# ---- block 1 ----
block_1/clk_routes.png
(8 px per µm)
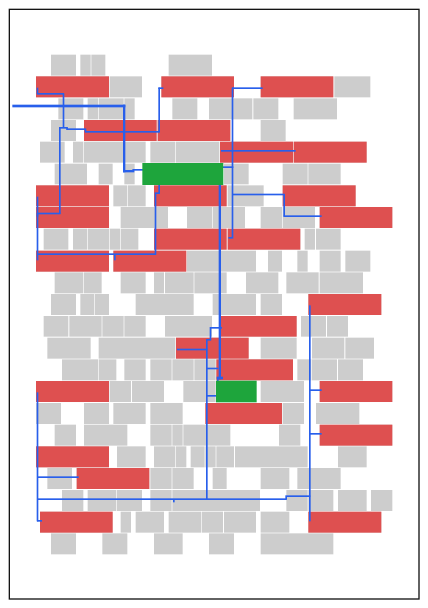

`src/rtl/sipo_demux_1_8_pkg.sv`:
```
// Shared defaults and helpers for the bit-serial mux/demux pair.
// Both the serializer and the collector use idx_width() so their slot counters agree.
package sipo_demux_1_8_pkg;

  localparam int DEF_WIDTH     = 8;
  localparam bit DEF_MSB_FIRST = 1'b0;

  function automatic int idx_width(input int width);
    return (width < 2) ? 1 : $clog2(width);
  endfunction

endpackage

```
`src/rtl/sipo_demux_1_8_out_buf.sv`:
```
// One-entry valid/ready holding register: load wins over a same-cycle consume,
// so a new word can replace the departing one with no bubble.
module out_buf_1 #(
  parameter int W = 8
) (
  input  logic         clk,
  input  logic         rst_n,
  input  logic         load,
  input  logic [W-1:0] data,
  input  logic         ready,
  output logic [W-1:0] data_q,
  output logic         valid_q
);

  logic [W-1:0] r_data;
  logic         r_valid;

  always_ff @(posedge clk or negedge rst_n) begin
    if (!rst_n) begin
      r_data  <= '0;
      r_valid <= 1'b0;
    end else if (load) begin
      r_data  <= data;
      r_valid <= 1'b1;
    end else if (r_valid && ready) begin
      r_valid <= 1'b0;
    end
  end

  assign data_q  = r_data;
  assign valid_q = r_valid;

endmodule

```
`src/rtl/sipo_demux_1_8.sv`:
```
// Serial-to-parallel collector: demuxes accepted bits into an assembly register and
// hands full words to a one-entry output buffer; only the completing bit stalls on a full buffer.
module sipo_demux_1_8 import sipo_demux_1_8_pkg::*; #(
  parameter int WIDTH     = DEF_WIDTH,
  parameter int IDX_W     = idx_width(WIDTH),
  parameter bit MSB_FIRST = DEF_MSB_FIRST
) (
  input  logic             clk,
  input  logic             rst_n,
  input  logic             bit_in,
  input  logic             bit_valid,
  output logic             bit_ready,
  input  logic             clear,
  output logic [IDX_W-1:0] slot_idx,
  output logic [WIDTH-1:0] word_out,
  output logic             word_valid,
  input  logic             word_ready,
  output logic [7:0]       overflow_cnt
);

  logic [WIDTH-1:0] r_asm;
  logic [IDX_W-1:0] r_idx;
  logic [7:0]       r_ovf;
  logic [WIDTH-1:0] w_merged;
  logic [WIDTH-1:0] w_word_q;
  logic [IDX_W-1:0] w_slot;
  logic             w_last;
  logic             w_accept;
  logic             w_complete;
  logic             w_valid_q;

  assign w_slot     = MSB_FIRST ? (IDX_W'(WIDTH - 1) - r_idx) : r_idx;
  assign w_last     = (r_idx == IDX_W'(WIDTH - 1));
  assign bit_ready  = !clear && !(w_last && w_valid_q && !word_ready);
  assign w_accept   = bit_valid && bit_ready;
  assign w_complete = w_accept && w_last;

  // The completing bit never lands in r_asm; it is merged straight into the outgoing word.
  always_comb begin
    w_merged         = r_asm;
    w_merged[w_slot] = bit_in;
  end

  always_ff @(posedge clk or negedge rst_n) begin
    if (!rst_n) begin
      r_asm <= '0;
      r_idx <= '0;
    end else if (clear) begin
      r_asm <= '0;
      r_idx <= '0;
    end else if (w_accept) begin
      if (w_last) begin
        r_asm <= '0;
        r_idx <= '0;
      end else begin
        r_asm[w_slot] <= bit_in;
        r_idx         <= r_idx + 1'b1;
      end
    end
  end

  always_ff @(posedge clk or negedge rst_n) begin
    if (!rst_n) begin
      r_ovf <= '0;
    end else if (bit_valid && !bit_ready && (r_ovf != 8'hFF)) begin
      r_ovf <= r_ovf + 8'd1;
    end
  end

  out_buf_1 #(.W(WIDTH)) u_out_buf (
    .clk     (clk),
    .rst_n   (rst_n),
    .load    (w_complete),
    .data    (w_merged),
    .ready   (word_ready),
    .data_q  (w_word_q),
    .valid_q (w_valid_q)
  );

  assign slot_idx     = w_slot;
  assign word_out     = w_word_q;
  assign word_valid   = w_valid_q;
  assign overflow_cnt = r_ovf;

endmodule

```
`config.mk`:
```
export PLATFORM = sky130hd
export DESIGN_NAME = sipo_demux_1_8
export DESIGN_NICKNAME = d
export VERILOG_FILES = /design/src/rtl/sipo_demux_1_8_pkg.sv /design/src/rtl/sipo_demux_1_8_out_buf.sv /design/src/rtl/sipo_demux_1_8.sv
export SDC_FILE = /design/constraint.sdc
export NUM_CORES = 1
export LEC_CHECK = 0
export CAP_MARGIN = 0
export CORE_ASPECT_RATIO = 1.5
export CORE_MARGIN = 3
export CORE_UTILIZATION = 46
export DETAILED_ROUTE_END_ITERATION = 12
export PLACE_DENSITY_LB_ADDON = 0.08
export SYNTH_ARGS = -nofsm -noshare
export SYNTH_HDL_FRONTEND = slang
export SYNTH_HIERARCHICAL = 1
export SYNTH_SLANG_ARGS = --single-unit
```
`constraint.sdc`:
```
create_clock -name clk -period 1.55 [get_ports clk]
set_input_delay 0.31 -clock clk [delete_from_list [all_inputs] [get_ports clk]]
set_output_delay 0.31 -clock clk [all_outputs]
set_load 0.02 [all_outputs]
```
# ---- block 2 ----
===== config.mk =====
export PLATFORM = sky130hd
export DESIGN_NAME = restoring_divider8
export DESIGN_NICKNAME = d
export VERILOG_FILES = /design/src/rtl/restoring_divider8_pkg.sv /design/src/rtl/restoring_divider8_trial_sub.sv /design/src/rtl/restoring_divider8.sv
export SDC_FILE = /design/constraint.sdc
export NUM_CORES = 1
export LEC_CHECK = 0
export CELL_PAD_IN_SITES_DETAIL_PLACEMENT = 1
export CELL_PAD_IN_SITES_GLOBAL_PLACEMENT = 1
export CORE_ASPECT_RATIO = 2
export CORE_MARGIN = 1
export CORE_UTILIZATION = 25
export DETAILED_ROUTE_END_ITERATION = 8
export PLACE_DENSITY = 0.59
export SETUP_SLACK_MARGIN = 0.2
export SLEW_MARGIN = 20
export SYNTH_ARGS = -nofsm -noshare
export SYNTH_HDL_FRONTEND = slang
export SYNTH_HIERARCHICAL = 1
export SYNTH_SLANG_ARGS = --single-unit

===== constraint.sdc =====
create_clock -name clk -period 8.7 [get_ports clk]
set_clock_uncertainty 0.2 [all_clocks]
set_input_delay 2.61 -clock clk [delete_from_list [all_inputs] [get_ports clk]]
set_output_delay 2.61 -clock clk [all_outputs]
set_load 0.01 [all_outputs]

===== src/rtl/restoring_divider8_pkg.sv =====
// Shared constants and state type for the restoring divider.
package restoring_divider8_pkg;

    localparam int DIV_W     = 8;
    localparam int DIV_STEPS = 8;

    // Quotient reported when the divisor is zero (all ones, as if "infinite").
    localparam logic [DIV_W-1:0] DIV0_QUOTIENT = 8'hFF;

    typedef enum logic [1:0] {
        IDLE = 2'd0,
        RUN  = 2'd1,
        DONE = 2'd2
    } div_state_t;

endpackage


===== src/rtl/restoring_divider8_trial_sub.sv =====
// Trial subtraction for one restoring-division step: diff = a - b as a + ~b + 1.
// Kept separate so a faster adder structure can replace it without touching the FSM.
module div_trial_sub
    import restoring_divider8_pkg::*;
#(
    parameter int W = DIV_W + 1
) (
    input  logic [W-1:0] a,
    input  logic [W-1:0] b,
    output logic [W-1:0] diff,
    output logic         borrow
);

    logic [W:0] sum;

    // One extra bit of width exposes the carry; no carry out means a borrow.
    always_comb begin
        sum    = {1'b0, a} + {1'b0, ~b} + (W+1)'(1);
        diff   = sum[W-1:0];
        borrow = ~sum[W];
    end

endmodule


===== src/rtl/restoring_divider8.sv =====
// Sequential unsigned divider: one shift-and-trial-subtract step per clock.
//
// state | meaning
// ------+-------------------------------------------------------------
// IDLE  | waiting for start; outputs hold the last result
// RUN   | one quotient bit per cycle, DIV_STEPS cycles
// DONE  | done pulse cycle; a new start is accepted here as in IDLE
module restoring_divider8
    import restoring_divider8_pkg::*;
#(
    parameter int WIDTH = DIV_W
) (
    input  logic             clk,
    input  logic             rst,
    input  logic             start,
    input  logic [WIDTH-1:0] dividend,
    input  logic [WIDTH-1:0] divisor,
    output logic             busy,
    output logic             done,
    output logic [WIDTH-1:0] quotient,
    output logic [WIDTH-1:0] remainder,
    output logic             div_by_zero
);

    localparam int                CNT_W     = $clog2(DIV_STEPS);
    localparam logic [CNT_W-1:0]  LAST_STEP = CNT_W'(DIV_STEPS - 1);

    div_state_t       state;
    logic [WIDTH:0]   rem_q;
    logic [WIDTH-1:0] quo_q;
    logic [WIDTH-1:0] dvs_q;
    logic [CNT_W-1:0] step_cnt;

    logic [WIDTH:0]   shifted;
    logic [WIDTH:0]   trial;
    logic             borrow;
    logic [WIDTH:0]   rem_next;
    logic [WIDTH-1:0] quo_next;

    // R[WIDTH] is always 0 after a step (R < D), so it never feeds the next shift.
    logic rem_msb_unused;
    assign rem_msb_unused = rem_q[WIDTH];

    // Shift the next dividend bit into the partial remainder.
    always_comb begin
        shifted = {rem_q[WIDTH-1:0], quo_q[WIDTH-1]};
    end

    div_trial_sub #(.W(WIDTH + 1)) u_trial_sub (
        .a      (shifted),
        .b      ({1'b0, dvs_q}),
        .diff   (trial),
        .borrow (borrow)
    );

    // Restore on borrow, otherwise keep the difference; quotient bit is !borrow.
    always_comb begin
        rem_next = borrow ? shifted : trial;
        quo_next = {quo_q[WIDTH-2:0], ~borrow};
    end

    // FSM, datapath registers and registered outputs.
    always_ff @(posedge clk or posedge rst) begin
        if (rst) begin
            state       <= IDLE;
            rem_q       <= '0;
            quo_q       <= '0;
            dvs_q       <= '0;
            step_cnt    <= '0;
            busy        <= 1'b0;
            done        <= 1'b0;
            quotient    <= '0;
            remainder   <= '0;
            div_by_zero <= 1'b0;
        end else begin
            done <= 1'b0;
            case (state)
                RUN: begin
                    rem_q    <= rem_next;
                    quo_q    <= quo_next;
                    step_cnt <= step_cnt + CNT_W'(1);
                    if (step_cnt == LAST_STEP) begin
                        state     <= DONE;
                        busy      <= 1'b0;
                        done      <= 1'b1;
                        quotient  <= quo_next;
                        remainder <= rem_next[WIDTH-1:0];
                    end
                end
                default: begin
                    if (start) begin
                        rem_q       <= '0;
                        quo_q       <= dividend;
                        dvs_q       <= divisor;
                        step_cnt    <= '0;
                        div_by_zero <= 1'b0;
                        if (divisor == '0) begin
                            // Zero divisor short-circuits straight to a result.
                            state       <= DONE;
                            busy        <= 1'b0;
                            done        <= 1'b1;
                            quotient    <= WIDTH'(DIV0_QUOTIENT);
                            remainder   <= dividend;
                            div_by_zero <= 1'b1;
                        end else begin
                            state <= RUN;
                            busy  <= 1'b1;
                        end
                    end else begin
                        state <= IDLE;
                        busy  <= 1'b0;
                    end
                end
            endcase
        end
    end

endmodule

# ---- block 3 ----
### src/rtl/enable_gen_pkg.sv
// Shared definitions for the periodic enable generator.
//   EG_MODE_CLOCK / EG_MODE_PULSE : values accepted by the CLOCK_MODE parameter
//   EG_COUNTER_WIDTH              : default width of the period and cycle counter
package enable_gen_pkg;

  localparam string EG_MODE_CLOCK = "TRUE";
  localparam string EG_MODE_PULSE = "FALSE";

  localparam int EG_COUNTER_WIDTH = 32;

endpackage

### src/rtl/enable_gen_counter.sv
// Wrap counter with a shadowed period register.
//   clock    : system clock, rising edge
//   reset    : asynchronous, active-high; clears cnt and period_r
//   run      : count while high; while low the counter idles at 0 and the
//              shadow follows the period input
//   period   : requested period in cycles (unsigned)
//   cnt      : current cycle count, 0 .. period_r-1
//   period_r : period currently in force (reloaded only at wrap or while idle)
//   wrap     : high during the last cycle of a period (cnt == period_r-1)
module enable_gen_counter
  import enable_gen_pkg::*;
#(
  parameter int COUNTER_WIDTH = EG_COUNTER_WIDTH
) (
  input  logic                     clock,
  input  logic                     reset,
  input  logic                     run,
  input  logic [COUNTER_WIDTH-1:0] period,
  output logic [COUNTER_WIDTH-1:0] cnt,
  output logic [COUNTER_WIDTH-1:0] period_r,
  output logic                     wrap
);

  localparam logic [COUNTER_WIDTH-1:0] ONE = COUNTER_WIDTH'(1);

  logic period_zero;

  assign period_zero = (period_r == '0);

  // period_r - 1 underflows when period_r is 0, so the compare is gated.
  assign wrap = run && !period_zero && (cnt == period_r - ONE);

  always_ff @(posedge clock or posedge reset) begin
    if (reset) begin
      cnt      <= '0;
      period_r <= '0;
    end else if (!run) begin
      cnt      <= '0;
      period_r <= period;
    end else if (period_zero) begin
      // Zero period disables counting; keep reloading the shadow so a
      // later non-zero period is not locked out until the next idle.
      cnt      <= '0;
      period_r <= period;
    end else if (wrap) begin
      cnt      <= '0;
      period_r <= period;
    end else begin
      cnt      <= cnt + ONE;
    end
  end

endmodule

### src/rtl/enable_gen_core.sv
// Programmable periodic enable generator.
// Produces a one-cycle strobe every `period` cycles (pulse mode) or a square
// wave high for floor(P/2) and low for ceil(P/2) cycles (clock mode), only
// while gen_enable_in is high.
//   clock         : system clock, rising edge
//   reset         : asynchronous, active-high; clears all state
//   gen_enable_in : run enable
//   period        : output period in clock cycles (unsigned)
//   enable_out    : registered strobe / square wave
module enable_gen_core
  import enable_gen_pkg::*;
#(
  parameter string CLOCK_MODE    = EG_MODE_CLOCK,
  parameter int    COUNTER_WIDTH = EG_COUNTER_WIDTH
) (
  input  logic                     clock,
  input  logic                     reset,
  input  logic                     gen_enable_in,
  input  logic [COUNTER_WIDTH-1:0] period,
  output logic                     enable_out
);

  // Anything other than the clock-mode string falls back to pulse mode.
  localparam bit IS_CLOCK = (CLOCK_MODE == EG_MODE_CLOCK);

  logic [COUNTER_WIDTH-1:0] cnt;
  logic [COUNTER_WIDTH-1:0] period_r;
  logic                     wrap;
  logic [COUNTER_WIDTH-1:0] half;
  logic                     next_out;

  enable_gen_counter #(
    .COUNTER_WIDTH(COUNTER_WIDTH)
  ) u_counter (
    .clock    (clock),
    .reset    (reset),
    .run      (gen_enable_in),
    .period   (period),
    .cnt      (cnt),
    .period_r (period_r),
    .wrap     (wrap)
  );

  assign half = period_r >> 1;

  // With period_r == 0, half is 0 and wrap is gated off, so both modes
  // naturally hold the output low.
  always_comb begin
    next_out = 1'b0;
    if (gen_enable_in) begin
      if (IS_CLOCK) next_out = (cnt < half);
      else          next_out = wrap;
    end
  end

  always_ff @(posedge clock or posedge reset) begin
    if (reset) enable_out <= 1'b0;
    else       enable_out <= next_out;
  end

endmodule

### config.mk
export PLATFORM = sky130hd
export DESIGN_NAME = enable_gen_core
export DESIGN_NICKNAME = d
export VERILOG_FILES = /design/src/rtl/enable_gen_pkg.sv /design/src/rtl/enable_gen_counter.sv /design/src/rtl/enable_gen_core.sv
export SDC_FILE = /design/constraint.sdc
export NUM_CORES = 1
export LEC_CHECK = 0
export CAP_MARGIN = 20
export CORE_MARGIN = 4
export CORE_UTILIZATION = 49
export CTS_CLUSTER_DIAMETER = 200
export DETAILED_ROUTE_END_ITERATION = 12
export PLACE_DENSITY_LB_ADDON = 0.05
export SLEW_MARGIN = 20
export SYNTH_ARGS = -nofsm -noshare
export SYNTH_HDL_FRONTEND = slang
export SYNTH_SLANG_ARGS = --single-unit
### constraint.sdc
create_clock -name clock -period 6.3 [get_ports clock]
set_clock_uncertainty 0.15 [all_clocks]
set_input_delay 1.26 -clock clock [delete_from_list [all_inputs] [get_ports clock]]
set_output_delay 1.26 -clock clock [all_outputs]
set_load 0.005 [all_outputs]
# ---- block 4 ----
==> src/rtl/fifo_wr_arbiter.sv <==
// fifo_wr_arbiter: round-robin burst arbiter sharing one FIFO write port among N requesters
module fifo_wr_arbiter #(
    parameter int N = 4,
    parameter int DW = 8,
    parameter int MAX_BURST = 16
) (
    input  logic                 clk,
    input  logic                 rst,
    input  logic [N-1:0]         req,
    input  logic [N*DW-1:0]      req_data,
    input  logic [N-1:0]         req_last,
    input  logic                 fifo_full,
    output logic [N-1:0]         gnt,
    output logic [N-1:0]         ack,
    output logic                 wr_en,
    output logic [DW-1:0]        wr_data,
    output logic [$clog2(N)-1:0] owner,
    output logic                 busy
);
    localparam int OW = $clog2(N);
    localparam int CW = $clog2(MAX_BURST + 1);

    typedef enum logic {IDLE, BURST} state_t;

    state_t        state, state_n;
    logic [N-1:0]  gnt_n;
    logic [OW-1:0] owner_n, rr_ptr, rr_n, pick, nxt_ptr;
    logic [CW-1:0] cnt, cnt_n;
    logic          xfer, done;

    assign busy    = (state == BURST);
    assign xfer    = busy & req[owner] & ~fifo_full & rst;
    assign wr_en   = xfer;
    assign ack     = xfer ? N'(1) << owner : '0;
    assign wr_data = req_data[owner*DW +: DW];
    assign done    = ~req[owner] | (xfer & (req_last[owner] | (int'(cnt) + 1 == MAX_BURST)));
    assign nxt_ptr = (int'(owner) == N - 1) ? '0 : owner + 1'b1;

    always_comb begin
        pick = rr_ptr;
        for (int k = N - 1; k >= 0; k--)
            if (req[(int'(rr_ptr) + k) % N]) pick = OW'((int'(rr_ptr) + k) % N);
    end

    always_comb begin
        state_n = state;
        gnt_n   = gnt;
        owner_n = owner;
        rr_n    = rr_ptr;
        cnt_n   = cnt;
        if (state == IDLE) begin
            if (|req) begin
                state_n = BURST;
                owner_n = pick;
                gnt_n   = N'(1) << pick;
                cnt_n   = '0;
            end
        end else if (done) begin
            state_n = IDLE;
            gnt_n   = '0;
            rr_n    = nxt_ptr;
        end else if (xfer) begin
            cnt_n = cnt + 1'b1;
        end
    end

    always_ff @(posedge clk) begin
        if (!rst) begin
            state  <= IDLE;
            gnt    <= '0;
            owner  <= '0;
            rr_ptr <= '0;
            cnt    <= '0;
        end else begin
            state  <= state_n;
            gnt    <= gnt_n;
            owner  <= owner_n;
            rr_ptr <= rr_n;
            cnt    <= cnt_n;
        end
    end
endmodule

==> config.mk <==
export PLATFORM = sky130hd
export DESIGN_NAME = fifo_wr_arbiter
export DESIGN_NICKNAME = d
export VERILOG_FILES = /design/src/rtl/fifo_wr_arbiter.sv
export SDC_FILE = /design/constraint.sdc
export NUM_CORES = 1
export LEC_CHECK = 0
export ABC_AREA = 1
export CAP_MARGIN = 0
export CORE_MARGIN = 8
export CORE_UTILIZATION = 44
export DETAILED_ROUTE_END_ITERATION = 16
export GPL_TIMING_DRIVEN = 0
export PLACE_DENSITY = 0.86
export SYNTH_ARGS = -nofsm -noshare
export SYNTH_HDL_FRONTEND = slang
export SYNTH_SLANG_ARGS = --single-unit
==> constraint.sdc <==
create_clock -name clk -period 3.2 [get_ports clk]
set_input_delay 0.64 -clock clk [delete_from_list [all_inputs] [get_ports clk]]
set_output_delay 0.64 -clock clk [all_outputs]
set_load 0.02 [all_outputs]
# ---- block 5 ----
## config.mk

```make
export PLATFORM = sky130hd
export DESIGN_NAME = fmul_arbiter_flat
export DESIGN_NICKNAME = d
export VERILOG_FILES = /design/src/rtl/fmul_arbiter_if.sv /design/src/rtl/fmul_arbiter.sv /design/src/flat_wrapper.sv
export SDC_FILE = /design/constraint.sdc
export NUM_CORES = 1
export LEC_CHECK = 0
export CAP_MARGIN = 20
export CORE_MARGIN = 3
export CORE_UTILIZATION = 40
export DETAILED_ROUTE_END_ITERATION = 10
export GPL_ROUTABILITY_DRIVEN = 0
export PLACE_DENSITY = 0.84
export SETUP_SLACK_MARGIN = 0.15
export SYNTH_ARGS = -nofsm -noshare
export SYNTH_HDL_FRONTEND = slang
export SYNTH_SLANG_ARGS = --single-unit
export TNS_END_PERCENT = 30
```

## constraint.sdc

```tcl
create_clock -name clk -period 8.5 [get_ports clk]
set_input_delay 2.125 -clock clk [delete_from_list [all_inputs] [get_ports clk]]
set_output_delay 2.125 -clock clk [all_outputs]
set_load 0.01 [all_outputs]
```

## src/rtl/fmul_arbiter_if.sv

```systemverilog
// Bundle of requester, multiplier and response signals for fmul_arbiter.
// The slave modport is the arbiter's view; master is the environment's view.
interface fmul_arbiter_if;
    logic        req0_valid;
    logic [31:0] req0_a;
    logic [31:0] req0_b;
    logic        req0_ready;
    logic        req1_valid;
    logic [31:0] req1_a;
    logic [31:0] req1_b;
    logic        req1_ready;
    logic        mul_start;
    logic [31:0] mul_a;
    logic [31:0] mul_b;
    logic        mul_ready;
    logic [31:0] mul_result;
    logic        rsp0_valid;
    logic        rsp1_valid;
    logic [31:0] rsp_data;
    logic        busy;
    logic        proto_err;

    modport slave (
        input  req0_valid, req0_a, req0_b, req1_valid, req1_a, req1_b,
        input  mul_ready, mul_result,
        output req0_ready, req1_ready, mul_start, mul_a, mul_b,
        output rsp0_valid, rsp1_valid, rsp_data, busy, proto_err
    );

    modport master (
        output req0_valid, req0_a, req0_b, req1_valid, req1_a, req1_b,
        output mul_ready, mul_result,
        input  req0_ready, req1_ready, mul_start, mul_a, mul_b,
        input  rsp0_valid, rsp1_valid, rsp_data, busy, proto_err
    );
endinterface

```

## src/rtl/fmul_arbiter.sv

```systemverilog
// Two-port round-robin front end for a pipelined FP multiplier.
// Issues one op per cycle, tracks requester ids through a tag pipeline
// matched to the multiplier latency, and routes results back as pulses.
module fmul_arbiter #(
    parameter int LATENCY = 4
) (
    input  logic           clk,
    input  logic           rst,
    fmul_arbiter_if.slave  bus
);
    // r_prio: 0 -> port 0 wins a tie, 1 -> port 1 wins a tie
    logic               r_prio;
    logic               w_gnt0;
    logic               w_gnt1;
    logic               w_xfer;
    logic               w_emerge;
    logic [31:0]        r_a;
    logic [31:0]        r_b;
    // Stage 0 is the issue register itself (mul_start), stage LATENCY lines up
    // with the multiplier's mul_ready for that op.
    logic [LATENCY:0]   r_vld_pipe;
    logic [LATENCY:0]   r_id_pipe;
    logic               r_rsp0;
    logic               r_rsp1;
    logic [31:0]        r_data;
    logic               r_err;

    // Grant: lone valid wins; on a tie the pointer decides. Reset blocks grants.
    always_comb begin
        w_gnt0 = !rst && bus.req0_valid && (!bus.req1_valid || !r_prio);
        w_gnt1 = !rst && bus.req1_valid && (!bus.req0_valid ||  r_prio);
    end

    assign w_xfer   = w_gnt0 | w_gnt1;
    assign w_emerge = r_vld_pipe[LATENCY];

    // Pointer flips away from whoever was just served, only on a transfer
    always_ff @(posedge clk or posedge rst) begin
        if (rst)
            r_prio <= 1'b0;
        else if (w_xfer)
            r_prio <= w_gnt0;
    end

    // Issue register and tag pipeline; the pipe shifts every cycle
    always_ff @(posedge clk or posedge rst) begin
        if (rst) begin
            r_a        <= '0;
            r_b        <= '0;
            r_vld_pipe <= '0;
            r_id_pipe  <= '0;
        end else begin
            r_vld_pipe[0]         <= w_xfer;
            r_id_pipe[0]          <= w_gnt1;
            r_vld_pipe[LATENCY:1] <= r_vld_pipe[LATENCY-1:0];
            r_id_pipe[LATENCY:1]  <= r_id_pipe[LATENCY-1:0];
            if (w_xfer) begin
                r_a <= w_gnt1 ? bus.req1_a : bus.req0_a;
                r_b <= w_gnt1 ? bus.req1_b : bus.req0_b;
            end
        end
    end

    // Response capture: a tag/ready disagreement in either direction is sticky
    always_ff @(posedge clk or posedge rst) begin
        if (rst) begin
            r_rsp0 <= 1'b0;
            r_rsp1 <= 1'b0;
            r_data <= '0;
            r_err  <= 1'b0;
        end else begin
            r_rsp0 <= w_emerge && bus.mul_ready && !r_id_pipe[LATENCY];
            r_rsp1 <= w_emerge && bus.mul_ready &&  r_id_pipe[LATENCY];
            if (w_emerge && bus.mul_ready)
                r_data <= bus.mul_result;
            if (w_emerge != bus.mul_ready)
                r_err <= 1'b1;
        end
    end

    assign bus.req0_ready = w_gnt0;
    assign bus.req1_ready = w_gnt1;
    assign bus.mul_start  = r_vld_pipe[0];
    assign bus.mul_a      = r_a;
    assign bus.mul_b      = r_b;
    assign bus.rsp0_valid = r_rsp0;
    assign bus.rsp1_valid = r_rsp1;
    assign bus.rsp_data   = r_data;
    assign bus.busy       = |r_vld_pipe;
    assign bus.proto_err  = r_err;
endmodule

```

## src/flat_wrapper.sv

```systemverilog
// flat-port wrapper written by rule: the top's interface ports become plain ports
module fmul_arbiter_flat 
#(
    parameter int LATENCY = 4
)
  (clk, rst, bus_req0_valid, bus_req0_a, bus_req0_b, bus_req1_valid, bus_req1_a, bus_req1_b, bus_mul_ready, bus_mul_result, bus_req0_ready, bus_req1_ready, bus_mul_start, bus_mul_a, bus_mul_b, bus_rsp0_valid, bus_rsp1_valid, bus_rsp_data, bus_busy, bus_proto_err);
  fmul_arbiter_if bus_i ();
  input  logic clk;
  input  logic rst;
  input wire logic [$bits(bus_i.req0_valid)-1:0] bus_req0_valid;
  input wire logic [$bits(bus_i.req0_a)-1:0] bus_req0_a;
  input wire logic [$bits(bus_i.req0_b)-1:0] bus_req0_b;
  input wire logic [$bits(bus_i.req1_valid)-1:0] bus_req1_valid;
  input wire logic [$bits(bus_i.req1_a)-1:0] bus_req1_a;
  input wire logic [$bits(bus_i.req1_b)-1:0] bus_req1_b;
  input wire logic [$bits(bus_i.mul_ready)-1:0] bus_mul_ready;
  input wire logic [$bits(bus_i.mul_result)-1:0] bus_mul_result;
  output wire logic [$bits(bus_i.req0_ready)-1:0] bus_req0_ready;
  output wire logic [$bits(bus_i.req1_ready)-1:0] bus_req1_ready;
  output wire logic [$bits(bus_i.mul_start)-1:0] bus_mul_start;
  output wire logic [$bits(bus_i.mul_a)-1:0] bus_mul_a;
  output wire logic [$bits(bus_i.mul_b)-1:0] bus_mul_b;
  output wire logic [$bits(bus_i.rsp0_valid)-1:0] bus_rsp0_valid;
  output wire logic [$bits(bus_i.rsp1_valid)-1:0] bus_rsp1_valid;
  output wire logic [$bits(bus_i.rsp_data)-1:0] bus_rsp_data;
  output wire logic [$bits(bus_i.busy)-1:0] bus_busy;
  output wire logic [$bits(bus_i.proto_err)-1:0] bus_proto_err;
  assign bus_i.req0_valid = bus_req0_valid;
  assign bus_i.req0_a = bus_req0_a;
  assign bus_i.req0_b = bus_req0_b;
  assign bus_i.req1_valid = bus_req1_valid;
  assign bus_i.req1_a = bus_req1_a;
  assign bus_i.req1_b = bus_req1_b;
  assign bus_i.mul_ready = bus_mul_ready;
  assign bus_i.mul_result = bus_mul_result;
  assign bus_req0_ready = bus_i.req0_ready;
  assign bus_req1_ready = bus_i.req1_ready;
  assign bus_mul_start = bus_i.mul_start;
  assign bus_mul_a = bus_i.mul_a;
  assign bus_mul_b = bus_i.mul_b;
  assign bus_rsp0_valid = bus_i.rsp0_valid;
  assign bus_rsp1_valid = bus_i.rsp1_valid;
  assign bus_rsp_data = bus_i.rsp_data;
  assign bus_busy = bus_i.busy;
  assign bus_proto_err = bus_i.proto_err;
  fmul_arbiter #(.LATENCY(LATENCY)) u_core (.clk(clk), .rst(rst), .bus(bus_i));
endmodule
```

block_1/wires.png
(8 px per µm) Two of the layers only.
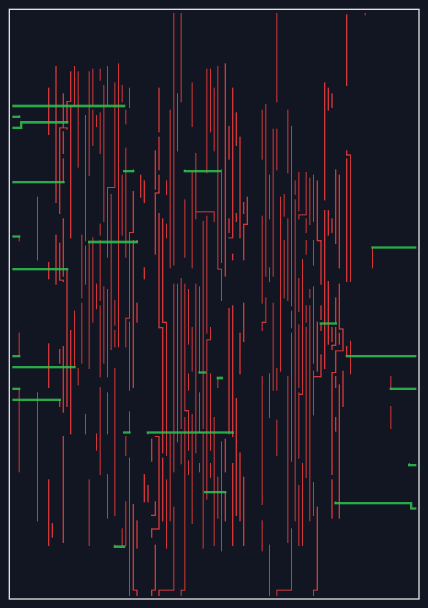
layer	color	wire length
metal 3	green	108 µm
metal 2	red	2,120 µm

About block_1/clk_routes.png:
[flip-flops] red | count: 28
[clock wires] blue | length: 306 µm
[clock drivers] green | count: 3
routed clock nets	4
largest clock skew in the final design: 0.004268 ns
clock network power consumption: 0.000575 W

==> flow_summary.rst, block 1 <==
Flow metrics
------------

.. list-table::
   :header-rows: 1

   * - Metric
     - Value
   * - Cells along the critical path
     - ha_4 -> ha_4 -> and3b_2 -> buf_4 -> o221ai_4 -> mux2_4
   * - Cell at the root of the clock tree
     - sky130_fd_sc_hd__clkbuf_8
   * - Setup repair after global routing missed its margin
     - true
   * - Number of setup violations in the final report
     - 19
   * - Startpoint of the most critical register-to-register path
     - slot_idx[0]
   * - Reported combinational group power
     - between 0.0007 and 0.0008 W
   * - Number of nets in the final layout
     - 175
   * - Post-route setup slack
     - -0.2435 ns
   * - Violated checks
     - setup timing
   * - Leak Pwr
     - 1.013 nW
   * - Warning count from the yosys run
     - 6
   * - Status
     - complete, but fails checks
   * - Die X-Extent
     - 51.03 µm
   * - Reg-to-Reg End
     - overflow_cnt[1]
   * - Largest fanout of any net on the critical path
     - 3
   * - CTS H-tree lvls
     - 1
==> block 1: layer usage <==
layer,vias up,wire [µm]
met5,-,0
met4,0,63
met2,27,2122
li1,521,-
met3,8,107
met1,566,1343
==> block 1: state kept, by name, indices dropped and copies added, names as in the netlist <==
| name | cells |
|---|---|
| slot_idx | 3 |
| overflow_cnt | 8 |
| u_out_buf/valid_q | 1 |
| r_asm | 8 |
| u_out_buf/data_q | 8 |
==> block 1: timing repair <==
item / CTS / global route
pin swaps: 9 / 6
gates resized: 39 / 14
setup endpoints to repair: 43 / 29
buffers inserted: 4 / 2
==> block 1: kinds of logic after synthesis <==
kind of cell | count (synthesis) | synth area share [%]
compound gates | 19 | 10.20
xor+xnor | 4 | 2.505
fa+ha+maj | 3 | 2.684
buf+inv | 12 | 4.113
flops | 28 | 50.09
mux | 20 | 18.16
simple gates | 31 | 12.25
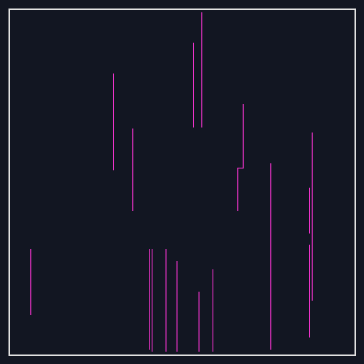
block_5/layer_met4.png
(3 px per µm)
longest straight run	61.9 µm
main direction	vertical
wire length on this layer	525 µm
detailed-route wire length: 15,560 µm
via count: 4,562

==> flow_summary.rst, block 5 <==
Flow metrics
------------

.. list-table::
   :header-rows: 1

   * - Metric
     - Value
   * - Number of flip-flops and latches
     - 110
   * - Cell type group with the largest total delay on the critical path
     - buffers and inverters
   * - Non-clock inverter count
     - 1
   * - Die X-Extent
     - 114.8 µm
   * - Wire length of the first global-routing pass
     - 24,040 µm
   * - Number of cells produced by synthesis
     - 462
   * - Hold EP
     - u_core.r_id_pipe[4]
   * - Status
     - finished, final reports clean
   * - Netlist cell types
     - 22
   * - Period minus WS final
     - 5.976 ns
   * - Initial antenna violation count
     - 1
   * - Total length of routed met3 wires
     - 1282 µm
   * - Maximum number of pins on one net before global-route repair
     - approximately 130
   * - CP max stage delay
     - about 0.55 ns
   * - Ranking of synthesized cells by instance count
     - sky130_fd_sc_hd__dfrtp_1, sky130_fd_sc_hd__nor2_1, sky130_fd_sc_hd__a31oi_1, sky130_fd_sc_hd__nand3_1, sky130_fd_sc_hd__o21ai_0
## block 5: flip-flops by register name (all words and copies together), names as in the netlist
name	flops
u_core.bus.mul_b	32
u_core.bus.rsp0_valid	1
u_core.bus.proto_err	1
u_core.bus.mul_a	32
u_core.bus.rsp1_valid	1
u_core.r_vld_pipe	5
u_core.r_prio	1
u_core.bus.rsp_data	32
u_core.r_id_pipe	5
## block 5: kinds of logic after synthesis
logic type,synth area share (%)
AND-OR/OR-AND,15.64
adder cells (fa/ha/maj),0.2642
buffers and inverters,5.021
flip-flops,58.14
multiplexers,7.611
AND/OR/NAND/NOR,13.32
## block 5: power breakdown
part           switching (W)  total [W]  internal (W)
Combinational       0.000180   0.000428      0.000248
Sequential         0.0000412   0.000639      0.000598
Clock               0.000196   0.000459      0.000263
Total               0.000417    0.00153       0.00111
## block 5: worst register-to-register path, delay by kind of cell, from the launching register on
family,cells,cell delay [ns]
simple gates,2,0.68
buf+inv,1,0.51
flops,1,0.46
compound gates,1,0.25
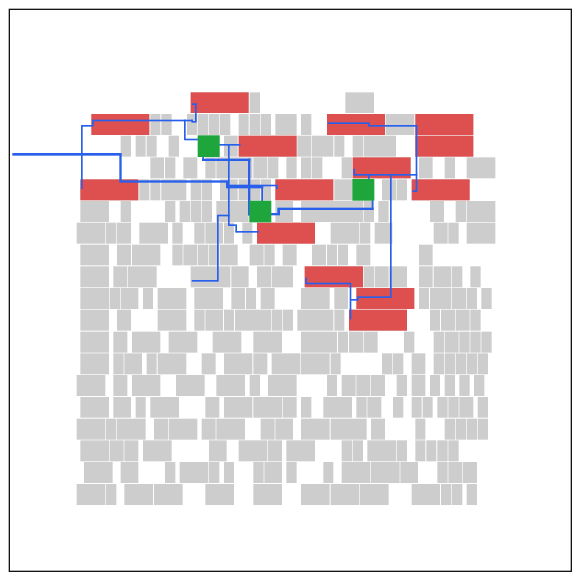
block_4/clk_routes.png
(8 px per µm)
[flip-flops] red | count: 14
[clock wires] blue | length: 202 µm
[clock drivers] green | count: 3
routed clock nets	4

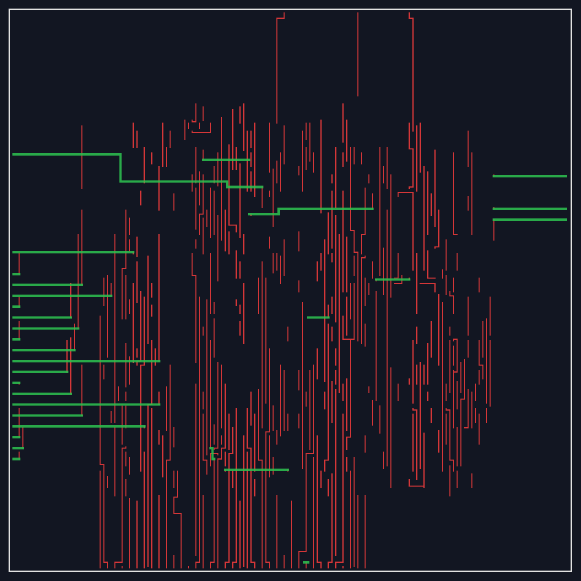
block_4/wires.png
(8 px per µm) Two of the layers only.
layer	color	wire length
metal 3	green	239 µm
metal 2	red	2,180 µm

==> flow_summary.rst, block 4 <==
Flow metrics
------------

.. list-table::
   :header-rows: 1

   * - Metric
     - Value
   * - Crit path DAT
     - 2.40 ns
   * - Internal cell power
     - 0.0005922 W
   * - Seq/Total Area, Yosys
     - between 20% and 30%
   * - Layout non-clock buf frac
     - 33.88%
   * - Xor+xnor area frac
     - 0.6809%
   * - Relative contribution of the clock network to total power
     - between 10% and 20%
   * - Clock buffers created by TritonCTS
     - 3
   * - Post-synth net total
     - 273
   * - Overall power of the completed layout
     - 0.001097 W
   * - Initial antenna violation count
     - 0
   * - Status
     - finished, final reports clean
   * - Sequential cell area in the final layout
     - 280.3 µm²
   * - Max Clk Rate
     - 0.3289 GHz
   * - Number of cells produced by synthesis
     - 225
   * - Switching component of the power
     - 0.0005051 W
==> block 4: critical path, cell delays in order <==
cell,delay [ns]
sky130_fd_sc_hd__clkdlybuf4s50_1,0.50
sky130_fd_sc_hd__inv_1,0.07
sky130_fd_sc_hd__o21ai_1,0.22
sky130_fd_sc_hd__nand3_2,0.20
sky130_fd_sc_hd__nor2_1,0.13
sky130_fd_sc_hd__clkdlybuf4s50_1,0.65
==> block 4: final timing paths <==
| path | from | endpoint | slack, ns | cells after the start |
|---|---|---|---|---|
| hold reg to reg | gnt[1] | gnt[1] | 0.47 | 2 |
| setup / recovery | req[0] | ack[3] | 0.16 | 6 |
| hold / removal | gnt[1] | gnt[1] | 0.47 | 2 |
| setup reg to reg | owner[0] | rr_ptr[1] | 1.55 | 6 |
==> block 4: stage by stage <==
stage          setup slack [ns]  hold WS [ns]  instances  util [%]
2_1_floorplan             1.113        0.5105        225         -
3_3_place_gp             0.1597        0.4493        317     70.19
3_5_place_dp             0.1557        0.4533        317     70.19
4_1_cts                  0.1430        0.4661        321     71.51
5_1_grt                0.003521        0.4882        321     71.51
6_report                 0.1599        0.4669        321     71.51
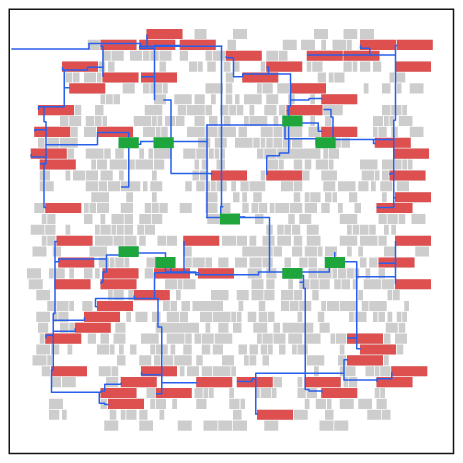
block_3/clk_routes.png
(4 px per µm)
[flip-flops] red | count: 65
[clock drivers] green | count: 9
[clock wires] blue | length: 978 µm
routed clock nets	10
Latency at later pin: 0.36 ns
relative contribution of the clock network to total power: 39.3%
clock network power consumption: 0.000430 W

==> flow_summary.rst, block 3 <==
Flow metrics
------------

.. list-table::
   :header-rows: 1

   * - Metric
     - Value
   * - Status
     - finished, final reports clean
   * - Share of async-settable or async-resettable flops after synthesis
     - 100.0%
   * - Sequential cell area in the final layout
     - 1627 µm²
   * - Remaining global-route overflow
     - 0
   * - Flop share of the area
     - 28.02%
   * - Top Layer Used
     - met4
   * - Most instantiated flip-flop cell in the synthesis netlist
     - sky130_fd_sc_hd__dfrtp_1
   * - Most repeated cell in the gate-level netlist after synthesis
     - sky130_fd_sc_hd__nand2_1
   * - Cell type group with the largest total delay on the critical path
     - simple AND/OR/NAND/NOR gates
   * - Number of cells on the worst hold path
     - 1
   * - Total length of routed met3 wires
     - 751 µm
   * - Area reported by Yosys stat
     - 5170 µm²
   * - Maximum number of buffers from clock root to sink
     - 2
   * - Via count of the first global-routing pass
     - slightly below 5,000
   * - Compound-gate portion of the synthesized area
     - 13.14%
   * - Share of post-route cells with drive strength above 1
     - 5.590%
   * - Non-clock inverter count
     - 36
   * - Share of total power in sequential cells
     - 43.3%
   * - Die height
     - 110.7 µm
   * - Hold_buf cts
     - 0
   * - Total Routing Usage GR
     - 24.32%
-- block 3: worst max path at each step --
stage	end	startpoint	cells past startpoint
finish	u_counter.period_r[10]	u_counter.period_r[4]	9
global route	u_counter.period_r[3]	u_counter.period_r[4]	9
CTS	u_counter.period_r[18]	u_counter.period_r[4]	9
detailed placement	u_counter.period_r[16]	u_counter.period_r[4]	9
global placement	u_counter.period_r[12]	u_counter.period_r[4]	9
floorplan	u_counter.period_r[10]	u_counter.period_r[12]	12
-- block 3: registers in the layout (all words and copies together), names as in the netlist --
signal	count
enable_out	1
u_counter.period_r	32
u_counter.cnt	32
-- block 3: placed cells by master, fill, tap and decap left out, drive strengths merged, types with 7 or more instances in the layout --
cell type and instances:
dfrtp 65, nand3 22, inv 38, xnor2 42, nor2 26, o21ai 11, clkbuf 11, o211ai 31
a21o 7, ha 33, nor3 47, clkdlybuf4s50 35, xor2 24, buf 7, nand4 44, and3 17
or3 7, nor4 15, nand2 81, a21oi 14
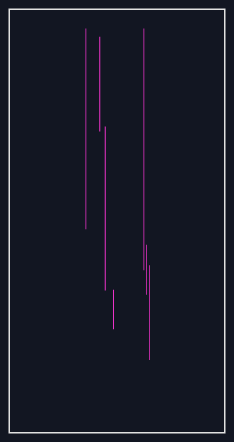
block_2/layer_met4.png
(3 px per µm)
main direction	vertical
longest straight run	80.2 µm
wire length on this layer	293 µm
share of all routed wire	4.7%

==> flow_summary.rst, block 2 <==
Flow metrics
------------

.. list-table::
   :header-rows: 1

   * - Metric
     - Value
   * - Growth of design area from synthesis to finish
     - 24.84%
   * - Status
     - finished, final reports clean
   * - Wire length of the first global-routing pass
     - 10,580 µm
   * - Final Hold Viols
     - 0
   * - Most used cells in the layout excluding fill and tap cells
     - sky130_fd_sc_hd__dfrtp_1, sky130_fd_sc_hd__clkdlybuf4s50_1, sky130_fd_sc_hd__o21ai_0
   * - Post-cts repair resize count
     - 0
   * - Floorplan Core Area
     - 9321 µm²
   * - Seq power
     - 0.000379 W
   * - Cell count of the worst reg-to-reg path
     - 6
   * - Post-Syn Area per Cell
     - ~11 µm²
   * - Class of the tightest hold or removal check
     - reg -> reg
   * - Summed negative setup slack over all endpoints
     - 0 ns
   * - Most frequently placed logic cell in the final layout
     - sky130_fd_sc_hd__dfrtp_1
   * - Cell at the root of the clock tree
     - sky130_fd_sc_hd__clkbuf_16
   * - Relative contribution of the clock network to total power
     - 17.4%
   * - Max stage delay cell, worst path
     - sky130_fd_sc_hd__o41a_1
   * - Top Consumer
     - combinational logic
   * - Initial antenna violation count
     - 0
   * - FF-to-FF setup slack
     - 5.83 ns
   * - Die height
     - 140.6 µm
   * - Hold path startpoint
     - quotient[7]
   * - Reported combinational group power
     - ~0.00053 W
   * - Leak Pwr
     - 1.354 nW
   * - Critical path required time
     - 8.68 ns
   * - Maximum number of buffers from clock root to sink
     - 2
   * - Worst slew slack as a fraction of its limit
     - 36.68%
   * - Switching component of the power
     - 0.0004213 W
   * - Hold EP
     - quotient[7]
-- block 2: stage by stage --
| stage | total power, W | hold WS, ns | worst slack (ns) | utilization, % | area, µm² |
|---|---|---|---|---|---|
| finish | 0.001105 | 0.2938 | 3.670 | 32.17 | 2999 |
| global placement | 0.0009051 | 0.2789 | 3.393 | 30.60 | 2853 |
| CTS | 0.001121 | 0.3006 | 3.605 | 32.16 | 2998 |
| floorplan | 0.0007348 | 0.2643 | 4.393 | - | 2402 |
| detailed placement | 0.0009217 | 0.2813 | 3.308 | 30.60 | 2853 |
| global route | 0.001202 | 0.3240 | 3.492 | 32.17 | 2999 |
-- block 2: metal layers --
metal / GRT usage (%) / wire [µm]
met5: 0 / 0
met4: 8.947 / 293
met3: 2.073 / 136
met2: 25.26 / 3519
met1: 14.67 / 2330
-- block 2: worst max-delay path: cells and delay by family --
kind | cells | cell delay (ns)
buf+inv | 2 | 1.24
compound gates | 2 | 1.15
-- block 2: final cells by class --
cell class | instances | share of cell area (%)
flip-flops and latches | 47 | 39.22
multi-input cells | 150 | 36.46
repair buffers | 38 | 12.60
well taps | 104 | 4.339
clock buffers | 5 | 4.172
inverters | 20 | 2.545
clock inverters | 3 | 0.6675

==> layout pictures side by side <==
PDN straps and rails.
panel A
(4 px per µm) Pins as bars on the die edge.
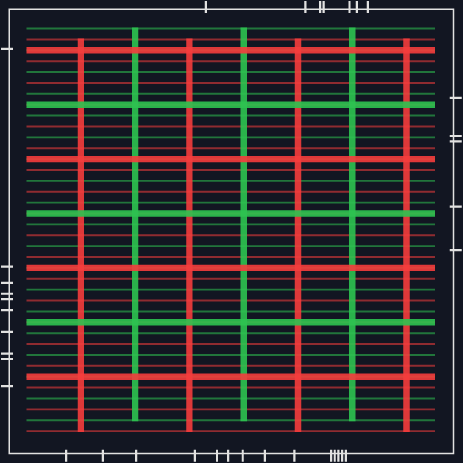
panel B
(6 px per µm) Pins as bars on the die edge.
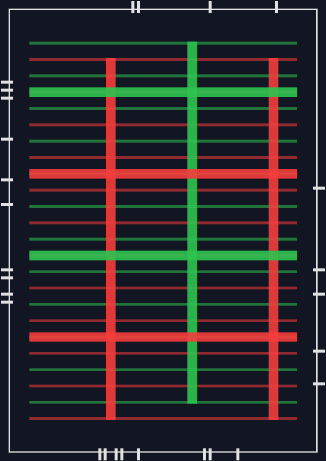
panel C
(4 px per µm) Pins as bars on the die edge.
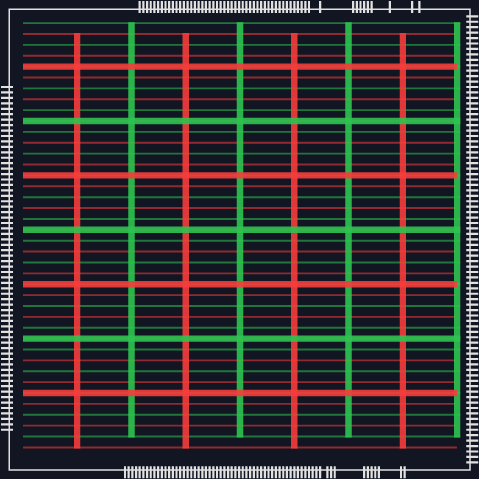
panel D
(6 px per µm) Pins as bars on the die edge.
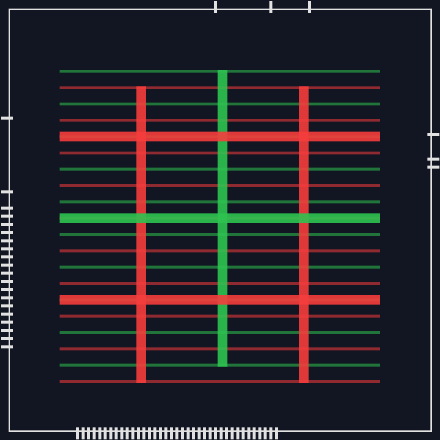
panel E
(4 px per µm) Pins as bars on the die edge.
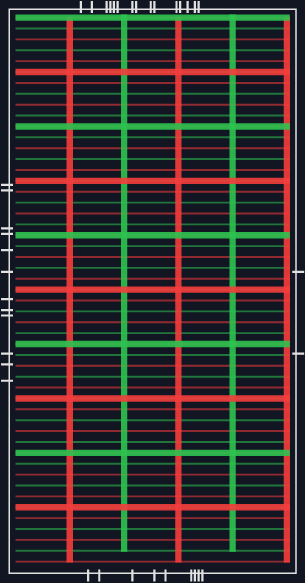
Panel A comes from block 3.
Panel D comes from block 4.
Panel C comes from block 5.
Panel E comes from block 2.
Panel B comes from block 1.
The one with the smallest die is panel B.

Key to panel D:
net	color
VDD	green
VSS	red
met4 straps	3
met5 straps	3
rows	19
signal pins	63
met1 rails	20


# ---- block 6 ----
block_6/power_grid.png
(8 px per µm) Pins as bars on the die edge.
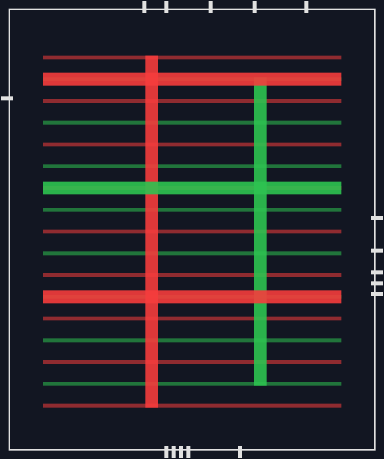

--- config.mk ---
export PLATFORM = sky130hd
export DESIGN_NAME = cv32e40p_sleep_sequencer_flat
export DESIGN_NICKNAME = d
export VERILOG_FILES = /design/src/rtl/cv32e40p_sleep_sequencer_if.sv /design/src/rtl/cv32e40p_sleep_sequencer.sv /design/src/flat_wrapper.sv
export SDC_FILE = /design/constraint.sdc
export NUM_CORES = 1
export LEC_CHECK = 0
export CORE_ASPECT_RATIO = 1.25
export CORE_MARGIN = 4
export CORE_UTILIZATION = 51
export DETAILED_ROUTE_END_ITERATION = 10
export GPL_ROUTABILITY_DRIVEN = 0
export PLACE_DENSITY_LB_ADDON = 0.3
export SLEW_MARGIN = 0
export SYNTH_ARGS = -nofsm -noshare
export SYNTH_HDL_FRONTEND = slang
export SYNTH_SLANG_ARGS = --single-unit
--- constraint.sdc ---
create_clock -name clk_i -period 2.6 [get_ports clk_i]
set_input_delay 0.26 -clock clk_i [delete_from_list [all_inputs] [get_ports clk_i]]
set_output_delay 0.26 -clock clk_i [all_outputs]
set_load 0.02 [all_outputs]
--- src/rtl/cv32e40p_sleep_sequencer_if.sv ---
// Signal bundle between controller/clock gate (master) and the sleep sequencer (slave).
interface cv32e40p_sleep_sequencer_if;
    logic fetch_enable_i;
    logic sleep_req_i;
    logic if_busy_i;
    logic ctrl_busy_i;
    logic lsu_busy_i;
    logic apu_busy_i;
    logic wake_i;
    logic debug_req_i;
    logic clock_en_o;
    logic core_sleep_o;
    logic fetch_enable_o;
    logic sleep_abort_o;
    logic drain_timeout_o;
    logic wake_o;

    modport slave (
        input  fetch_enable_i, sleep_req_i, if_busy_i, ctrl_busy_i, lsu_busy_i, apu_busy_i,
        input  wake_i, debug_req_i,
        output clock_en_o, core_sleep_o, fetch_enable_o, sleep_abort_o, drain_timeout_o, wake_o
    );

    modport master (
        output fetch_enable_i, sleep_req_i, if_busy_i, ctrl_busy_i, lsu_busy_i, apu_busy_i,
        output wake_i, debug_req_i,
        input  clock_en_o, core_sleep_o, fetch_enable_o, sleep_abort_o, drain_timeout_o, wake_o
    );
endinterface

--- src/rtl/cv32e40p_sleep_sequencer.sv ---
// WFI sleep sequencer: drains the core, gates its clock, and restores it on wake/debug.
// Build macro CV32E40P_SLEEP_STATS_EN adds sleep cycle and sleep entry statistics outputs.
module cv32e40p_sleep_sequencer #(
    parameter int unsigned DRAIN_TIMEOUT = 64,
    parameter int unsigned SETTLE_CYCLES = 2,
    parameter int unsigned WAKE_CYCLES   = 3
) (
    input  logic                      clk_i,
    input  logic                      rst_i,
`ifdef CV32E40P_SLEEP_STATS_EN
    output logic [31:0]               sleep_cycles_o,
    output logic [15:0]               sleep_count_o,
`endif
    cv32e40p_sleep_sequencer_if.slave bus
);
    localparam int unsigned MaxDs     = (DRAIN_TIMEOUT > SETTLE_CYCLES) ? DRAIN_TIMEOUT
                                                                         : SETTLE_CYCLES;
    localparam int unsigned CntMax    = (MaxDs > WAKE_CYCLES) ? MaxDs : WAKE_CYCLES;
    localparam int unsigned CntW      = $clog2(CntMax + 1);
    localparam int unsigned WakeLen   = (WAKE_CYCLES == 0) ? 1 : WAKE_CYCLES;
    localparam int unsigned SettleLen = (SETTLE_CYCLES == 0) ? 1 : SETTLE_CYCLES;

    localparam logic [CntW-1:0] DrainLast  = CntW'(DRAIN_TIMEOUT - 1);
    localparam logic [CntW-1:0] SettleLast = CntW'(SettleLen - 1);
    localparam logic [CntW-1:0] WakeLast   = CntW'(WakeLen - 1);
    localparam logic [CntW-1:0] CntSat     = {CntW{1'b1}};

    typedef enum logic [2:0] {
        StIdle,
        StRun,
        StDrain,
        StSettle,
        StSleep,
        StWake
    } state_e;

    state_e          state_q, state_d;
    logic [CntW-1:0] cnt_q, cnt_d;
    logic            fe_q, fe_d;
    logic            abort_q, abort_d;
    logic            timeout_q, timeout_d;
    logic            wake_evt;
    logic            busy_any;

    assign wake_evt = bus.wake_i | bus.debug_req_i;
    assign busy_any = bus.if_busy_i | bus.ctrl_busy_i | bus.lsu_busy_i | bus.apu_busy_i;

    always_comb begin
        state_d   = state_q;
        abort_d   = 1'b0;
        timeout_d = timeout_q;
        fe_d      = fe_q | bus.fetch_enable_i;

        unique case (state_q)
            StIdle: begin
                if (fe_q) state_d = StRun;
            end
            StRun: begin
                if (bus.sleep_req_i) begin
                    if (wake_evt) abort_d = 1'b1;
                    else          state_d = StDrain;
                end
            end
            StDrain: begin
                if (wake_evt) begin
                    state_d = StRun;
                    abort_d = 1'b1;
                end else if (busy_any && (cnt_q == DrainLast)) begin
                    state_d   = StRun;
                    abort_d   = 1'b1;
                    timeout_d = 1'b1;
                end else if (!busy_any) begin
                    state_d = (SETTLE_CYCLES == 0) ? StSleep : StSettle;
                end
            end
            StSettle: begin
                if (wake_evt) begin
                    state_d = StRun;
                    abort_d = 1'b1;
                end else if (busy_any) begin
                    state_d = StDrain;
                end else if (cnt_q == SettleLast) begin
                    state_d = StSleep;
                end
            end
            StSleep: begin
                // Only wake/debug are observed while gated.
                if (wake_evt) state_d = StWake;
            end
            StWake: begin
                if (cnt_q == WakeLast) state_d = StRun;
            end
            default: state_d = StIdle;
        endcase

        // Shared counter restarts on every state entry, otherwise saturates.
        if (state_d != state_q)  cnt_d = '0;
        else if (cnt_q == CntSat) cnt_d = cnt_q;
        else                      cnt_d = cnt_q + CntW'(1);
    end

    always_ff @(posedge clk_i or posedge rst_i) begin
        if (rst_i) begin
            state_q   <= StIdle;
            cnt_q     <= '0;
            fe_q      <= 1'b0;
            abort_q   <= 1'b0;
            timeout_q <= 1'b0;
        end else begin
            state_q   <= state_d;
            cnt_q     <= cnt_d;
            fe_q      <= fe_d;
            abort_q   <= abort_d;
            timeout_q <= timeout_d;
        end
    end

    // Enable rises combinationally on wake so the very next gated edge happens.
    assign bus.clock_en_o      = (state_q == StRun) || (state_q == StDrain) ||
                                 (state_q == StSettle) || (state_q == StWake) ||
                                 ((state_q == StSleep) && wake_evt);
    assign bus.core_sleep_o    = (state_q == StSleep) && !wake_evt;
    assign bus.wake_o          = (state_q == StWake) && (cnt_q == WakeLast);
    assign bus.fetch_enable_o  = fe_q;
    assign bus.sleep_abort_o   = abort_q;
    assign bus.drain_timeout_o = timeout_q;

`ifdef CV32E40P_SLEEP_STATS_EN
    logic [31:0] sleep_cycles_q, sleep_cycles_d;
    logic [15:0] sleep_count_q, sleep_count_d;

    always_comb begin
        sleep_cycles_d = sleep_cycles_q;
        sleep_count_d  = sleep_count_q;
        if ((state_q == StSleep) && (sleep_cycles_q != 32'hFFFF_FFFF)) begin
            sleep_cycles_d = sleep_cycles_q + 32'd1;
        end
        if ((state_d == StSleep) && (state_q != StSleep)) begin
            sleep_count_d = sleep_count_q + 16'd1;
        end
    end

    always_ff @(posedge clk_i or posedge rst_i) begin
        if (rst_i) begin
            sleep_cycles_q <= '0;
            sleep_count_q  <= '0;
        end else begin
            sleep_cycles_q <= sleep_cycles_d;
            sleep_count_q  <= sleep_count_d;
        end
    end

    assign sleep_cycles_o = sleep_cycles_q;
    assign sleep_count_o  = sleep_count_q;
`endif
endmodule
--- src/flat_wrapper.sv ---
// flat-port wrapper written by rule: the top's interface ports become plain ports
module cv32e40p_sleep_sequencer_flat 
#(
    parameter int unsigned DRAIN_TIMEOUT = 64,
    parameter int unsigned SETTLE_CYCLES = 2,
    parameter int unsigned WAKE_CYCLES   = 3
)
  (clk_i, rst_i, bus_fetch_enable_i, bus_sleep_req_i, bus_if_busy_i, bus_ctrl_busy_i, bus_lsu_busy_i, bus_apu_busy_i, bus_wake_i, bus_debug_req_i, bus_clock_en_o, bus_core_sleep_o, bus_fetch_enable_o, bus_sleep_abort_o, bus_drain_timeout_o, bus_wake_o);
  cv32e40p_sleep_sequencer_if bus_i ();
  input  logic clk_i;
  input  logic rst_i;
  input wire logic [$bits(bus_i.fetch_enable_i)-1:0] bus_fetch_enable_i;
  input wire logic [$bits(bus_i.sleep_req_i)-1:0] bus_sleep_req_i;
  input wire logic [$bits(bus_i.if_busy_i)-1:0] bus_if_busy_i;
  input wire logic [$bits(bus_i.ctrl_busy_i)-1:0] bus_ctrl_busy_i;
  input wire logic [$bits(bus_i.lsu_busy_i)-1:0] bus_lsu_busy_i;
  input wire logic [$bits(bus_i.apu_busy_i)-1:0] bus_apu_busy_i;
  input wire logic [$bits(bus_i.wake_i)-1:0] bus_wake_i;
  input wire logic [$bits(bus_i.debug_req_i)-1:0] bus_debug_req_i;
  output wire logic [$bits(bus_i.clock_en_o)-1:0] bus_clock_en_o;
  output wire logic [$bits(bus_i.core_sleep_o)-1:0] bus_core_sleep_o;
  output wire logic [$bits(bus_i.fetch_enable_o)-1:0] bus_fetch_enable_o;
  output wire logic [$bits(bus_i.sleep_abort_o)-1:0] bus_sleep_abort_o;
  output wire logic [$bits(bus_i.drain_timeout_o)-1:0] bus_drain_timeout_o;
  output wire logic [$bits(bus_i.wake_o)-1:0] bus_wake_o;
  assign bus_i.fetch_enable_i = bus_fetch_enable_i;
  assign bus_i.sleep_req_i = bus_sleep_req_i;
  assign bus_i.if_busy_i = bus_if_busy_i;
  assign bus_i.ctrl_busy_i = bus_ctrl_busy_i;
  assign bus_i.lsu_busy_i = bus_lsu_busy_i;
  assign bus_i.apu_busy_i = bus_apu_busy_i;
  assign bus_i.wake_i = bus_wake_i;
  assign bus_i.debug_req_i = bus_debug_req_i;
  assign bus_clock_en_o = bus_i.clock_en_o;
  assign bus_core_sleep_o = bus_i.core_sleep_o;
  assign bus_fetch_enable_o = bus_i.fetch_enable_o;
  assign bus_sleep_abort_o = bus_i.sleep_abort_o;
  assign bus_drain_timeout_o = bus_i.drain_timeout_o;
  assign bus_wake_o = bus_i.wake_o;
  cv32e40p_sleep_sequencer #(.DRAIN_TIMEOUT(DRAIN_TIMEOUT), .SETTLE_CYCLES(SETTLE_CYCLES), .WAKE_CYCLES(WAKE_CYCLES)) u_core (.clk_i(clk_i), .rst_i(rst_i), .bus(bus_i));
endmodule
# ---- block 7 ----
===== config.mk =====
export PLATFORM = sky130hd
export DESIGN_NAME = sfif_capture_ctrl
export DESIGN_NICKNAME = d
export VERILOG_FILES = /design/src/rtl/sfif_capture_ctrl_pkg.sv /design/src/rtl/sfif_capture_ctrl_trig.sv /design/src/rtl/sfif_capture_ctrl.sv
export SDC_FILE = /design/constraint.sdc
export NUM_CORES = 1
export LEC_CHECK = 0
export CORE_AREA = 4 4 96 189
export CTS_BUF_LIST = sky130_fd_sc_hd__clkbuf_4 sky130_fd_sc_hd__clkbuf_8
export DETAILED_ROUTE_END_ITERATION = 8
export DIE_AREA = 0 0 100 193
export PLACE_DENSITY_LB_ADDON = 0.15
export RECOVER_POWER = 100
export SKIP_CTS_REPAIR_TIMING = 1
export SLEW_MARGIN = 20
export SYNTH_ARGS = -nofsm -noshare
export SYNTH_HDL_FRONTEND = slang
export SYNTH_SLANG_ARGS = --single-unit

===== constraint.sdc =====
create_clock -name wb_clk_i -period 5.2 [get_ports wb_clk_i]
set_input_delay 0.52 -clock wb_clk_i [delete_from_list [all_inputs] [get_ports wb_clk_i]]
set_output_delay 0.52 -clock wb_clk_i [all_outputs]
set_load 0.03 [all_outputs]

===== src/rtl/sfif_capture_ctrl_pkg.sv =====
// rtl/sfif_capture_ctrl_pkg.sv - shared state codes and register map for the sfif capture controller
//
// Purpose : definitions shared by sfif_capture_ctrl, sfif_capture_trig and the
//           sfif_wbs register decode (state codes, state width, register offsets).
// Ports   : none (package).
// Config  : CAPTURE_LEVEL_TRIG_EN is not referenced here.
package sfif_capture_ctrl_pkg;

  localparam int CAP_STATE_W = 3;

  typedef enum logic [CAP_STATE_W-1:0] {
    CAP_IDLE  = 3'd0,
    CAP_FILL  = 3'd1,
    CAP_ARMED = 3'd2,
    CAP_POST  = 3'd3,
    CAP_DONE  = 3'd4
  } cap_state_e;

  // Byte offsets of the capture registers inside the sfif_wbs window.
  localparam logic [7:0] CAP_REG_CTRL   = 8'h00;
  localparam logic [7:0] CAP_REG_STATUS = 8'h04;
  localparam logic [7:0] CAP_REG_PRE    = 8'h08;
  localparam logic [7:0] CAP_REG_POST   = 8'h0C;
  localparam logic [7:0] CAP_REG_BASE   = 8'h10;

  // States in which incoming samples are written to the capture RAM.
  function automatic logic cap_is_busy(input cap_state_e st);
    return (st == CAP_FILL) || (st == CAP_ARMED) || (st == CAP_POST);
  endfunction

endpackage


===== src/rtl/sfif_capture_ctrl_trig.sv =====
// rtl/sfif_capture_ctrl_trig.sv - trigger detector for the sfif capture controller
//
// Purpose : module sfif_capture_trig. Produces a one-cycle trigger strobe from
//           the rising edge of trig_i, qualified by sample_valid_i. With
//           CAPTURE_LEVEL_TRIG_EN defined, also fires when a valid sample
//           crosses level_thresh_i upwards (unsigned compare) and ORs both.
// Ports   : wb_clk_i, wb_rst_i (async, active-high)
//           trig_i          external trigger level
//           sample_valid_i  sample qualifier
//           sample_i        sample value      (CAPTURE_LEVEL_TRIG_EN only)
//           level_thresh_i  level threshold   (CAPTURE_LEVEL_TRIG_EN only)
//           trig_o          trigger strobe, combinational
// Config  : CAPTURE_LEVEL_TRIG_EN
module sfif_capture_trig #(
  parameter int SAMPLE_WIDTH = 16
) (
  input  logic                    wb_clk_i,
  input  logic                    wb_rst_i,
  input  logic                    trig_i,
  input  logic                    sample_valid_i,
`ifdef CAPTURE_LEVEL_TRIG_EN
  input  logic [SAMPLE_WIDTH-1:0] sample_i,
  input  logic [SAMPLE_WIDTH-1:0] level_thresh_i,
`endif
  output logic                    trig_o
);

  logic trig_prev_q;
  logic edge_trig;

  // trig_i is sampled every cycle, so a level held across idle cycles
  // does not re-fire when samples resume.
  always_ff @(posedge wb_clk_i or posedge wb_rst_i) begin
    if (wb_rst_i) begin
      trig_prev_q <= 1'b0;
    end else begin
      trig_prev_q <= trig_i;
    end
  end

  assign edge_trig = sample_valid_i & trig_i & ~trig_prev_q;

`ifdef CAPTURE_LEVEL_TRIG_EN
  logic [SAMPLE_WIDTH-1:0] prev_sample_q;
  logic                    level_trig;

  always_ff @(posedge wb_clk_i or posedge wb_rst_i) begin
    if (wb_rst_i) begin
      prev_sample_q <= '0;
    end else if (sample_valid_i) begin
      prev_sample_q <= sample_i;
    end
  end

  assign level_trig = sample_valid_i & (sample_i >= level_thresh_i) &
                      (prev_sample_q < level_thresh_i);
  assign trig_o     = edge_trig | level_trig;
`else
  assign trig_o     = edge_trig;
`endif

endmodule


===== src/rtl/sfif_capture_ctrl.sv =====
// rtl/sfif_capture_ctrl.sv - capture sequencer driving the adc_ram write port
//
// Purpose : arm / pre-trigger fill / trigger / post-trigger count / freeze.
//           Publishes capture_base_o (oldest sample address) as the read head.
// Ports   : wb_clk_i, wb_rst_i (async, active-high)
//           arm_i, abort_i              1-cycle command pulses
//           pre_trig_i, post_trig_i     capture geometry, latched at arm
//           trig_i, sample_valid_i, sample_i
//           level_thresh_i              (CAPTURE_LEVEL_TRIG_EN only)
//           ram_we_o, ram_wr_addr_o, ram_wr_data_o   registered RAM write port
//           capture_base_o, done_o, busy_o, cfg_err_o, state_o
// Config  : CAPTURE_LEVEL_TRIG_EN adds the level_thresh_i input and the
//           threshold-crossing trigger.
module sfif_capture_ctrl
  import sfif_capture_ctrl_pkg::*;
#(
  parameter int SAMPLE_WIDTH = 16,
  parameter int PTR_BITS     = 10
) (
  input  logic                    wb_clk_i,
  input  logic                    wb_rst_i,
  input  logic                    arm_i,
  input  logic                    abort_i,
  input  logic [PTR_BITS-1:0]     pre_trig_i,
  input  logic [PTR_BITS-1:0]     post_trig_i,
  input  logic                    trig_i,
  input  logic                    sample_valid_i,
  input  logic [SAMPLE_WIDTH-1:0] sample_i,
`ifdef CAPTURE_LEVEL_TRIG_EN
  input  logic [SAMPLE_WIDTH-1:0] level_thresh_i,
`endif
  output logic                    ram_we_o,
  output logic [PTR_BITS-1:0]     ram_wr_addr_o,
  output logic [SAMPLE_WIDTH-1:0] ram_wr_data_o,
  output logic [PTR_BITS-1:0]     capture_base_o,
  output logic                    done_o,
  output logic                    busy_o,
  output logic                    cfg_err_o,
  output logic [CAP_STATE_W-1:0]  state_o
);

  localparam logic [PTR_BITS-1:0] PTR_ZERO = '0;
  localparam logic [PTR_BITS-1:0] PTR_ONE  = {{(PTR_BITS-1){1'b0}}, 1'b1};
  localparam logic [PTR_BITS:0]   DEPTH    = {1'b1, {PTR_BITS{1'b0}}};

  cap_state_e              state_q, state_d;
  logic [PTR_BITS-1:0]     wr_ptr_q, wr_ptr_d;
  logic [PTR_BITS-1:0]     pre_q, pre_d;
  logic [PTR_BITS-1:0]     post_q, post_d;
  logic [PTR_BITS-1:0]     pre_cnt_q, pre_cnt_d;
  logic [PTR_BITS-1:0]     post_cnt_q, post_cnt_d;
  logic [PTR_BITS-1:0]     trig_addr_q, trig_addr_d;
  logic [PTR_BITS-1:0]     base_q, base_d;
  logic                    cfg_err_q, cfg_err_d;
  logic                    done_q, busy_q;
  logic                    ram_we_q;
  logic [PTR_BITS-1:0]     ram_wr_addr_q, ram_wr_addr_d;
  logic [SAMPLE_WIDTH-1:0] ram_wr_data_q, ram_wr_data_d;

  logic                    trig_hit;
  logic                    wr_en;
  logic                    arm_ok_state;
  logic [PTR_BITS-1:0]     post_eff;
  logic [PTR_BITS:0]       cfg_sum;
  logic                    cfg_bad;

  sfif_capture_trig #(
    .SAMPLE_WIDTH (SAMPLE_WIDTH)
  ) u_trig (
    .wb_clk_i       (wb_clk_i),
    .wb_rst_i       (wb_rst_i),
    .trig_i         (trig_i),
    .sample_valid_i (sample_valid_i),
`ifdef CAPTURE_LEVEL_TRIG_EN
    .sample_i       (sample_i),
    .level_thresh_i (level_thresh_i),
`endif
    .trig_o         (trig_hit)
  );

  // A post-trigger length of 0 still keeps the trigger sample itself.
  assign post_eff = (post_trig_i == PTR_ZERO) ? PTR_ONE : post_trig_i;

  // One extra bit so a geometry of exactly the RAM depth is not mistaken
  // for an overflow.
  assign cfg_sum = {1'b0, pre_trig_i} + {1'b0, post_eff};
  assign cfg_bad = (cfg_sum > DEPTH);

  assign arm_ok_state = (state_q == CAP_IDLE) || (state_q == CAP_DONE);

  // abort wins over a sample arriving in the same cycle; the write already
  // sitting on the RAM port is left to complete.
  assign wr_en = sample_valid_i & ~abort_i & cap_is_busy(state_q);

  assign wr_ptr_d      = wr_ptr_q + {{(PTR_BITS-1){1'b0}}, wr_en};
  assign ram_wr_addr_d = wr_en ? wr_ptr_q : ram_wr_addr_q;
  assign ram_wr_data_d = wr_en ? sample_i : ram_wr_data_q;

  always_comb begin
    state_d     = state_q;
    pre_d       = pre_q;
    post_d      = post_q;
    pre_cnt_d   = pre_cnt_q;
    post_cnt_d  = post_cnt_q;
    trig_addr_d = trig_addr_q;
    base_d      = base_q;
    cfg_err_d   = cfg_err_q;

    if (abort_i) begin
      state_d = CAP_IDLE;
    end else if (arm_i && arm_ok_state) begin
      pre_d     = pre_trig_i;
      post_d    = post_eff;
      pre_cnt_d = PTR_ZERO;
      cfg_err_d = cfg_bad;
      if (!cfg_bad) begin
        state_d = (pre_trig_i == PTR_ZERO) ? CAP_ARMED : CAP_FILL;
      end
    end else begin
      case (state_q)
        CAP_FILL: begin
          if (wr_en) begin
            pre_cnt_d = pre_cnt_q + PTR_ONE;
            if (pre_cnt_d == pre_q) begin
              state_d = CAP_ARMED;
            end
          end
        end
        CAP_ARMED: begin
          // trig_hit implies a valid sample, so the trigger sample is
          // written this cycle at wr_ptr_q and counts as the first post sample.
          if (trig_hit) begin
            trig_addr_d = wr_ptr_q;
            post_cnt_d  = post_q - PTR_ONE;
            if (post_q == PTR_ONE) begin
              state_d = CAP_DONE;
              base_d  = wr_ptr_q - pre_q;
            end else begin
              state_d = CAP_POST;
            end
          end
        end
        CAP_POST: begin
          // post_cnt_q holds the samples still owed after the trigger;
          // the write that takes it to zero is the last one.
          if (wr_en) begin
            post_cnt_d = post_cnt_q - PTR_ONE;
            if (post_cnt_q == PTR_ONE) begin
              state_d = CAP_DONE;
              base_d  = trig_addr_q - pre_q;
            end
          end
        end
        default: begin
          state_d = state_q;
        end
      endcase
    end
  end

  always_ff @(posedge wb_clk_i or posedge wb_rst_i) begin
    if (wb_rst_i) begin
      state_q       <= CAP_IDLE;
      wr_ptr_q      <= '0;
      pre_q         <= '0;
      post_q        <= '0;
      pre_cnt_q     <= '0;
      post_cnt_q    <= '0;
      trig_addr_q   <= '0;
      base_q        <= '0;
      cfg_err_q     <= 1'b0;
      done_q        <= 1'b0;
      busy_q        <= 1'b0;
      ram_we_q      <= 1'b0;
      ram_wr_addr_q <= '0;
      ram_wr_data_q <= '0;
    end else begin
      state_q       <= state_d;
      wr_ptr_q      <= wr_ptr_d;
      pre_q         <= pre_d;
      post_q        <= post_d;
      pre_cnt_q     <= pre_cnt_d;
      post_cnt_q    <= post_cnt_d;
      trig_addr_q   <= trig_addr_d;
      base_q        <= base_d;
      cfg_err_q     <= cfg_err_d;
      done_q        <= (state_d == CAP_DONE);
      busy_q        <= cap_is_busy(state_d);
      ram_we_q      <= wr_en;
      ram_wr_addr_q <= ram_wr_addr_d;
      ram_wr_data_q <= ram_wr_data_d;
    end
  end

  assign ram_we_o       = ram_we_q;
  assign ram_wr_addr_o  = ram_wr_addr_q;
  assign ram_wr_data_o  = ram_wr_data_q;
  assign capture_base_o = base_q;
  assign done_o         = done_q;
  assign busy_o         = busy_q;
  assign cfg_err_o      = cfg_err_q;
  assign state_o        = state_q;

endmodule


# ---- block 8 ----
<file path="src/rtl/ram_arbiter.sv">
// Two-port arbiter in front of a single-port word RAM: fetch (I) and load/store (D),
// alternating priority on contention, read-modify-write for partial stores.
module ram_arbiter #(
   parameter int DATA_WIDTH = 32,
   parameter int ADDR_WIDTH = 32
) (
   input  logic                    clk,
   input  logic                    rst,
   input  logic                    if_req,
   input  logic [ADDR_WIDTH-1:0]   if_addr,
   output logic                    if_gnt,
   output logic                    if_rvalid,
   output logic [DATA_WIDTH-1:0]   if_rdata,
   input  logic                    d_req,
   input  logic                    d_we,
   input  logic [ADDR_WIDTH-1:0]   d_addr,
   input  logic [DATA_WIDTH-1:0]   d_wdata,
   input  logic [DATA_WIDTH/8-1:0] d_be,
   output logic                    d_gnt,
   output logic                    d_rvalid,
   output logic [DATA_WIDTH-1:0]   d_rdata,
   output logic [ADDR_WIDTH-1:0]   ram_address,
   output logic [DATA_WIDTH-1:0]   ram_data_in,
   output logic                    ram_write,
   output logic                    ram_read,
   input  logic [DATA_WIDTH-1:0]   ram_data_out,
   output logic                    dbg_state
);
   localparam int NB = DATA_WIDTH / 8;

   typedef enum logic {IDLE = 1'b0, RMW = 1'b1} state_t;

   state_t                r_state;
   logic                  r_last_d;
   logic                  r_pend_i;
   logic                  r_pend_d;
   logic [ADDR_WIDTH-1:0] r_rmw_addr;
   logic [DATA_WIDTH-1:0] r_rmw_wdata;
   logic [NB-1:0]         r_rmw_be;

   logic                  w_idle, w_rmw, w_pick_i, w_pick_d;
   logic                  w_be_full, w_be_none;
   logic                  w_load, w_full_st, w_none_st, w_part_st;
   logic [DATA_WIDTH-1:0] w_merged;

   // Handshake: a requester holds req and its fields stable until gnt; gnt is the
   // acceptance (or completion, for stores) cycle, and rvalid follows a read gnt by one cycle.
   assign w_idle    = (r_state == IDLE) && !rst;
   assign w_rmw     = (r_state == RMW) && !rst;
   assign w_pick_i  = w_idle && if_req && (!d_req || r_last_d);
   assign w_pick_d  = w_idle && d_req && !w_pick_i;
   assign w_be_full = &d_be;
   assign w_be_none = ~|d_be;
   assign w_load    = w_pick_d && !d_we;
   assign w_full_st = w_pick_d && d_we && w_be_full;
   assign w_none_st = w_pick_d && d_we && w_be_none;
   assign w_part_st = w_pick_d && d_we && !w_be_full && !w_be_none;
   assign dbg_state = (r_state == RMW);

   always_comb begin
      w_merged = '0;
      for (int b = 0; b < NB; b++) begin
         w_merged[8*b +: 8] = r_rmw_be[b] ? r_rmw_wdata[8*b +: 8] : ram_data_out[8*b +: 8];
      end
   end

   always_comb begin
      if_gnt      = w_pick_i;
      d_gnt       = w_load || w_full_st || w_none_st || w_rmw;
      ram_read    = w_pick_i || w_load || w_part_st;
      ram_write   = w_full_st || w_rmw;
      ram_address = '0;
      ram_data_in = '0;
      if (w_pick_i) begin
         ram_address = if_addr;
      end else if (w_load || w_full_st || w_part_st) begin
         ram_address = d_addr;
      end else if (w_rmw) begin
         ram_address = r_rmw_addr;
      end
      if (w_full_st) begin
         ram_data_in = d_wdata;
      end else if (w_rmw) begin
         ram_data_in = w_merged;
      end
      if_rvalid = r_pend_i && !rst;
      d_rvalid  = r_pend_d && !rst;
      if_rdata  = if_rvalid ? ram_data_out : '0;
      d_rdata   = d_rvalid ? ram_data_out : '0;
   end

   always_ff @(posedge clk) begin
      if (rst) begin
         r_state     <= IDLE;
         r_last_d    <= 1'b1;
         r_pend_i    <= 1'b0;
         r_pend_d    <= 1'b0;
         r_rmw_addr  <= '0;
         r_rmw_wdata <= '0;
         r_rmw_be    <= '0;
      end else begin
         r_pend_i <= w_pick_i;
         r_pend_d <= w_load;
         if (w_pick_i) begin
            r_last_d <= 1'b0;
         end else if (w_pick_d) begin
            r_last_d <= 1'b1;
         end
         if (r_state == IDLE) begin
            if (w_part_st) begin
               r_state     <= RMW;
               r_rmw_addr  <= d_addr;
               r_rmw_wdata <= d_wdata;
               r_rmw_be    <= d_be;
            end
         end else begin
            r_state <= IDLE;
         end
      end
   end
endmodule

</file>
<file path="config.mk">
export PLATFORM = sky130hd
export DESIGN_NAME = ram_arbiter
export DESIGN_NICKNAME = d
export VERILOG_FILES = /design/src/rtl/ram_arbiter.sv
export SDC_FILE = /design/constraint.sdc
export NUM_CORES = 1
export LEC_CHECK = 0
export ABC_CLOCK_PERIOD_IN_PS = 2080
export CAP_MARGIN = 20
export CORE_AREA = 3 3 104 106
export DETAILED_ROUTE_END_ITERATION = 8
export DIE_AREA = 0 0 107 109
export DONT_BUFFER_PORTS = 1
export PLACE_DENSITY = 0.58
export SETUP_SLACK_MARGIN = 0.15
export SLEW_MARGIN = 20
export SYNTH_ARGS = -nofsm -noshare
export SYNTH_HDL_FRONTEND = slang
export SYNTH_SLANG_ARGS = --single-unit
</file>
<file path="constraint.sdc">
create_clock -name clk -period 2.08 [get_ports clk]
set_clock_uncertainty 0.1 [all_clocks]
set_input_delay 0.416 -clock clk [delete_from_list [all_inputs] [get_ports clk]]
set_output_delay 0.416 -clock clk [all_outputs]
set_load 0.005 [all_outputs]
</file>

==> gallery <==
Cell area per tile.
picture 1
(4 px per µm) The die is cut into 9 by 11 equal tiles; white is low, dark blue is high, 0 to 100% covered.
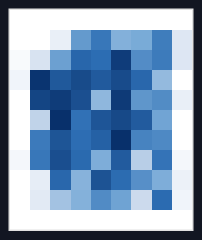
picture 2
(2 px per µm) The die is cut into 11 by 11 equal tiles; white is low, dark blue is high, 0 to 100% covered.
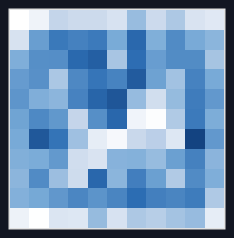
picture 3
(2 px per µm) The die is cut into 10 by 19 equal tiles; white is low, dark blue is high, 0 to 100% covered.
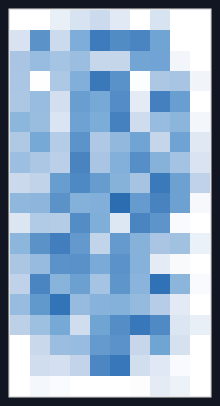
- picture 1 = block 6
- picture 2 = block 8
- picture 3 = block 7
- lowest utilization: picture 3
- largest die: picture 3

Key to picture 2:
emptiest ninth of the die	bottom left
tiles over 75% full	9.9%
mean over tiles	47%
fullest tile	93%
nearly empty tiles	2.5%

block_8/layer_met4.png
(3 px per µm)
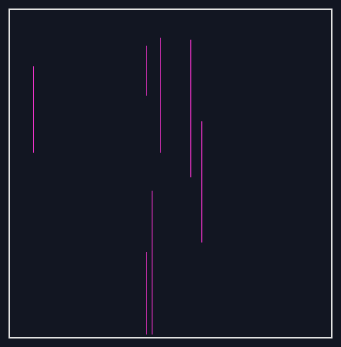
main direction	vertical
nets with wire on the layer	7

==> flow_summary.rst, block 8 <==
Flow metrics
------------

.. list-table::
   :header-rows: 1

   * - Metric
     - Value
   * - Post-cts repair resize count
     - 60
   * - Logic gate share of total power
     - 16.0%
   * - Fillers
     - 887
   * - Worst-margin pin slew
     - 0.5070 ns
   * - Combinational gate area
     - 3208 µm²
   * - Total DRC errors in the routed layout
     - 0
   * - DR WL/cell
     - 21.37 µm
   * - Violated checks
     - setup timing
   * - Hold EP
     - r_rmw_wdata[31]
   * - Post-synth mux share
     - around 7.1%
   * - EDFF count, synth
     - 0
   * - Clock buffers created by TritonCTS
     - 9
   * - Max Clk Rate
     - 0.4770 GHz
   * - Warning total across the stage logs
     - 29
   * - Post-route setup slack
     - -0.01658 ns
   * - Post-Route Hold Slack
     - 0.04996 ns
   * - Total power divided by cell area
     - 565.5 nW/µm²
   * - Total length of routed met3 wires
     - 989 µm
   * - Share of post-route cells with drive strength above 1
     - 27.71%
   * - Overall power of the completed layout
     - roughly 0.0032 W
   * - Setup repair after global routing missed its margin
     - true
   * - Grt met1 use
     - 27.83%
   * - Most frequently placed logic cell in the final layout
     - sky130_fd_sc_hd__dfxtp_1
   * - Number of setup violations in the final report
     - 13
   * - Status
     - complete, but fails checks
## block 8: how the worst max path moves through the flow
stage	from	to	cells after the start
after CTS	r_last_d	ram_data_in[7]	6
final	d_be[3]	ram_address[14]	5
after global placement	d_be[3]	ram_address[28]	5
after global routing	r_last_d	ram_data_in[3]	6
after floorplan	d_be[3]	d_gnt	6
after detailed placement	d_be[3]	ram_address[24]	5
## block 8: cell type report
cell class | instances | area share (%)
timing repair buffer | 38 | 10.40
clock inverter | 5 | 1.422
tap | 133 | 2.955
multi-input combinational | 454 | 56.97
sequential | 72 | 25.68
inverter | 1 | 0.06665
clock buffer | 11 | 2.511
## block 8: power by group through the flow
stage               Combinational, W  Clock [W]  Sequential (W)
detailed placement          0.000393          0         0.00147
CTS                         0.000438    0.00127         0.00144
global route                0.000554    0.00130         0.00145
finish                      0.000509    0.00123         0.00144
global placement            0.000386          0         0.00147
floorplan                   0.000335          0         0.00146
## block 8: flip-flops by register name (all words and copies together), names as in the netlist
signal and flops:
r_pend_i 1, dbg_state 1, r_last_d 1, r_pend_d 1, r_rmw_be 4, r_rmw_wdata 32
r_rmw_addr 32
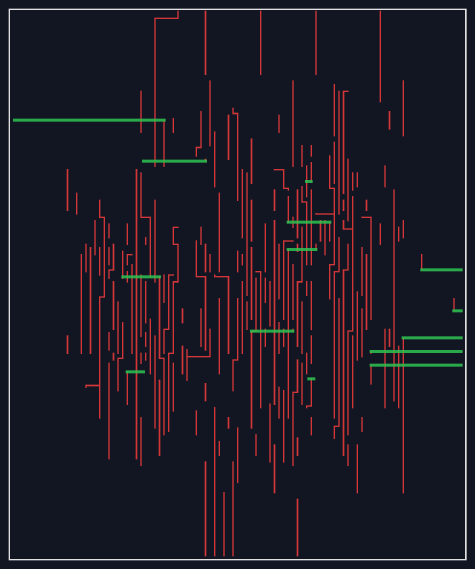
block_6/wires.png
(10 px per µm) Two of the layers only.
layer	color	wire length
metal 3	green	66.4 µm
metal 2	red	1,010 µm

Notes on block_6/power_grid.png above:
net	color
VDD	green
VSS	red
rows	16
met5 straps	3
met1 rails	17
signal pins	16
met4 straps	2
die height: 54.89 µm
Die X-Extent: 45.52 µm
Floorplan Core Area: 1622 µm²
Max rail drop VDD: 0.4898 mV

==> flow_summary.rst, block 6 <==
Flow metrics
------------

.. list-table::
   :header-rows: 1

   * - Metric
     - Value
   * - Number of setup violations in the final report
     - 0
   * - Final cell utilization of the core
     - 66.20%
   * - Summed negative setup slack over all endpoints
     - 0 ns
   * - M1 WL
     - 846 µm
   * - Final standard cell area without fillers
     - 1074 µm²
   * - Prevailing logic family in the synthesized netlist
     - simple AND/OR/NAND/NOR gates
   * - First DRT Iteration DRCs
     - 23
   * - Latency at later pin
     - 0.28 ns
   * - Share of async-settable or async-resettable flops after synthesis
     - 100.0%
   * - Sink Count
     - 13
   * - Via count of the first global-routing pass
     - 754
   * - Worst-margin pin slew
     - approximately 0.49 ns
   * - Initial antenna violation count
     - 0
   * - Cell count after placement
     - ~130
   * - Die Outline Area
     - 2498 µm²
   * - Status
     - finished, final reports clean
   * - Yosys stat cell total
     - 101
   * - Growth of design area from synthesis to finish
     - 19.67%
   * - Finished Layout Cells
     - 133
   * - Type of the setup path with the least slack
     - reg -> out
block 6: layout make-up:
type / count / area, µm²
Timing Repair Buffer: 17 / 165.2
Sequential cell: 13 / 325.3
Tap cell: 18 / 22.52
Inverter: 6 / 22.52
Multi-Input combinational cell: 75 / 511.7
Fill cell: 136 / 548.0
Clock buffer: 4 / 26.28
block 6: worst max-delay path, cell delays in order, from the launching register on:
cell	delay [ns]
sky130_fd_sc_hd__dfrtp_1	0.42
sky130_fd_sc_hd__or4_4	0.59
sky130_fd_sc_hd__nor4_1	0.28
sky130_fd_sc_hd__clkdlybuf4s50_1	0.64
block 6: sequential cells by signal, indices dropped and copies added, names as in the netlist:
register and count:
u_core.cnt_q 7, u_core.bus.fetch_enable_o 1, u_core.bus.drain_timeout_o 1, u_core.state_q 3, u_core.bus.sleep_abort_o 1
block 6: final timing paths:
kind,startpoint,end
hold reg to reg,u_core.bus.drain_timeout_o,u_core.bus.drain_timeout_o
max in group asynchronous,rst_i,u_core.cnt_q[0]
hold / removal,rst_i,u_core.cnt_q[3]
min in group clk_i,u_core.bus.drain_timeout_o,u_core.bus.drain_timeout_o
setup / recovery,u_core.cnt_q[6],bus_wake_o
setup reg to reg,u_core.cnt_q[6],u_core.cnt_q[6]
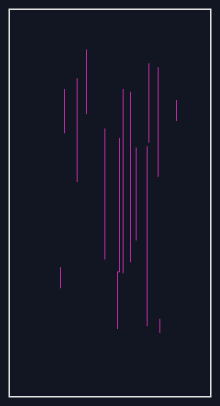
block_7/layer_met4.png
(2 px per µm)
longest straight run	91.8 µm
nets with wire on the layer	12
share of all routed wire	4.3%
main direction	vertical
via count: 4,843
detailed-route wire length: 16,500 µm

==> flow_summary.rst, block 7 <==
Flow metrics
------------

.. list-table::
   :header-rows: 1

   * - Metric
     - Value
   * - Total DRC errors in the routed layout
     - 0
   * - Logic gate share of total power
     - 44.1%
   * - Largest fanout of any net on the critical path
     - 5
   * - TritonCTS clock tree
     - yes
   * - Number of placement rows
     - 67
   * - Relative contribution of the clock network to total power
     - approximately 15%
   * - Max-Cap Viols
     - 2
   * - Cell count of the worst reg-to-reg path
     - 13
   * - Source of the critical timing path
     - post_trig_i[1]
   * - Share of async-settable or async-resettable flops after synthesis
     - 100.0%
   * - Cell at the root of the clock tree
     - sky130_fd_sc_hd__clkbuf_8
   * - Setup repair after global routing missed its margin
     - false
   * - Floorplan Core Area
     - approximately 17,000 µm²
   * - Status
     - complete, but fails checks
   * - Share of total power in sequential cells
     - 40.9%
   * - Final cell utilization of the core
     - 41.90%
   * - DR WL/cell
     - roughly 18 µm
   * - Violated checks
     - capacitance limit, slew limit
   * - Final number of max-transition violations
     - 75
[block 7: cells by family (layout without fill, tap and decap cells)]
| family | count (synthesis) | in the layout | synth area share (%) |
|---|---|---|---|
| AND-OR/OR-AND | 123 | 123 | 13.07 |
| XOR/XNOR | 40 | 40 | 6.299 |
| flip-flops | 104 | 104 | 45.02 |
| multiplexers | 24 | 24 | 4.589 |
| buffers and inverters | 54 | 135 | 3.528 |
| AND/OR/NAND/NOR | 272 | 272 | 21.17 |
| adder cells (fa/ha/maj) | 28 | 28 | 6.320 |
[block 7: final cells by class]
type | instances | area, µm²
Clock buffer | 9 | 123.9
Fill cell | 1688 | 9692
Multi-Input combinational cell | 487 | 2969
Timing Repair Buffer | 92 | 879.6
Sequential cell | 104 | 2603
Inverter | 27 | 102.6
Tap cell | 207 | 259.0
Clock inverter | 7 | 53.80
[block 7: per-layer routing]
| metal | part of all wire (%) | up-vias | wire (µm) | global-route usage [%] |
|---|---|---|---|---|
| met5 | 0 | - | 0 | 0 |
| met2 | 56 | 108 | 9265 | 33.63 |
| met3 | 2.9 | 30 | 475 | 2.233 |
| li1 | - | 2350 | - | - |
| met4 | 4.2 | 0 | 700 | 8.666 |
| met1 | 37 | 2355 | 6055 | 17.99 |

# ---- block 9 ----
## src/rtl/ib_lut_pkg.sv

```systemverilog
// ib_lut_pkg
// Shared definitions for the symmetric VN information-bottleneck LUT:
// default LUT word width, entries per page (one entry per load cycle)
// and the load/swap FSM state encoding.
package ib_lut_pkg;

    localparam int LUT_QUAN_SIZE = 3;   // default LUT word / load data width
    localparam int VN_LOAD_CYCLE = 32;  // entries per LUT page

    typedef enum logic [1:0] {
        IDLE,
        LOAD,
        FULL
    } lut_state_e;

endpackage

```

## src/rtl/ib_lut_dist_page.sv

```systemverilog
// ib_lut_dist_page
// One LUT page: a single write port shared by RD_PORT_NUM replicated
// distributed-RAM copies, each copy serving one combinational read port.
// Contents are not reset.
//   clk    : write clock
//   we     : write enable (writes every replica at waddr)
//   waddr  : write address
//   wdata  : write data
//   raddr  : packed read addresses, port p at [p*ADDR_W +: ADDR_W]
//   rdata  : packed read data, port p at [p*QUAN_SIZE +: QUAN_SIZE];
//            0 when the port address is beyond the last entry
module ib_lut_dist_page
    import ib_lut_pkg::*;
#(
    parameter int QUAN_SIZE   = LUT_QUAN_SIZE,
    parameter int ENTRY_NUM   = VN_LOAD_CYCLE,
    parameter int ADDR_W      = $clog2(ENTRY_NUM),
    parameter int RD_PORT_NUM = 2
) (
    input  logic                            clk,
    input  logic                            we,
    input  logic [ADDR_W-1:0]               waddr,
    input  logic [QUAN_SIZE-1:0]            wdata,
    input  logic [RD_PORT_NUM*ADDR_W-1:0]   raddr,
    output logic [RD_PORT_NUM*QUAN_SIZE-1:0] rdata
);

    (* ram_style = "distributed" *)
    logic [QUAN_SIZE-1:0] mem_q [RD_PORT_NUM][ENTRY_NUM];

    always_ff @(posedge clk) begin
        if (we) begin
            for (int unsigned p = 0; p < RD_PORT_NUM; p++) begin
                mem_q[p][waddr] <= wdata;
            end
        end
    end

    always_comb begin
        rdata = '0;
        for (int unsigned p = 0; p < RD_PORT_NUM; p++) begin
            // ENTRY_NUM need not be a power of two, so guard the tail
            if (32'(raddr[p*ADDR_W +: ADDR_W]) < ENTRY_NUM) begin
                rdata[p*QUAN_SIZE +: QUAN_SIZE] = mem_q[p][raddr[p*ADDR_W +: ADDR_W]];
            end
        end
    end

endmodule

```

## src/rtl/sym_vn_lut_pingpong.sv

```systemverilog
// sym_vn_lut_pingpong
// Ping-pong symmetric VN IB LUT. An active page serves RD_PORT_NUM
// zero-latency reads while a shadow page is filled serially over a
// valid/ready stream; a swap handshake exchanges the pages.
//   write_clk    : sole clock
//   rstn         : asynchronous active-low reset
//   load_start   : pulse, begin filling the shadow page from entry 0
//   load_valid   : load beat valid
//   load_data    : LUT entry for the current load address
//   load_ready   : shadow page accepting beats (LOAD state)
//   load_done    : shadow page full, awaiting swap (FULL state)
//   swap_req     : pulse, request page exchange
//   swap_ack     : one-cycle pulse, swap performed
//   swap_err     : one-cycle pulse, swap_req rejected (not FULL)
//   active_valid : active page holds a complete LUT
//   read_addr    : packed read addresses
//   lut_data     : packed read data, 0 while active_valid is low
module sym_vn_lut_pingpong
    import ib_lut_pkg::*;
#(
    parameter int QUAN_SIZE   = LUT_QUAN_SIZE,
    parameter int ENTRY_NUM   = VN_LOAD_CYCLE,
    parameter int ADDR_W      = $clog2(ENTRY_NUM),
    parameter int RD_PORT_NUM = 2
) (
    input  logic                             write_clk,
    input  logic                             rstn,
    input  logic                             load_start,
    input  logic                             load_valid,
    input  logic [QUAN_SIZE-1:0]             load_data,
    output logic                             load_ready,
    output logic                             load_done,
    input  logic                             swap_req,
    output logic                             swap_ack,
    output logic                             swap_err,
    output logic                             active_valid,
    input  logic [RD_PORT_NUM*ADDR_W-1:0]    read_addr,
    output logic [RD_PORT_NUM*QUAN_SIZE-1:0] lut_data
);

    localparam logic [ADDR_W-1:0] LAST_ADDR = ADDR_W'(ENTRY_NUM - 1);

    lut_state_e        state_q, state_d;
    logic [ADDR_W-1:0] wr_cnt_q, wr_cnt_d;
    logic              active_bank_q, active_bank_d;
    logic              active_valid_q, active_valid_d;
    logic              swap_ack_q, swap_ack_d;
    logic              swap_err_q, swap_err_d;

    logic              beat;
    logic              we0, we1;
    logic [RD_PORT_NUM*QUAN_SIZE-1:0] rd0, rd1;

    always_ff @(posedge write_clk or negedge rstn) begin
        if (!rstn) begin
            state_q        <= IDLE;
            wr_cnt_q       <= '0;
            active_bank_q  <= 1'b0;
            active_valid_q <= 1'b0;
            swap_ack_q     <= 1'b0;
            swap_err_q     <= 1'b0;
        end else begin
            state_q        <= state_d;
            wr_cnt_q       <= wr_cnt_d;
            active_bank_q  <= active_bank_d;
            active_valid_q <= active_valid_d;
            swap_ack_q     <= swap_ack_d;
            swap_err_q     <= swap_err_d;
        end
    end

    always_comb begin
        state_d        = state_q;
        wr_cnt_d       = wr_cnt_q;
        active_bank_d  = active_bank_q;
        active_valid_d = active_valid_q;
        swap_ack_d     = 1'b0;
        swap_err_d     = 1'b0;
        load_ready     = 1'b0;
        load_done      = 1'b0;
        beat           = 1'b0;

        case (state_q)
            IDLE: begin
                if (load_start) begin
                    state_d  = LOAD;
                    wr_cnt_d = '0;
                end
            end
            LOAD: begin
                load_ready = 1'b1;
                beat       = load_valid;
                if (beat) begin
                    if (wr_cnt_q == LAST_ADDR) begin
                        state_d  = FULL;
                        wr_cnt_d = '0;
                    end else begin
                        wr_cnt_d = wr_cnt_q + 1'b1;
                    end
                end
            end
            FULL: begin
                load_done = 1'b1;
                if (swap_req) begin
                    active_bank_d  = ~active_bank_q;
                    active_valid_d = 1'b1;
                    swap_ack_d     = 1'b1;
                    // back-to-back reload of the page that was just retired
                    state_d        = load_start ? LOAD : IDLE;
                    wr_cnt_d       = '0;
                end
            end
            default: state_d = IDLE;
        endcase

        if (swap_req && state_q != FULL) begin
            swap_err_d = 1'b1;
        end
    end

    // only the shadow bank is ever written
    assign we0 = beat &  active_bank_q;
    assign we1 = beat & ~active_bank_q;

    ib_lut_dist_page #(
        .QUAN_SIZE   (QUAN_SIZE),
        .ENTRY_NUM   (ENTRY_NUM),
        .ADDR_W      (ADDR_W),
        .RD_PORT_NUM (RD_PORT_NUM)
    ) u_bank0 (
        .clk   (write_clk),
        .we    (we0),
        .waddr (wr_cnt_q),
        .wdata (load_data),
        .raddr (read_addr),
        .rdata (rd0)
    );

    ib_lut_dist_page #(
        .QUAN_SIZE   (QUAN_SIZE),
        .ENTRY_NUM   (ENTRY_NUM),
        .ADDR_W      (ADDR_W),
        .RD_PORT_NUM (RD_PORT_NUM)
    ) u_bank1 (
        .clk   (write_clk),
        .we    (we1),
        .waddr (wr_cnt_q),
        .wdata (load_data),
        .raddr (read_addr),
        .rdata (rd1)
    );

    always_comb begin
        lut_data = '0;
        if (active_valid_q) begin
            lut_data = active_bank_q ? rd1 : rd0;
        end
    end

    assign swap_ack     = swap_ack_q;
    assign swap_err     = swap_err_q;
    assign active_valid = active_valid_q;

endmodule

```

## config.mk

```make
export PLATFORM = sky130hd
export DESIGN_NAME = sym_vn_lut_pingpong
export DESIGN_NICKNAME = d
export VERILOG_FILES = /design/src/rtl/ib_lut_pkg.sv /design/src/rtl/ib_lut_dist_page.sv /design/src/rtl/sym_vn_lut_pingpong.sv
export SDC_FILE = /design/constraint.sdc
export NUM_CORES = 1
export LEC_CHECK = 0
export ABC_AREA = 1
export CELL_PAD_IN_SITES_DETAIL_PLACEMENT = 0
export CELL_PAD_IN_SITES_GLOBAL_PLACEMENT = 2
export CORE_MARGIN = 2
export CORE_UTILIZATION = 42
export CTS_CLUSTER_DIAMETER = 120
export DETAILED_ROUTE_END_ITERATION = 8
export GPL_TIMING_DRIVEN = 0
export PLACE_DENSITY_LB_ADDON = 0.08
export SLEW_MARGIN = 20
export SYNTH_ARGS = -nofsm -noshare
export SYNTH_HDL_FRONTEND = slang
export SYNTH_SLANG_ARGS = --single-unit
```

## constraint.sdc

```tcl
create_clock -name write_clk -period 4.65 [get_ports write_clk]
set_input_delay 0.93 -clock write_clk [delete_from_list [all_inputs] [get_ports write_clk]]
set_output_delay 0.93 -clock write_clk [all_outputs]
set_load 0.03 [all_outputs]
```

# ---- block 10 ----
$ cat src/rtl/mp3_stream_fetch.sv
// Song ROM prefetcher: walks the block ROM and buffers 16-bit words in a
// small FWFT FIFO ahead of the SPI serializer's valid/ready port.
module mp3_stream_fetch #(
    parameter int ADDR_W     = 15,
    parameter int SONG_WORDS = 32768,
    parameter int ROM_LAT    = 1,
    parameter int DEPTH      = 4
) (
    input  logic                     clk,
    input  logic                     rst_n,
    input  logic                     i_start,
    input  logic                     i_abort,
    input  logic                     i_pause,
    input  logic                     i_loop,
    output logic                     o_rom_en,
    output logic [ADDR_W-1:0]        o_rom_addr,
    input  logic [15:0]              i_rom_data,
    output logic [15:0]              o_word,
    output logic                     o_valid,
    input  logic                     i_ready,
    output logic                     o_busy,
    output logic                     o_done,
    output logic [$clog2(DEPTH):0]   o_level
);

    localparam int PW = $clog2(DEPTH);
    localparam int LW = PW + 1;
    localparam logic [ADDR_W-1:0] LAST = ADDR_W'(SONG_WORDS - 1);

    typedef enum logic [1:0] {IDLE, FETCH, DRAIN} state_t;

    state_t              state_q, state_d;
    logic [ADDR_W-1:0]   addr_q, addr_d;
    logic [ROM_LAT-1:0]  vld_q, vld_d;
    logic [15:0]         mem_q [DEPTH];
    logic [PW-1:0]       wr_q, rd_q;
    logic [LW-1:0]       level_q;
    logic [LW:0]         inflight;
    logic                room, fetch_act, issue, push, pop, last;

    always_comb begin
        inflight = '0;
        for (int i = 0; i < ROM_LAT; i++) begin
            inflight = inflight + {{LW{1'b0}}, vld_q[i]};
        end
    end

    // Counting in-flight reads against free space means a landing word
    // always has a slot, so the FIFO never needs a full check on push.
    assign room      = ({1'b0, level_q} + inflight) < (LW+1)'(DEPTH);
    assign fetch_act = (state_q == FETCH) || (state_q == IDLE && i_start);
    assign issue     = fetch_act && !i_pause && !i_abort && room;
    assign last      = (addr_q == LAST);
    assign push      = vld_q[ROM_LAT-1];
    assign pop       = o_valid && i_ready && !i_abort;

    assign o_valid    = (level_q != '0) && !i_pause;
    assign o_word     = mem_q[rd_q];
    assign o_level    = level_q;
    assign o_rom_en   = issue;
    assign o_rom_addr = addr_q;
    assign o_busy     = (state_q != IDLE);
    assign o_done     = (state_q == DRAIN) && pop &&
                        (level_q == LW'(1)) && (inflight == '0);

    always_comb begin
        vld_d    = vld_q << 1;
        vld_d[0] = issue;
        state_d  = state_q;
        addr_d   = addr_q;
        if (issue) begin
            addr_d  = last ? '0 : addr_q + ADDR_W'(1);
            state_d = (last && !i_loop) ? DRAIN : FETCH;
        end else if (state_q == IDLE && i_start) begin
            state_d = FETCH;
        end
        if (state_q == DRAIN &&
            (o_done || (level_q == '0 && inflight == '0))) begin
            state_d = IDLE;
        end
        if (i_abort) begin
            state_d = IDLE;
            addr_d  = '0;
        end
    end

    always_ff @(posedge clk or negedge rst_n) begin
        if (!rst_n) begin
            state_q <= IDLE;
            addr_q  <= '0;
            vld_q   <= '0;
            wr_q    <= '0;
            rd_q    <= '0;
            level_q <= '0;
            for (int i = 0; i < DEPTH; i++) begin
                mem_q[i] <= '0;
            end
        end else begin
            state_q <= state_d;
            addr_q  <= addr_d;
            if (i_abort) begin
                vld_q   <= '0;
                wr_q    <= '0;
                rd_q    <= '0;
                level_q <= '0;
            end else begin
                vld_q <= vld_d;
                if (push) begin
                    mem_q[wr_q] <= i_rom_data;
                    wr_q        <= wr_q + PW'(1);
                end
                if (pop) begin
                    rd_q <= rd_q + PW'(1);
                end
                unique case ({push, pop})
                    2'b10:   level_q <= level_q + LW'(1);
                    2'b01:   level_q <= level_q - LW'(1);
                    default: level_q <= level_q;
                endcase
            end
        end
    end

endmodule

$ cat config.mk
export PLATFORM = sky130hd
export DESIGN_NAME = mp3_stream_fetch
export DESIGN_NICKNAME = d
export VERILOG_FILES = /design/src/rtl/mp3_stream_fetch.sv
export SDC_FILE = /design/constraint.sdc
export NUM_CORES = 1
export LEC_CHECK = 0
export CAP_MARGIN = 0
export CORE_MARGIN = 10
export CORE_UTILIZATION = 25
export CTS_CLUSTER_DIAMETER = 150
export DETAILED_ROUTE_END_ITERATION = 10
export PLACE_DENSITY_LB_ADDON = 0.08
export SYNTH_ARGS = -nofsm -noshare
export SYNTH_HDL_FRONTEND = slang
export SYNTH_SLANG_ARGS = --single-unit
$ cat constraint.sdc
create_clock -name clk -period 3.2 [get_ports clk]
set_input_delay 0.64 -clock clk [delete_from_list [all_inputs] [get_ports clk]]
set_output_delay 0.64 -clock clk [all_outputs]
set_load 0.005 [all_outputs]

## Gallery

Clock wires, drivers and flops.
Plate I
(3 px per µm)
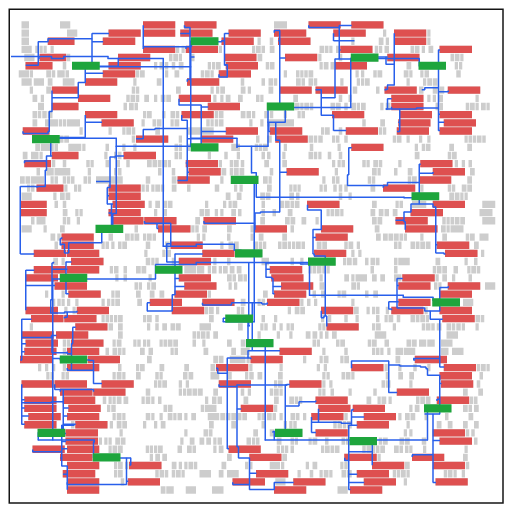
Plate II
(4 px per µm)
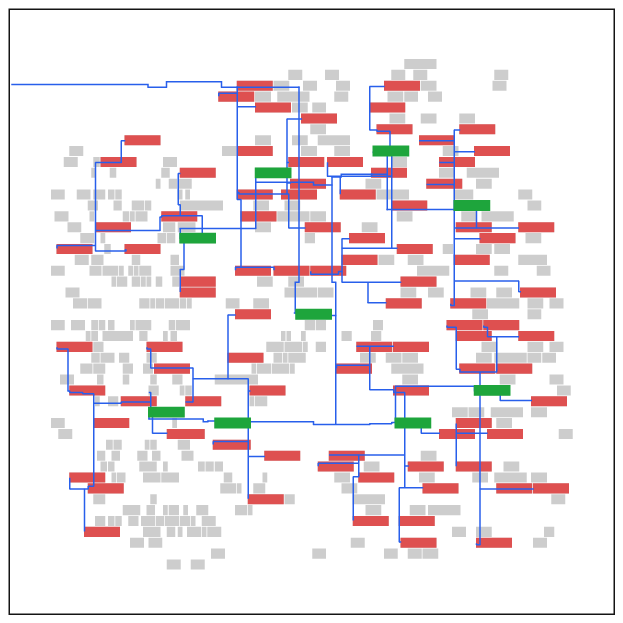
- most sequential cells: Plate I
- largest die: Plate I
- Plate I = block 9
- Plate II = block 10

block_9/power_grid.png
(3 px per µm) Pins as bars on the die edge.
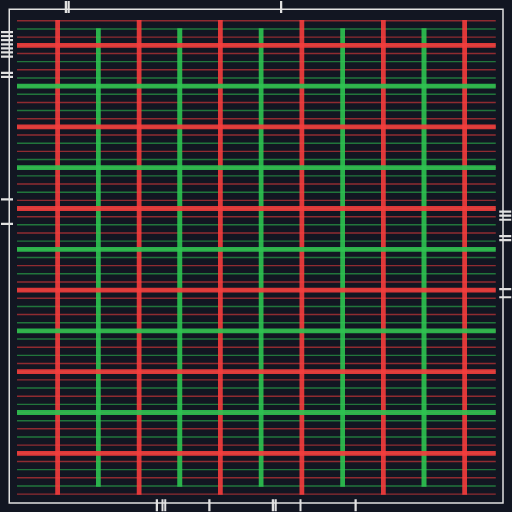
net	color
VDD	green
VSS	red
met4 straps	11
met5 straps	11
rows	58
met1 rails	59
Die X-Extent: 164.1 µm
Max rail drop VDD: 0.4223 mV
Floorplan Core Area: 25,180 µm²
die height: 164.1 µm

==> flow_summary.rst, block 9 <==
Flow metrics
------------

.. list-table::
   :header-rows: 1

   * - Metric
     - Value
   * - Status
     - finished, final reports clean
   * - Leak Pwr
     - 4.822 nW
   * - Cell count of the worst reg-to-reg path
     - 5
   * - Growth of design area from synthesis to finish
     - 13.02%
   * - Period minus WS final
     - 4.418 ns
   * - Final standard cell area without fillers
     - 12,170 µm²
   * - Multi-In Gates
     - 958
   * - Fp util
     - 42.75%
   * - Kind of launch point of the worst setup path
     - primary input
   * - Total DRC errors in the routed layout
     - 0
   * - Share of post-route cells with drive strength above 1
     - 8.221%
   * - Number of cells produced by synthesis
     - 1,273
   * - Final number of max-transition violations
     - 0
   * - DR WL/cell
     - around 25 µm
   * - Fillers
     - 2,489
block 9: sequential cells by signal (all words and copies together), names as in the netlist:
register and cells:
u_bank1.mem_q 96, wr_cnt_q 5, active_bank_q 1, swap_ack 1
state_q 2, u_bank0.mem_q 96, swap_err 1, active_valid 1
block 9: tightest hold or removal path, stage by stage, from the launching register on:
cell	delay, ns
sky130_fd_sc_hd__dfrtp_1	0.39
sky130_fd_sc_hd__nor2_1	0.10
sky130_fd_sc_hd__nor2_1	0.08
block 9: layer usage:
metal | global-route usage (%) | part of all wire, % | up-vias
met5 | 0 | 0 | -
met1 | 45.82 | 43 | 4597
met3 | 5.000 | 9.8 | 95
li1 | - | - | 4388
met2 | 48.92 | 44 | 506
met4 | 10.53 | 3.7 | 0
block 9: power by group:
| group | internal [W] | switching (W) | leakage [nW] | total (W) |
|---|---|---|---|---|
| clock | 0.00102 | 0.000759 | 0.359 | 0.00178 |
| sequential | 0.00205 | 0.0000349 | 1.86 | 0.00209 |
| combinational | 0.000251 | 0.000761 | 2.60 | 0.00101 |
| total | 0.00333 | 0.00156 | 4.82 | 0.00489 |
block 9: what timing repair did:
item | in CTS | in global routing
resized | 4 | 8
buffers inserted | 0 | 0
setup endpoints to repair | 3 | 5
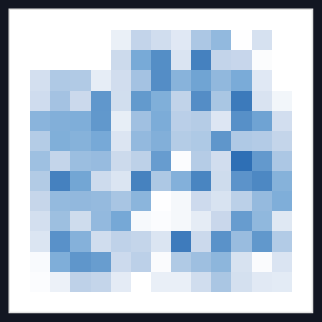
block_10/cell_density.png
(2 px per µm) The die is cut into 15 by 15 equal tiles; white is low, dark blue is high, 0 to 100% covered.
nearly empty tiles	33%
mean over tiles	23%
fullest tile	75%
emptiest ninth of the die	top left
final cell utilization of the core: 33.10%
fp util: 25.64%

==> flow_summary.rst, block 10 <==
Flow metrics
------------

.. list-table::
   :header-rows: 1

   * - Metric
     - Value
   * - Drt pass-1 iters
     - 4
   * - Simple-gate share of the synthesized area
     - 9.965%
   * - Wire length of the first global-routing pass
     - about 18,000 µm
   * - Via count
     - 2,862
   * - Logic gate share of total power
     - about a fifth
   * - Setup repair after global routing missed its margin
     - false
   * - Leak Pwr
     - 2.362 nW
   * - Sw Ratio
     - a little under a quarter
   * - Kind of launch point of the worst setup path
     - primary input
   * - Prevailing logic family in the synthesized netlist
     - multiplexers
   * - Most used cells in the layout excluding fill and tap cells
     - sky130_fd_sc_hd__dfrtp_1, sky130_fd_sc_hd__mux2_2, sky130_fd_sc_hd__clkdlybuf4s50_1
   * - Startpoint of the most critical register-to-register path
     - o_level[2]
   * - Max-Cap Viols
     - 0
   * - Overall power of the completed layout
     - roughly 0.003 W
   * - Summed negative setup slack over all endpoints
     - 0 ns
   * - Capturing element of the worst setup path
     - o_done
   * - Status
     - finished, final reports clean
   * - Largest fanout of any net on the critical path
     - 7
   * - Period utilisation layout
     - approximately 94%
   * - Routability congestion estimate from global placement
     - 0.7437
   * - Antenna Cells
     - 1
-- block 10: synth_stat cells, drive strengths merged (2+ instances only) --
master	number
and3	2
xor2	2
nor3	5
a21oi	7
nor4	3
dfrtp	89
nand3	10
or2	3
nand2b	2
nor2b	2
nand4	5
a31o	2
clkbuf	8
o31ai	3
or3	2
buf	8
a31oi	5
or4	4
ha	9
nor2	8
mux4	16
o21ai	6
xnor2	4
nand2	21
inv	11
mux2i	4
o41ai	2
mux2	65
or4b	2
-- block 10: flip-flops by register name, indices dropped and copies added (netlist names) --
register / flops
mem_q: 64
o_level: 3
o_rom_addr: 15
push: 1
rd_q: 2
state_q: 2
wr_q: 2
-- block 10: power by group through the flow --
stage	combinational, W	sequential [W]	clock (W)
after global routing	0.000652	0.00136	0.00122
final	0.000592	0.00134	0.00112
after CTS	0.000612	0.00134	0.00117
after global placement	0.000603	0.00136	0
after detailed placement	0.000611	0.00136	0
after floorplan	0.000310	0.00133	0
-- block 10: cells by family (layout without fill, tap and decap cells) --
kind of cell,after synthesis,after routing
AND-OR/OR-AND,32,32
buffers and inverters,27,100
XOR/XNOR,6,6
adder cells (fa/ha/maj),9,9
other,0,1
flip-flops,89,89
multiplexers,85,85
AND/OR/NAND/NOR,75,75


==> screenshots <==
Track usage over the die.
(a)
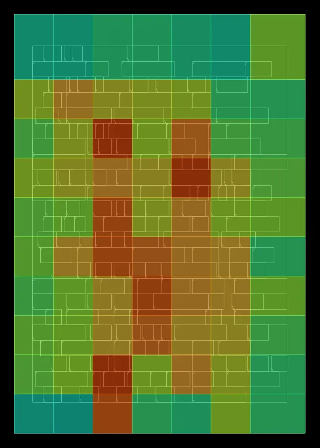
(b)
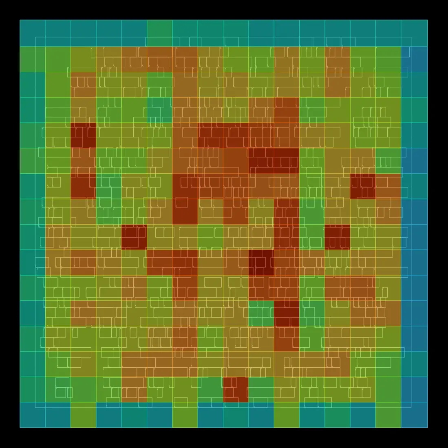
(c)
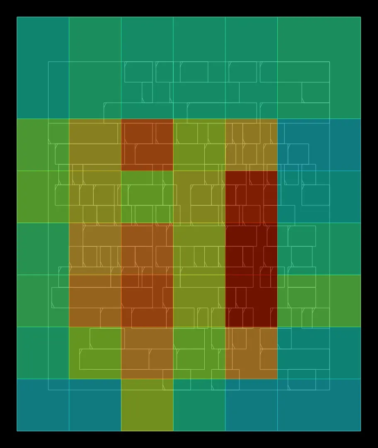
(d)
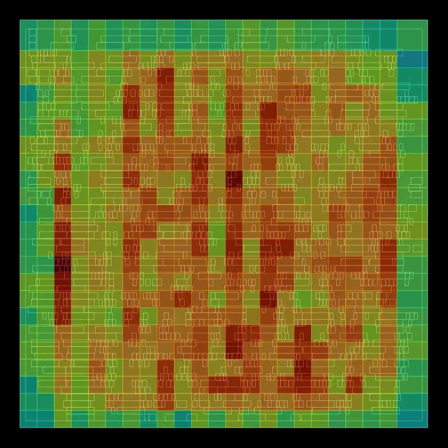
(e)
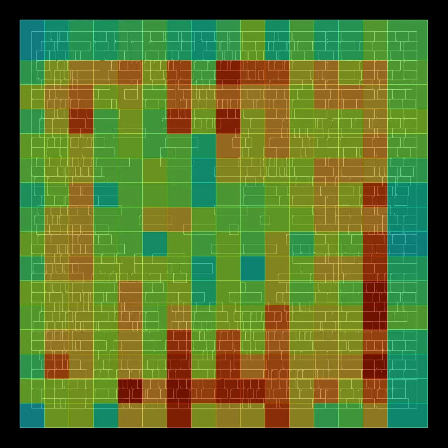
(f)
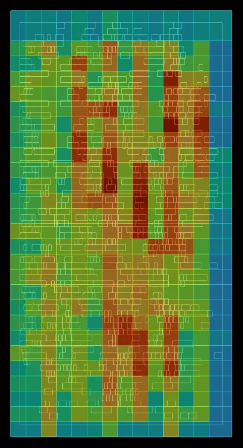
block 5: (e)
block 3: (b)
block 1: (a)
block 6: (c)
block 9: (d)
block 7: (f)
The one with the most wire per cell is (d).


==> notes/layouts.md <==
Pictures saved along the way, in no particular order.

Cell area per tile.
shot_01.png
(4 px per µm) The die is cut into 7 by 7 equal tiles; white is low, dark blue is high, 0 to 100% covered.
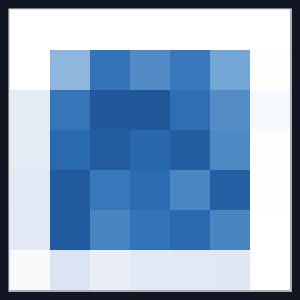
shot_02.png
(2 px per µm) The die is cut into 11 by 11 equal tiles; white is low, dark blue is high, 0 to 100% covered.
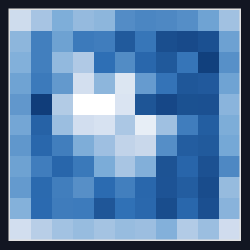
shot_03.png
(2 px per µm) The die is cut into 7 by 14 equal tiles; white is low, dark blue is high, 0 to 100% covered.
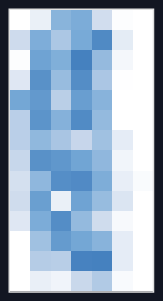
shot_04.png
(1.5 px per µm) The die is cut into 16 by 16 equal tiles; white is low, dark blue is high, 0 to 100% covered.
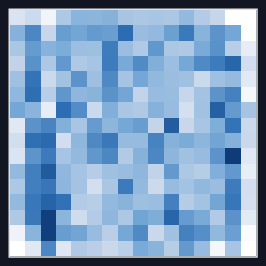
shot_05.png
(4 px per µm) The die is cut into 5 by 7 equal tiles; white is low, dark blue is high, 0 to 100% covered.
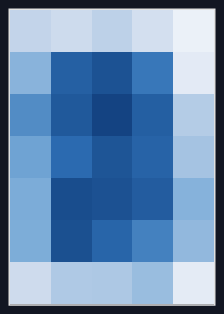
shot_06.png
(2 px per µm) The die is cut into 11 by 11 equal tiles; white is low, dark blue is high, 0 to 100% covered.
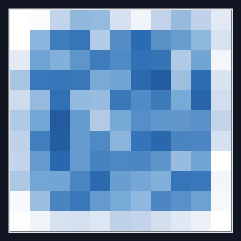
Block 9 is shot_04.png.
Block 4 is shot_01.png.
Block 1 is shot_05.png.
Block 5 is shot_02.png.
Block 2 is shot_03.png.
Block 3 is shot_06.png.
Of these, largest die: shot_04.png

Key to shot_03.png:
emptiest ninth of the die	top right
mean over tiles	29%
nearly empty tiles	22%
fullest tile	67%

Power and IR drop assume default switching activity.
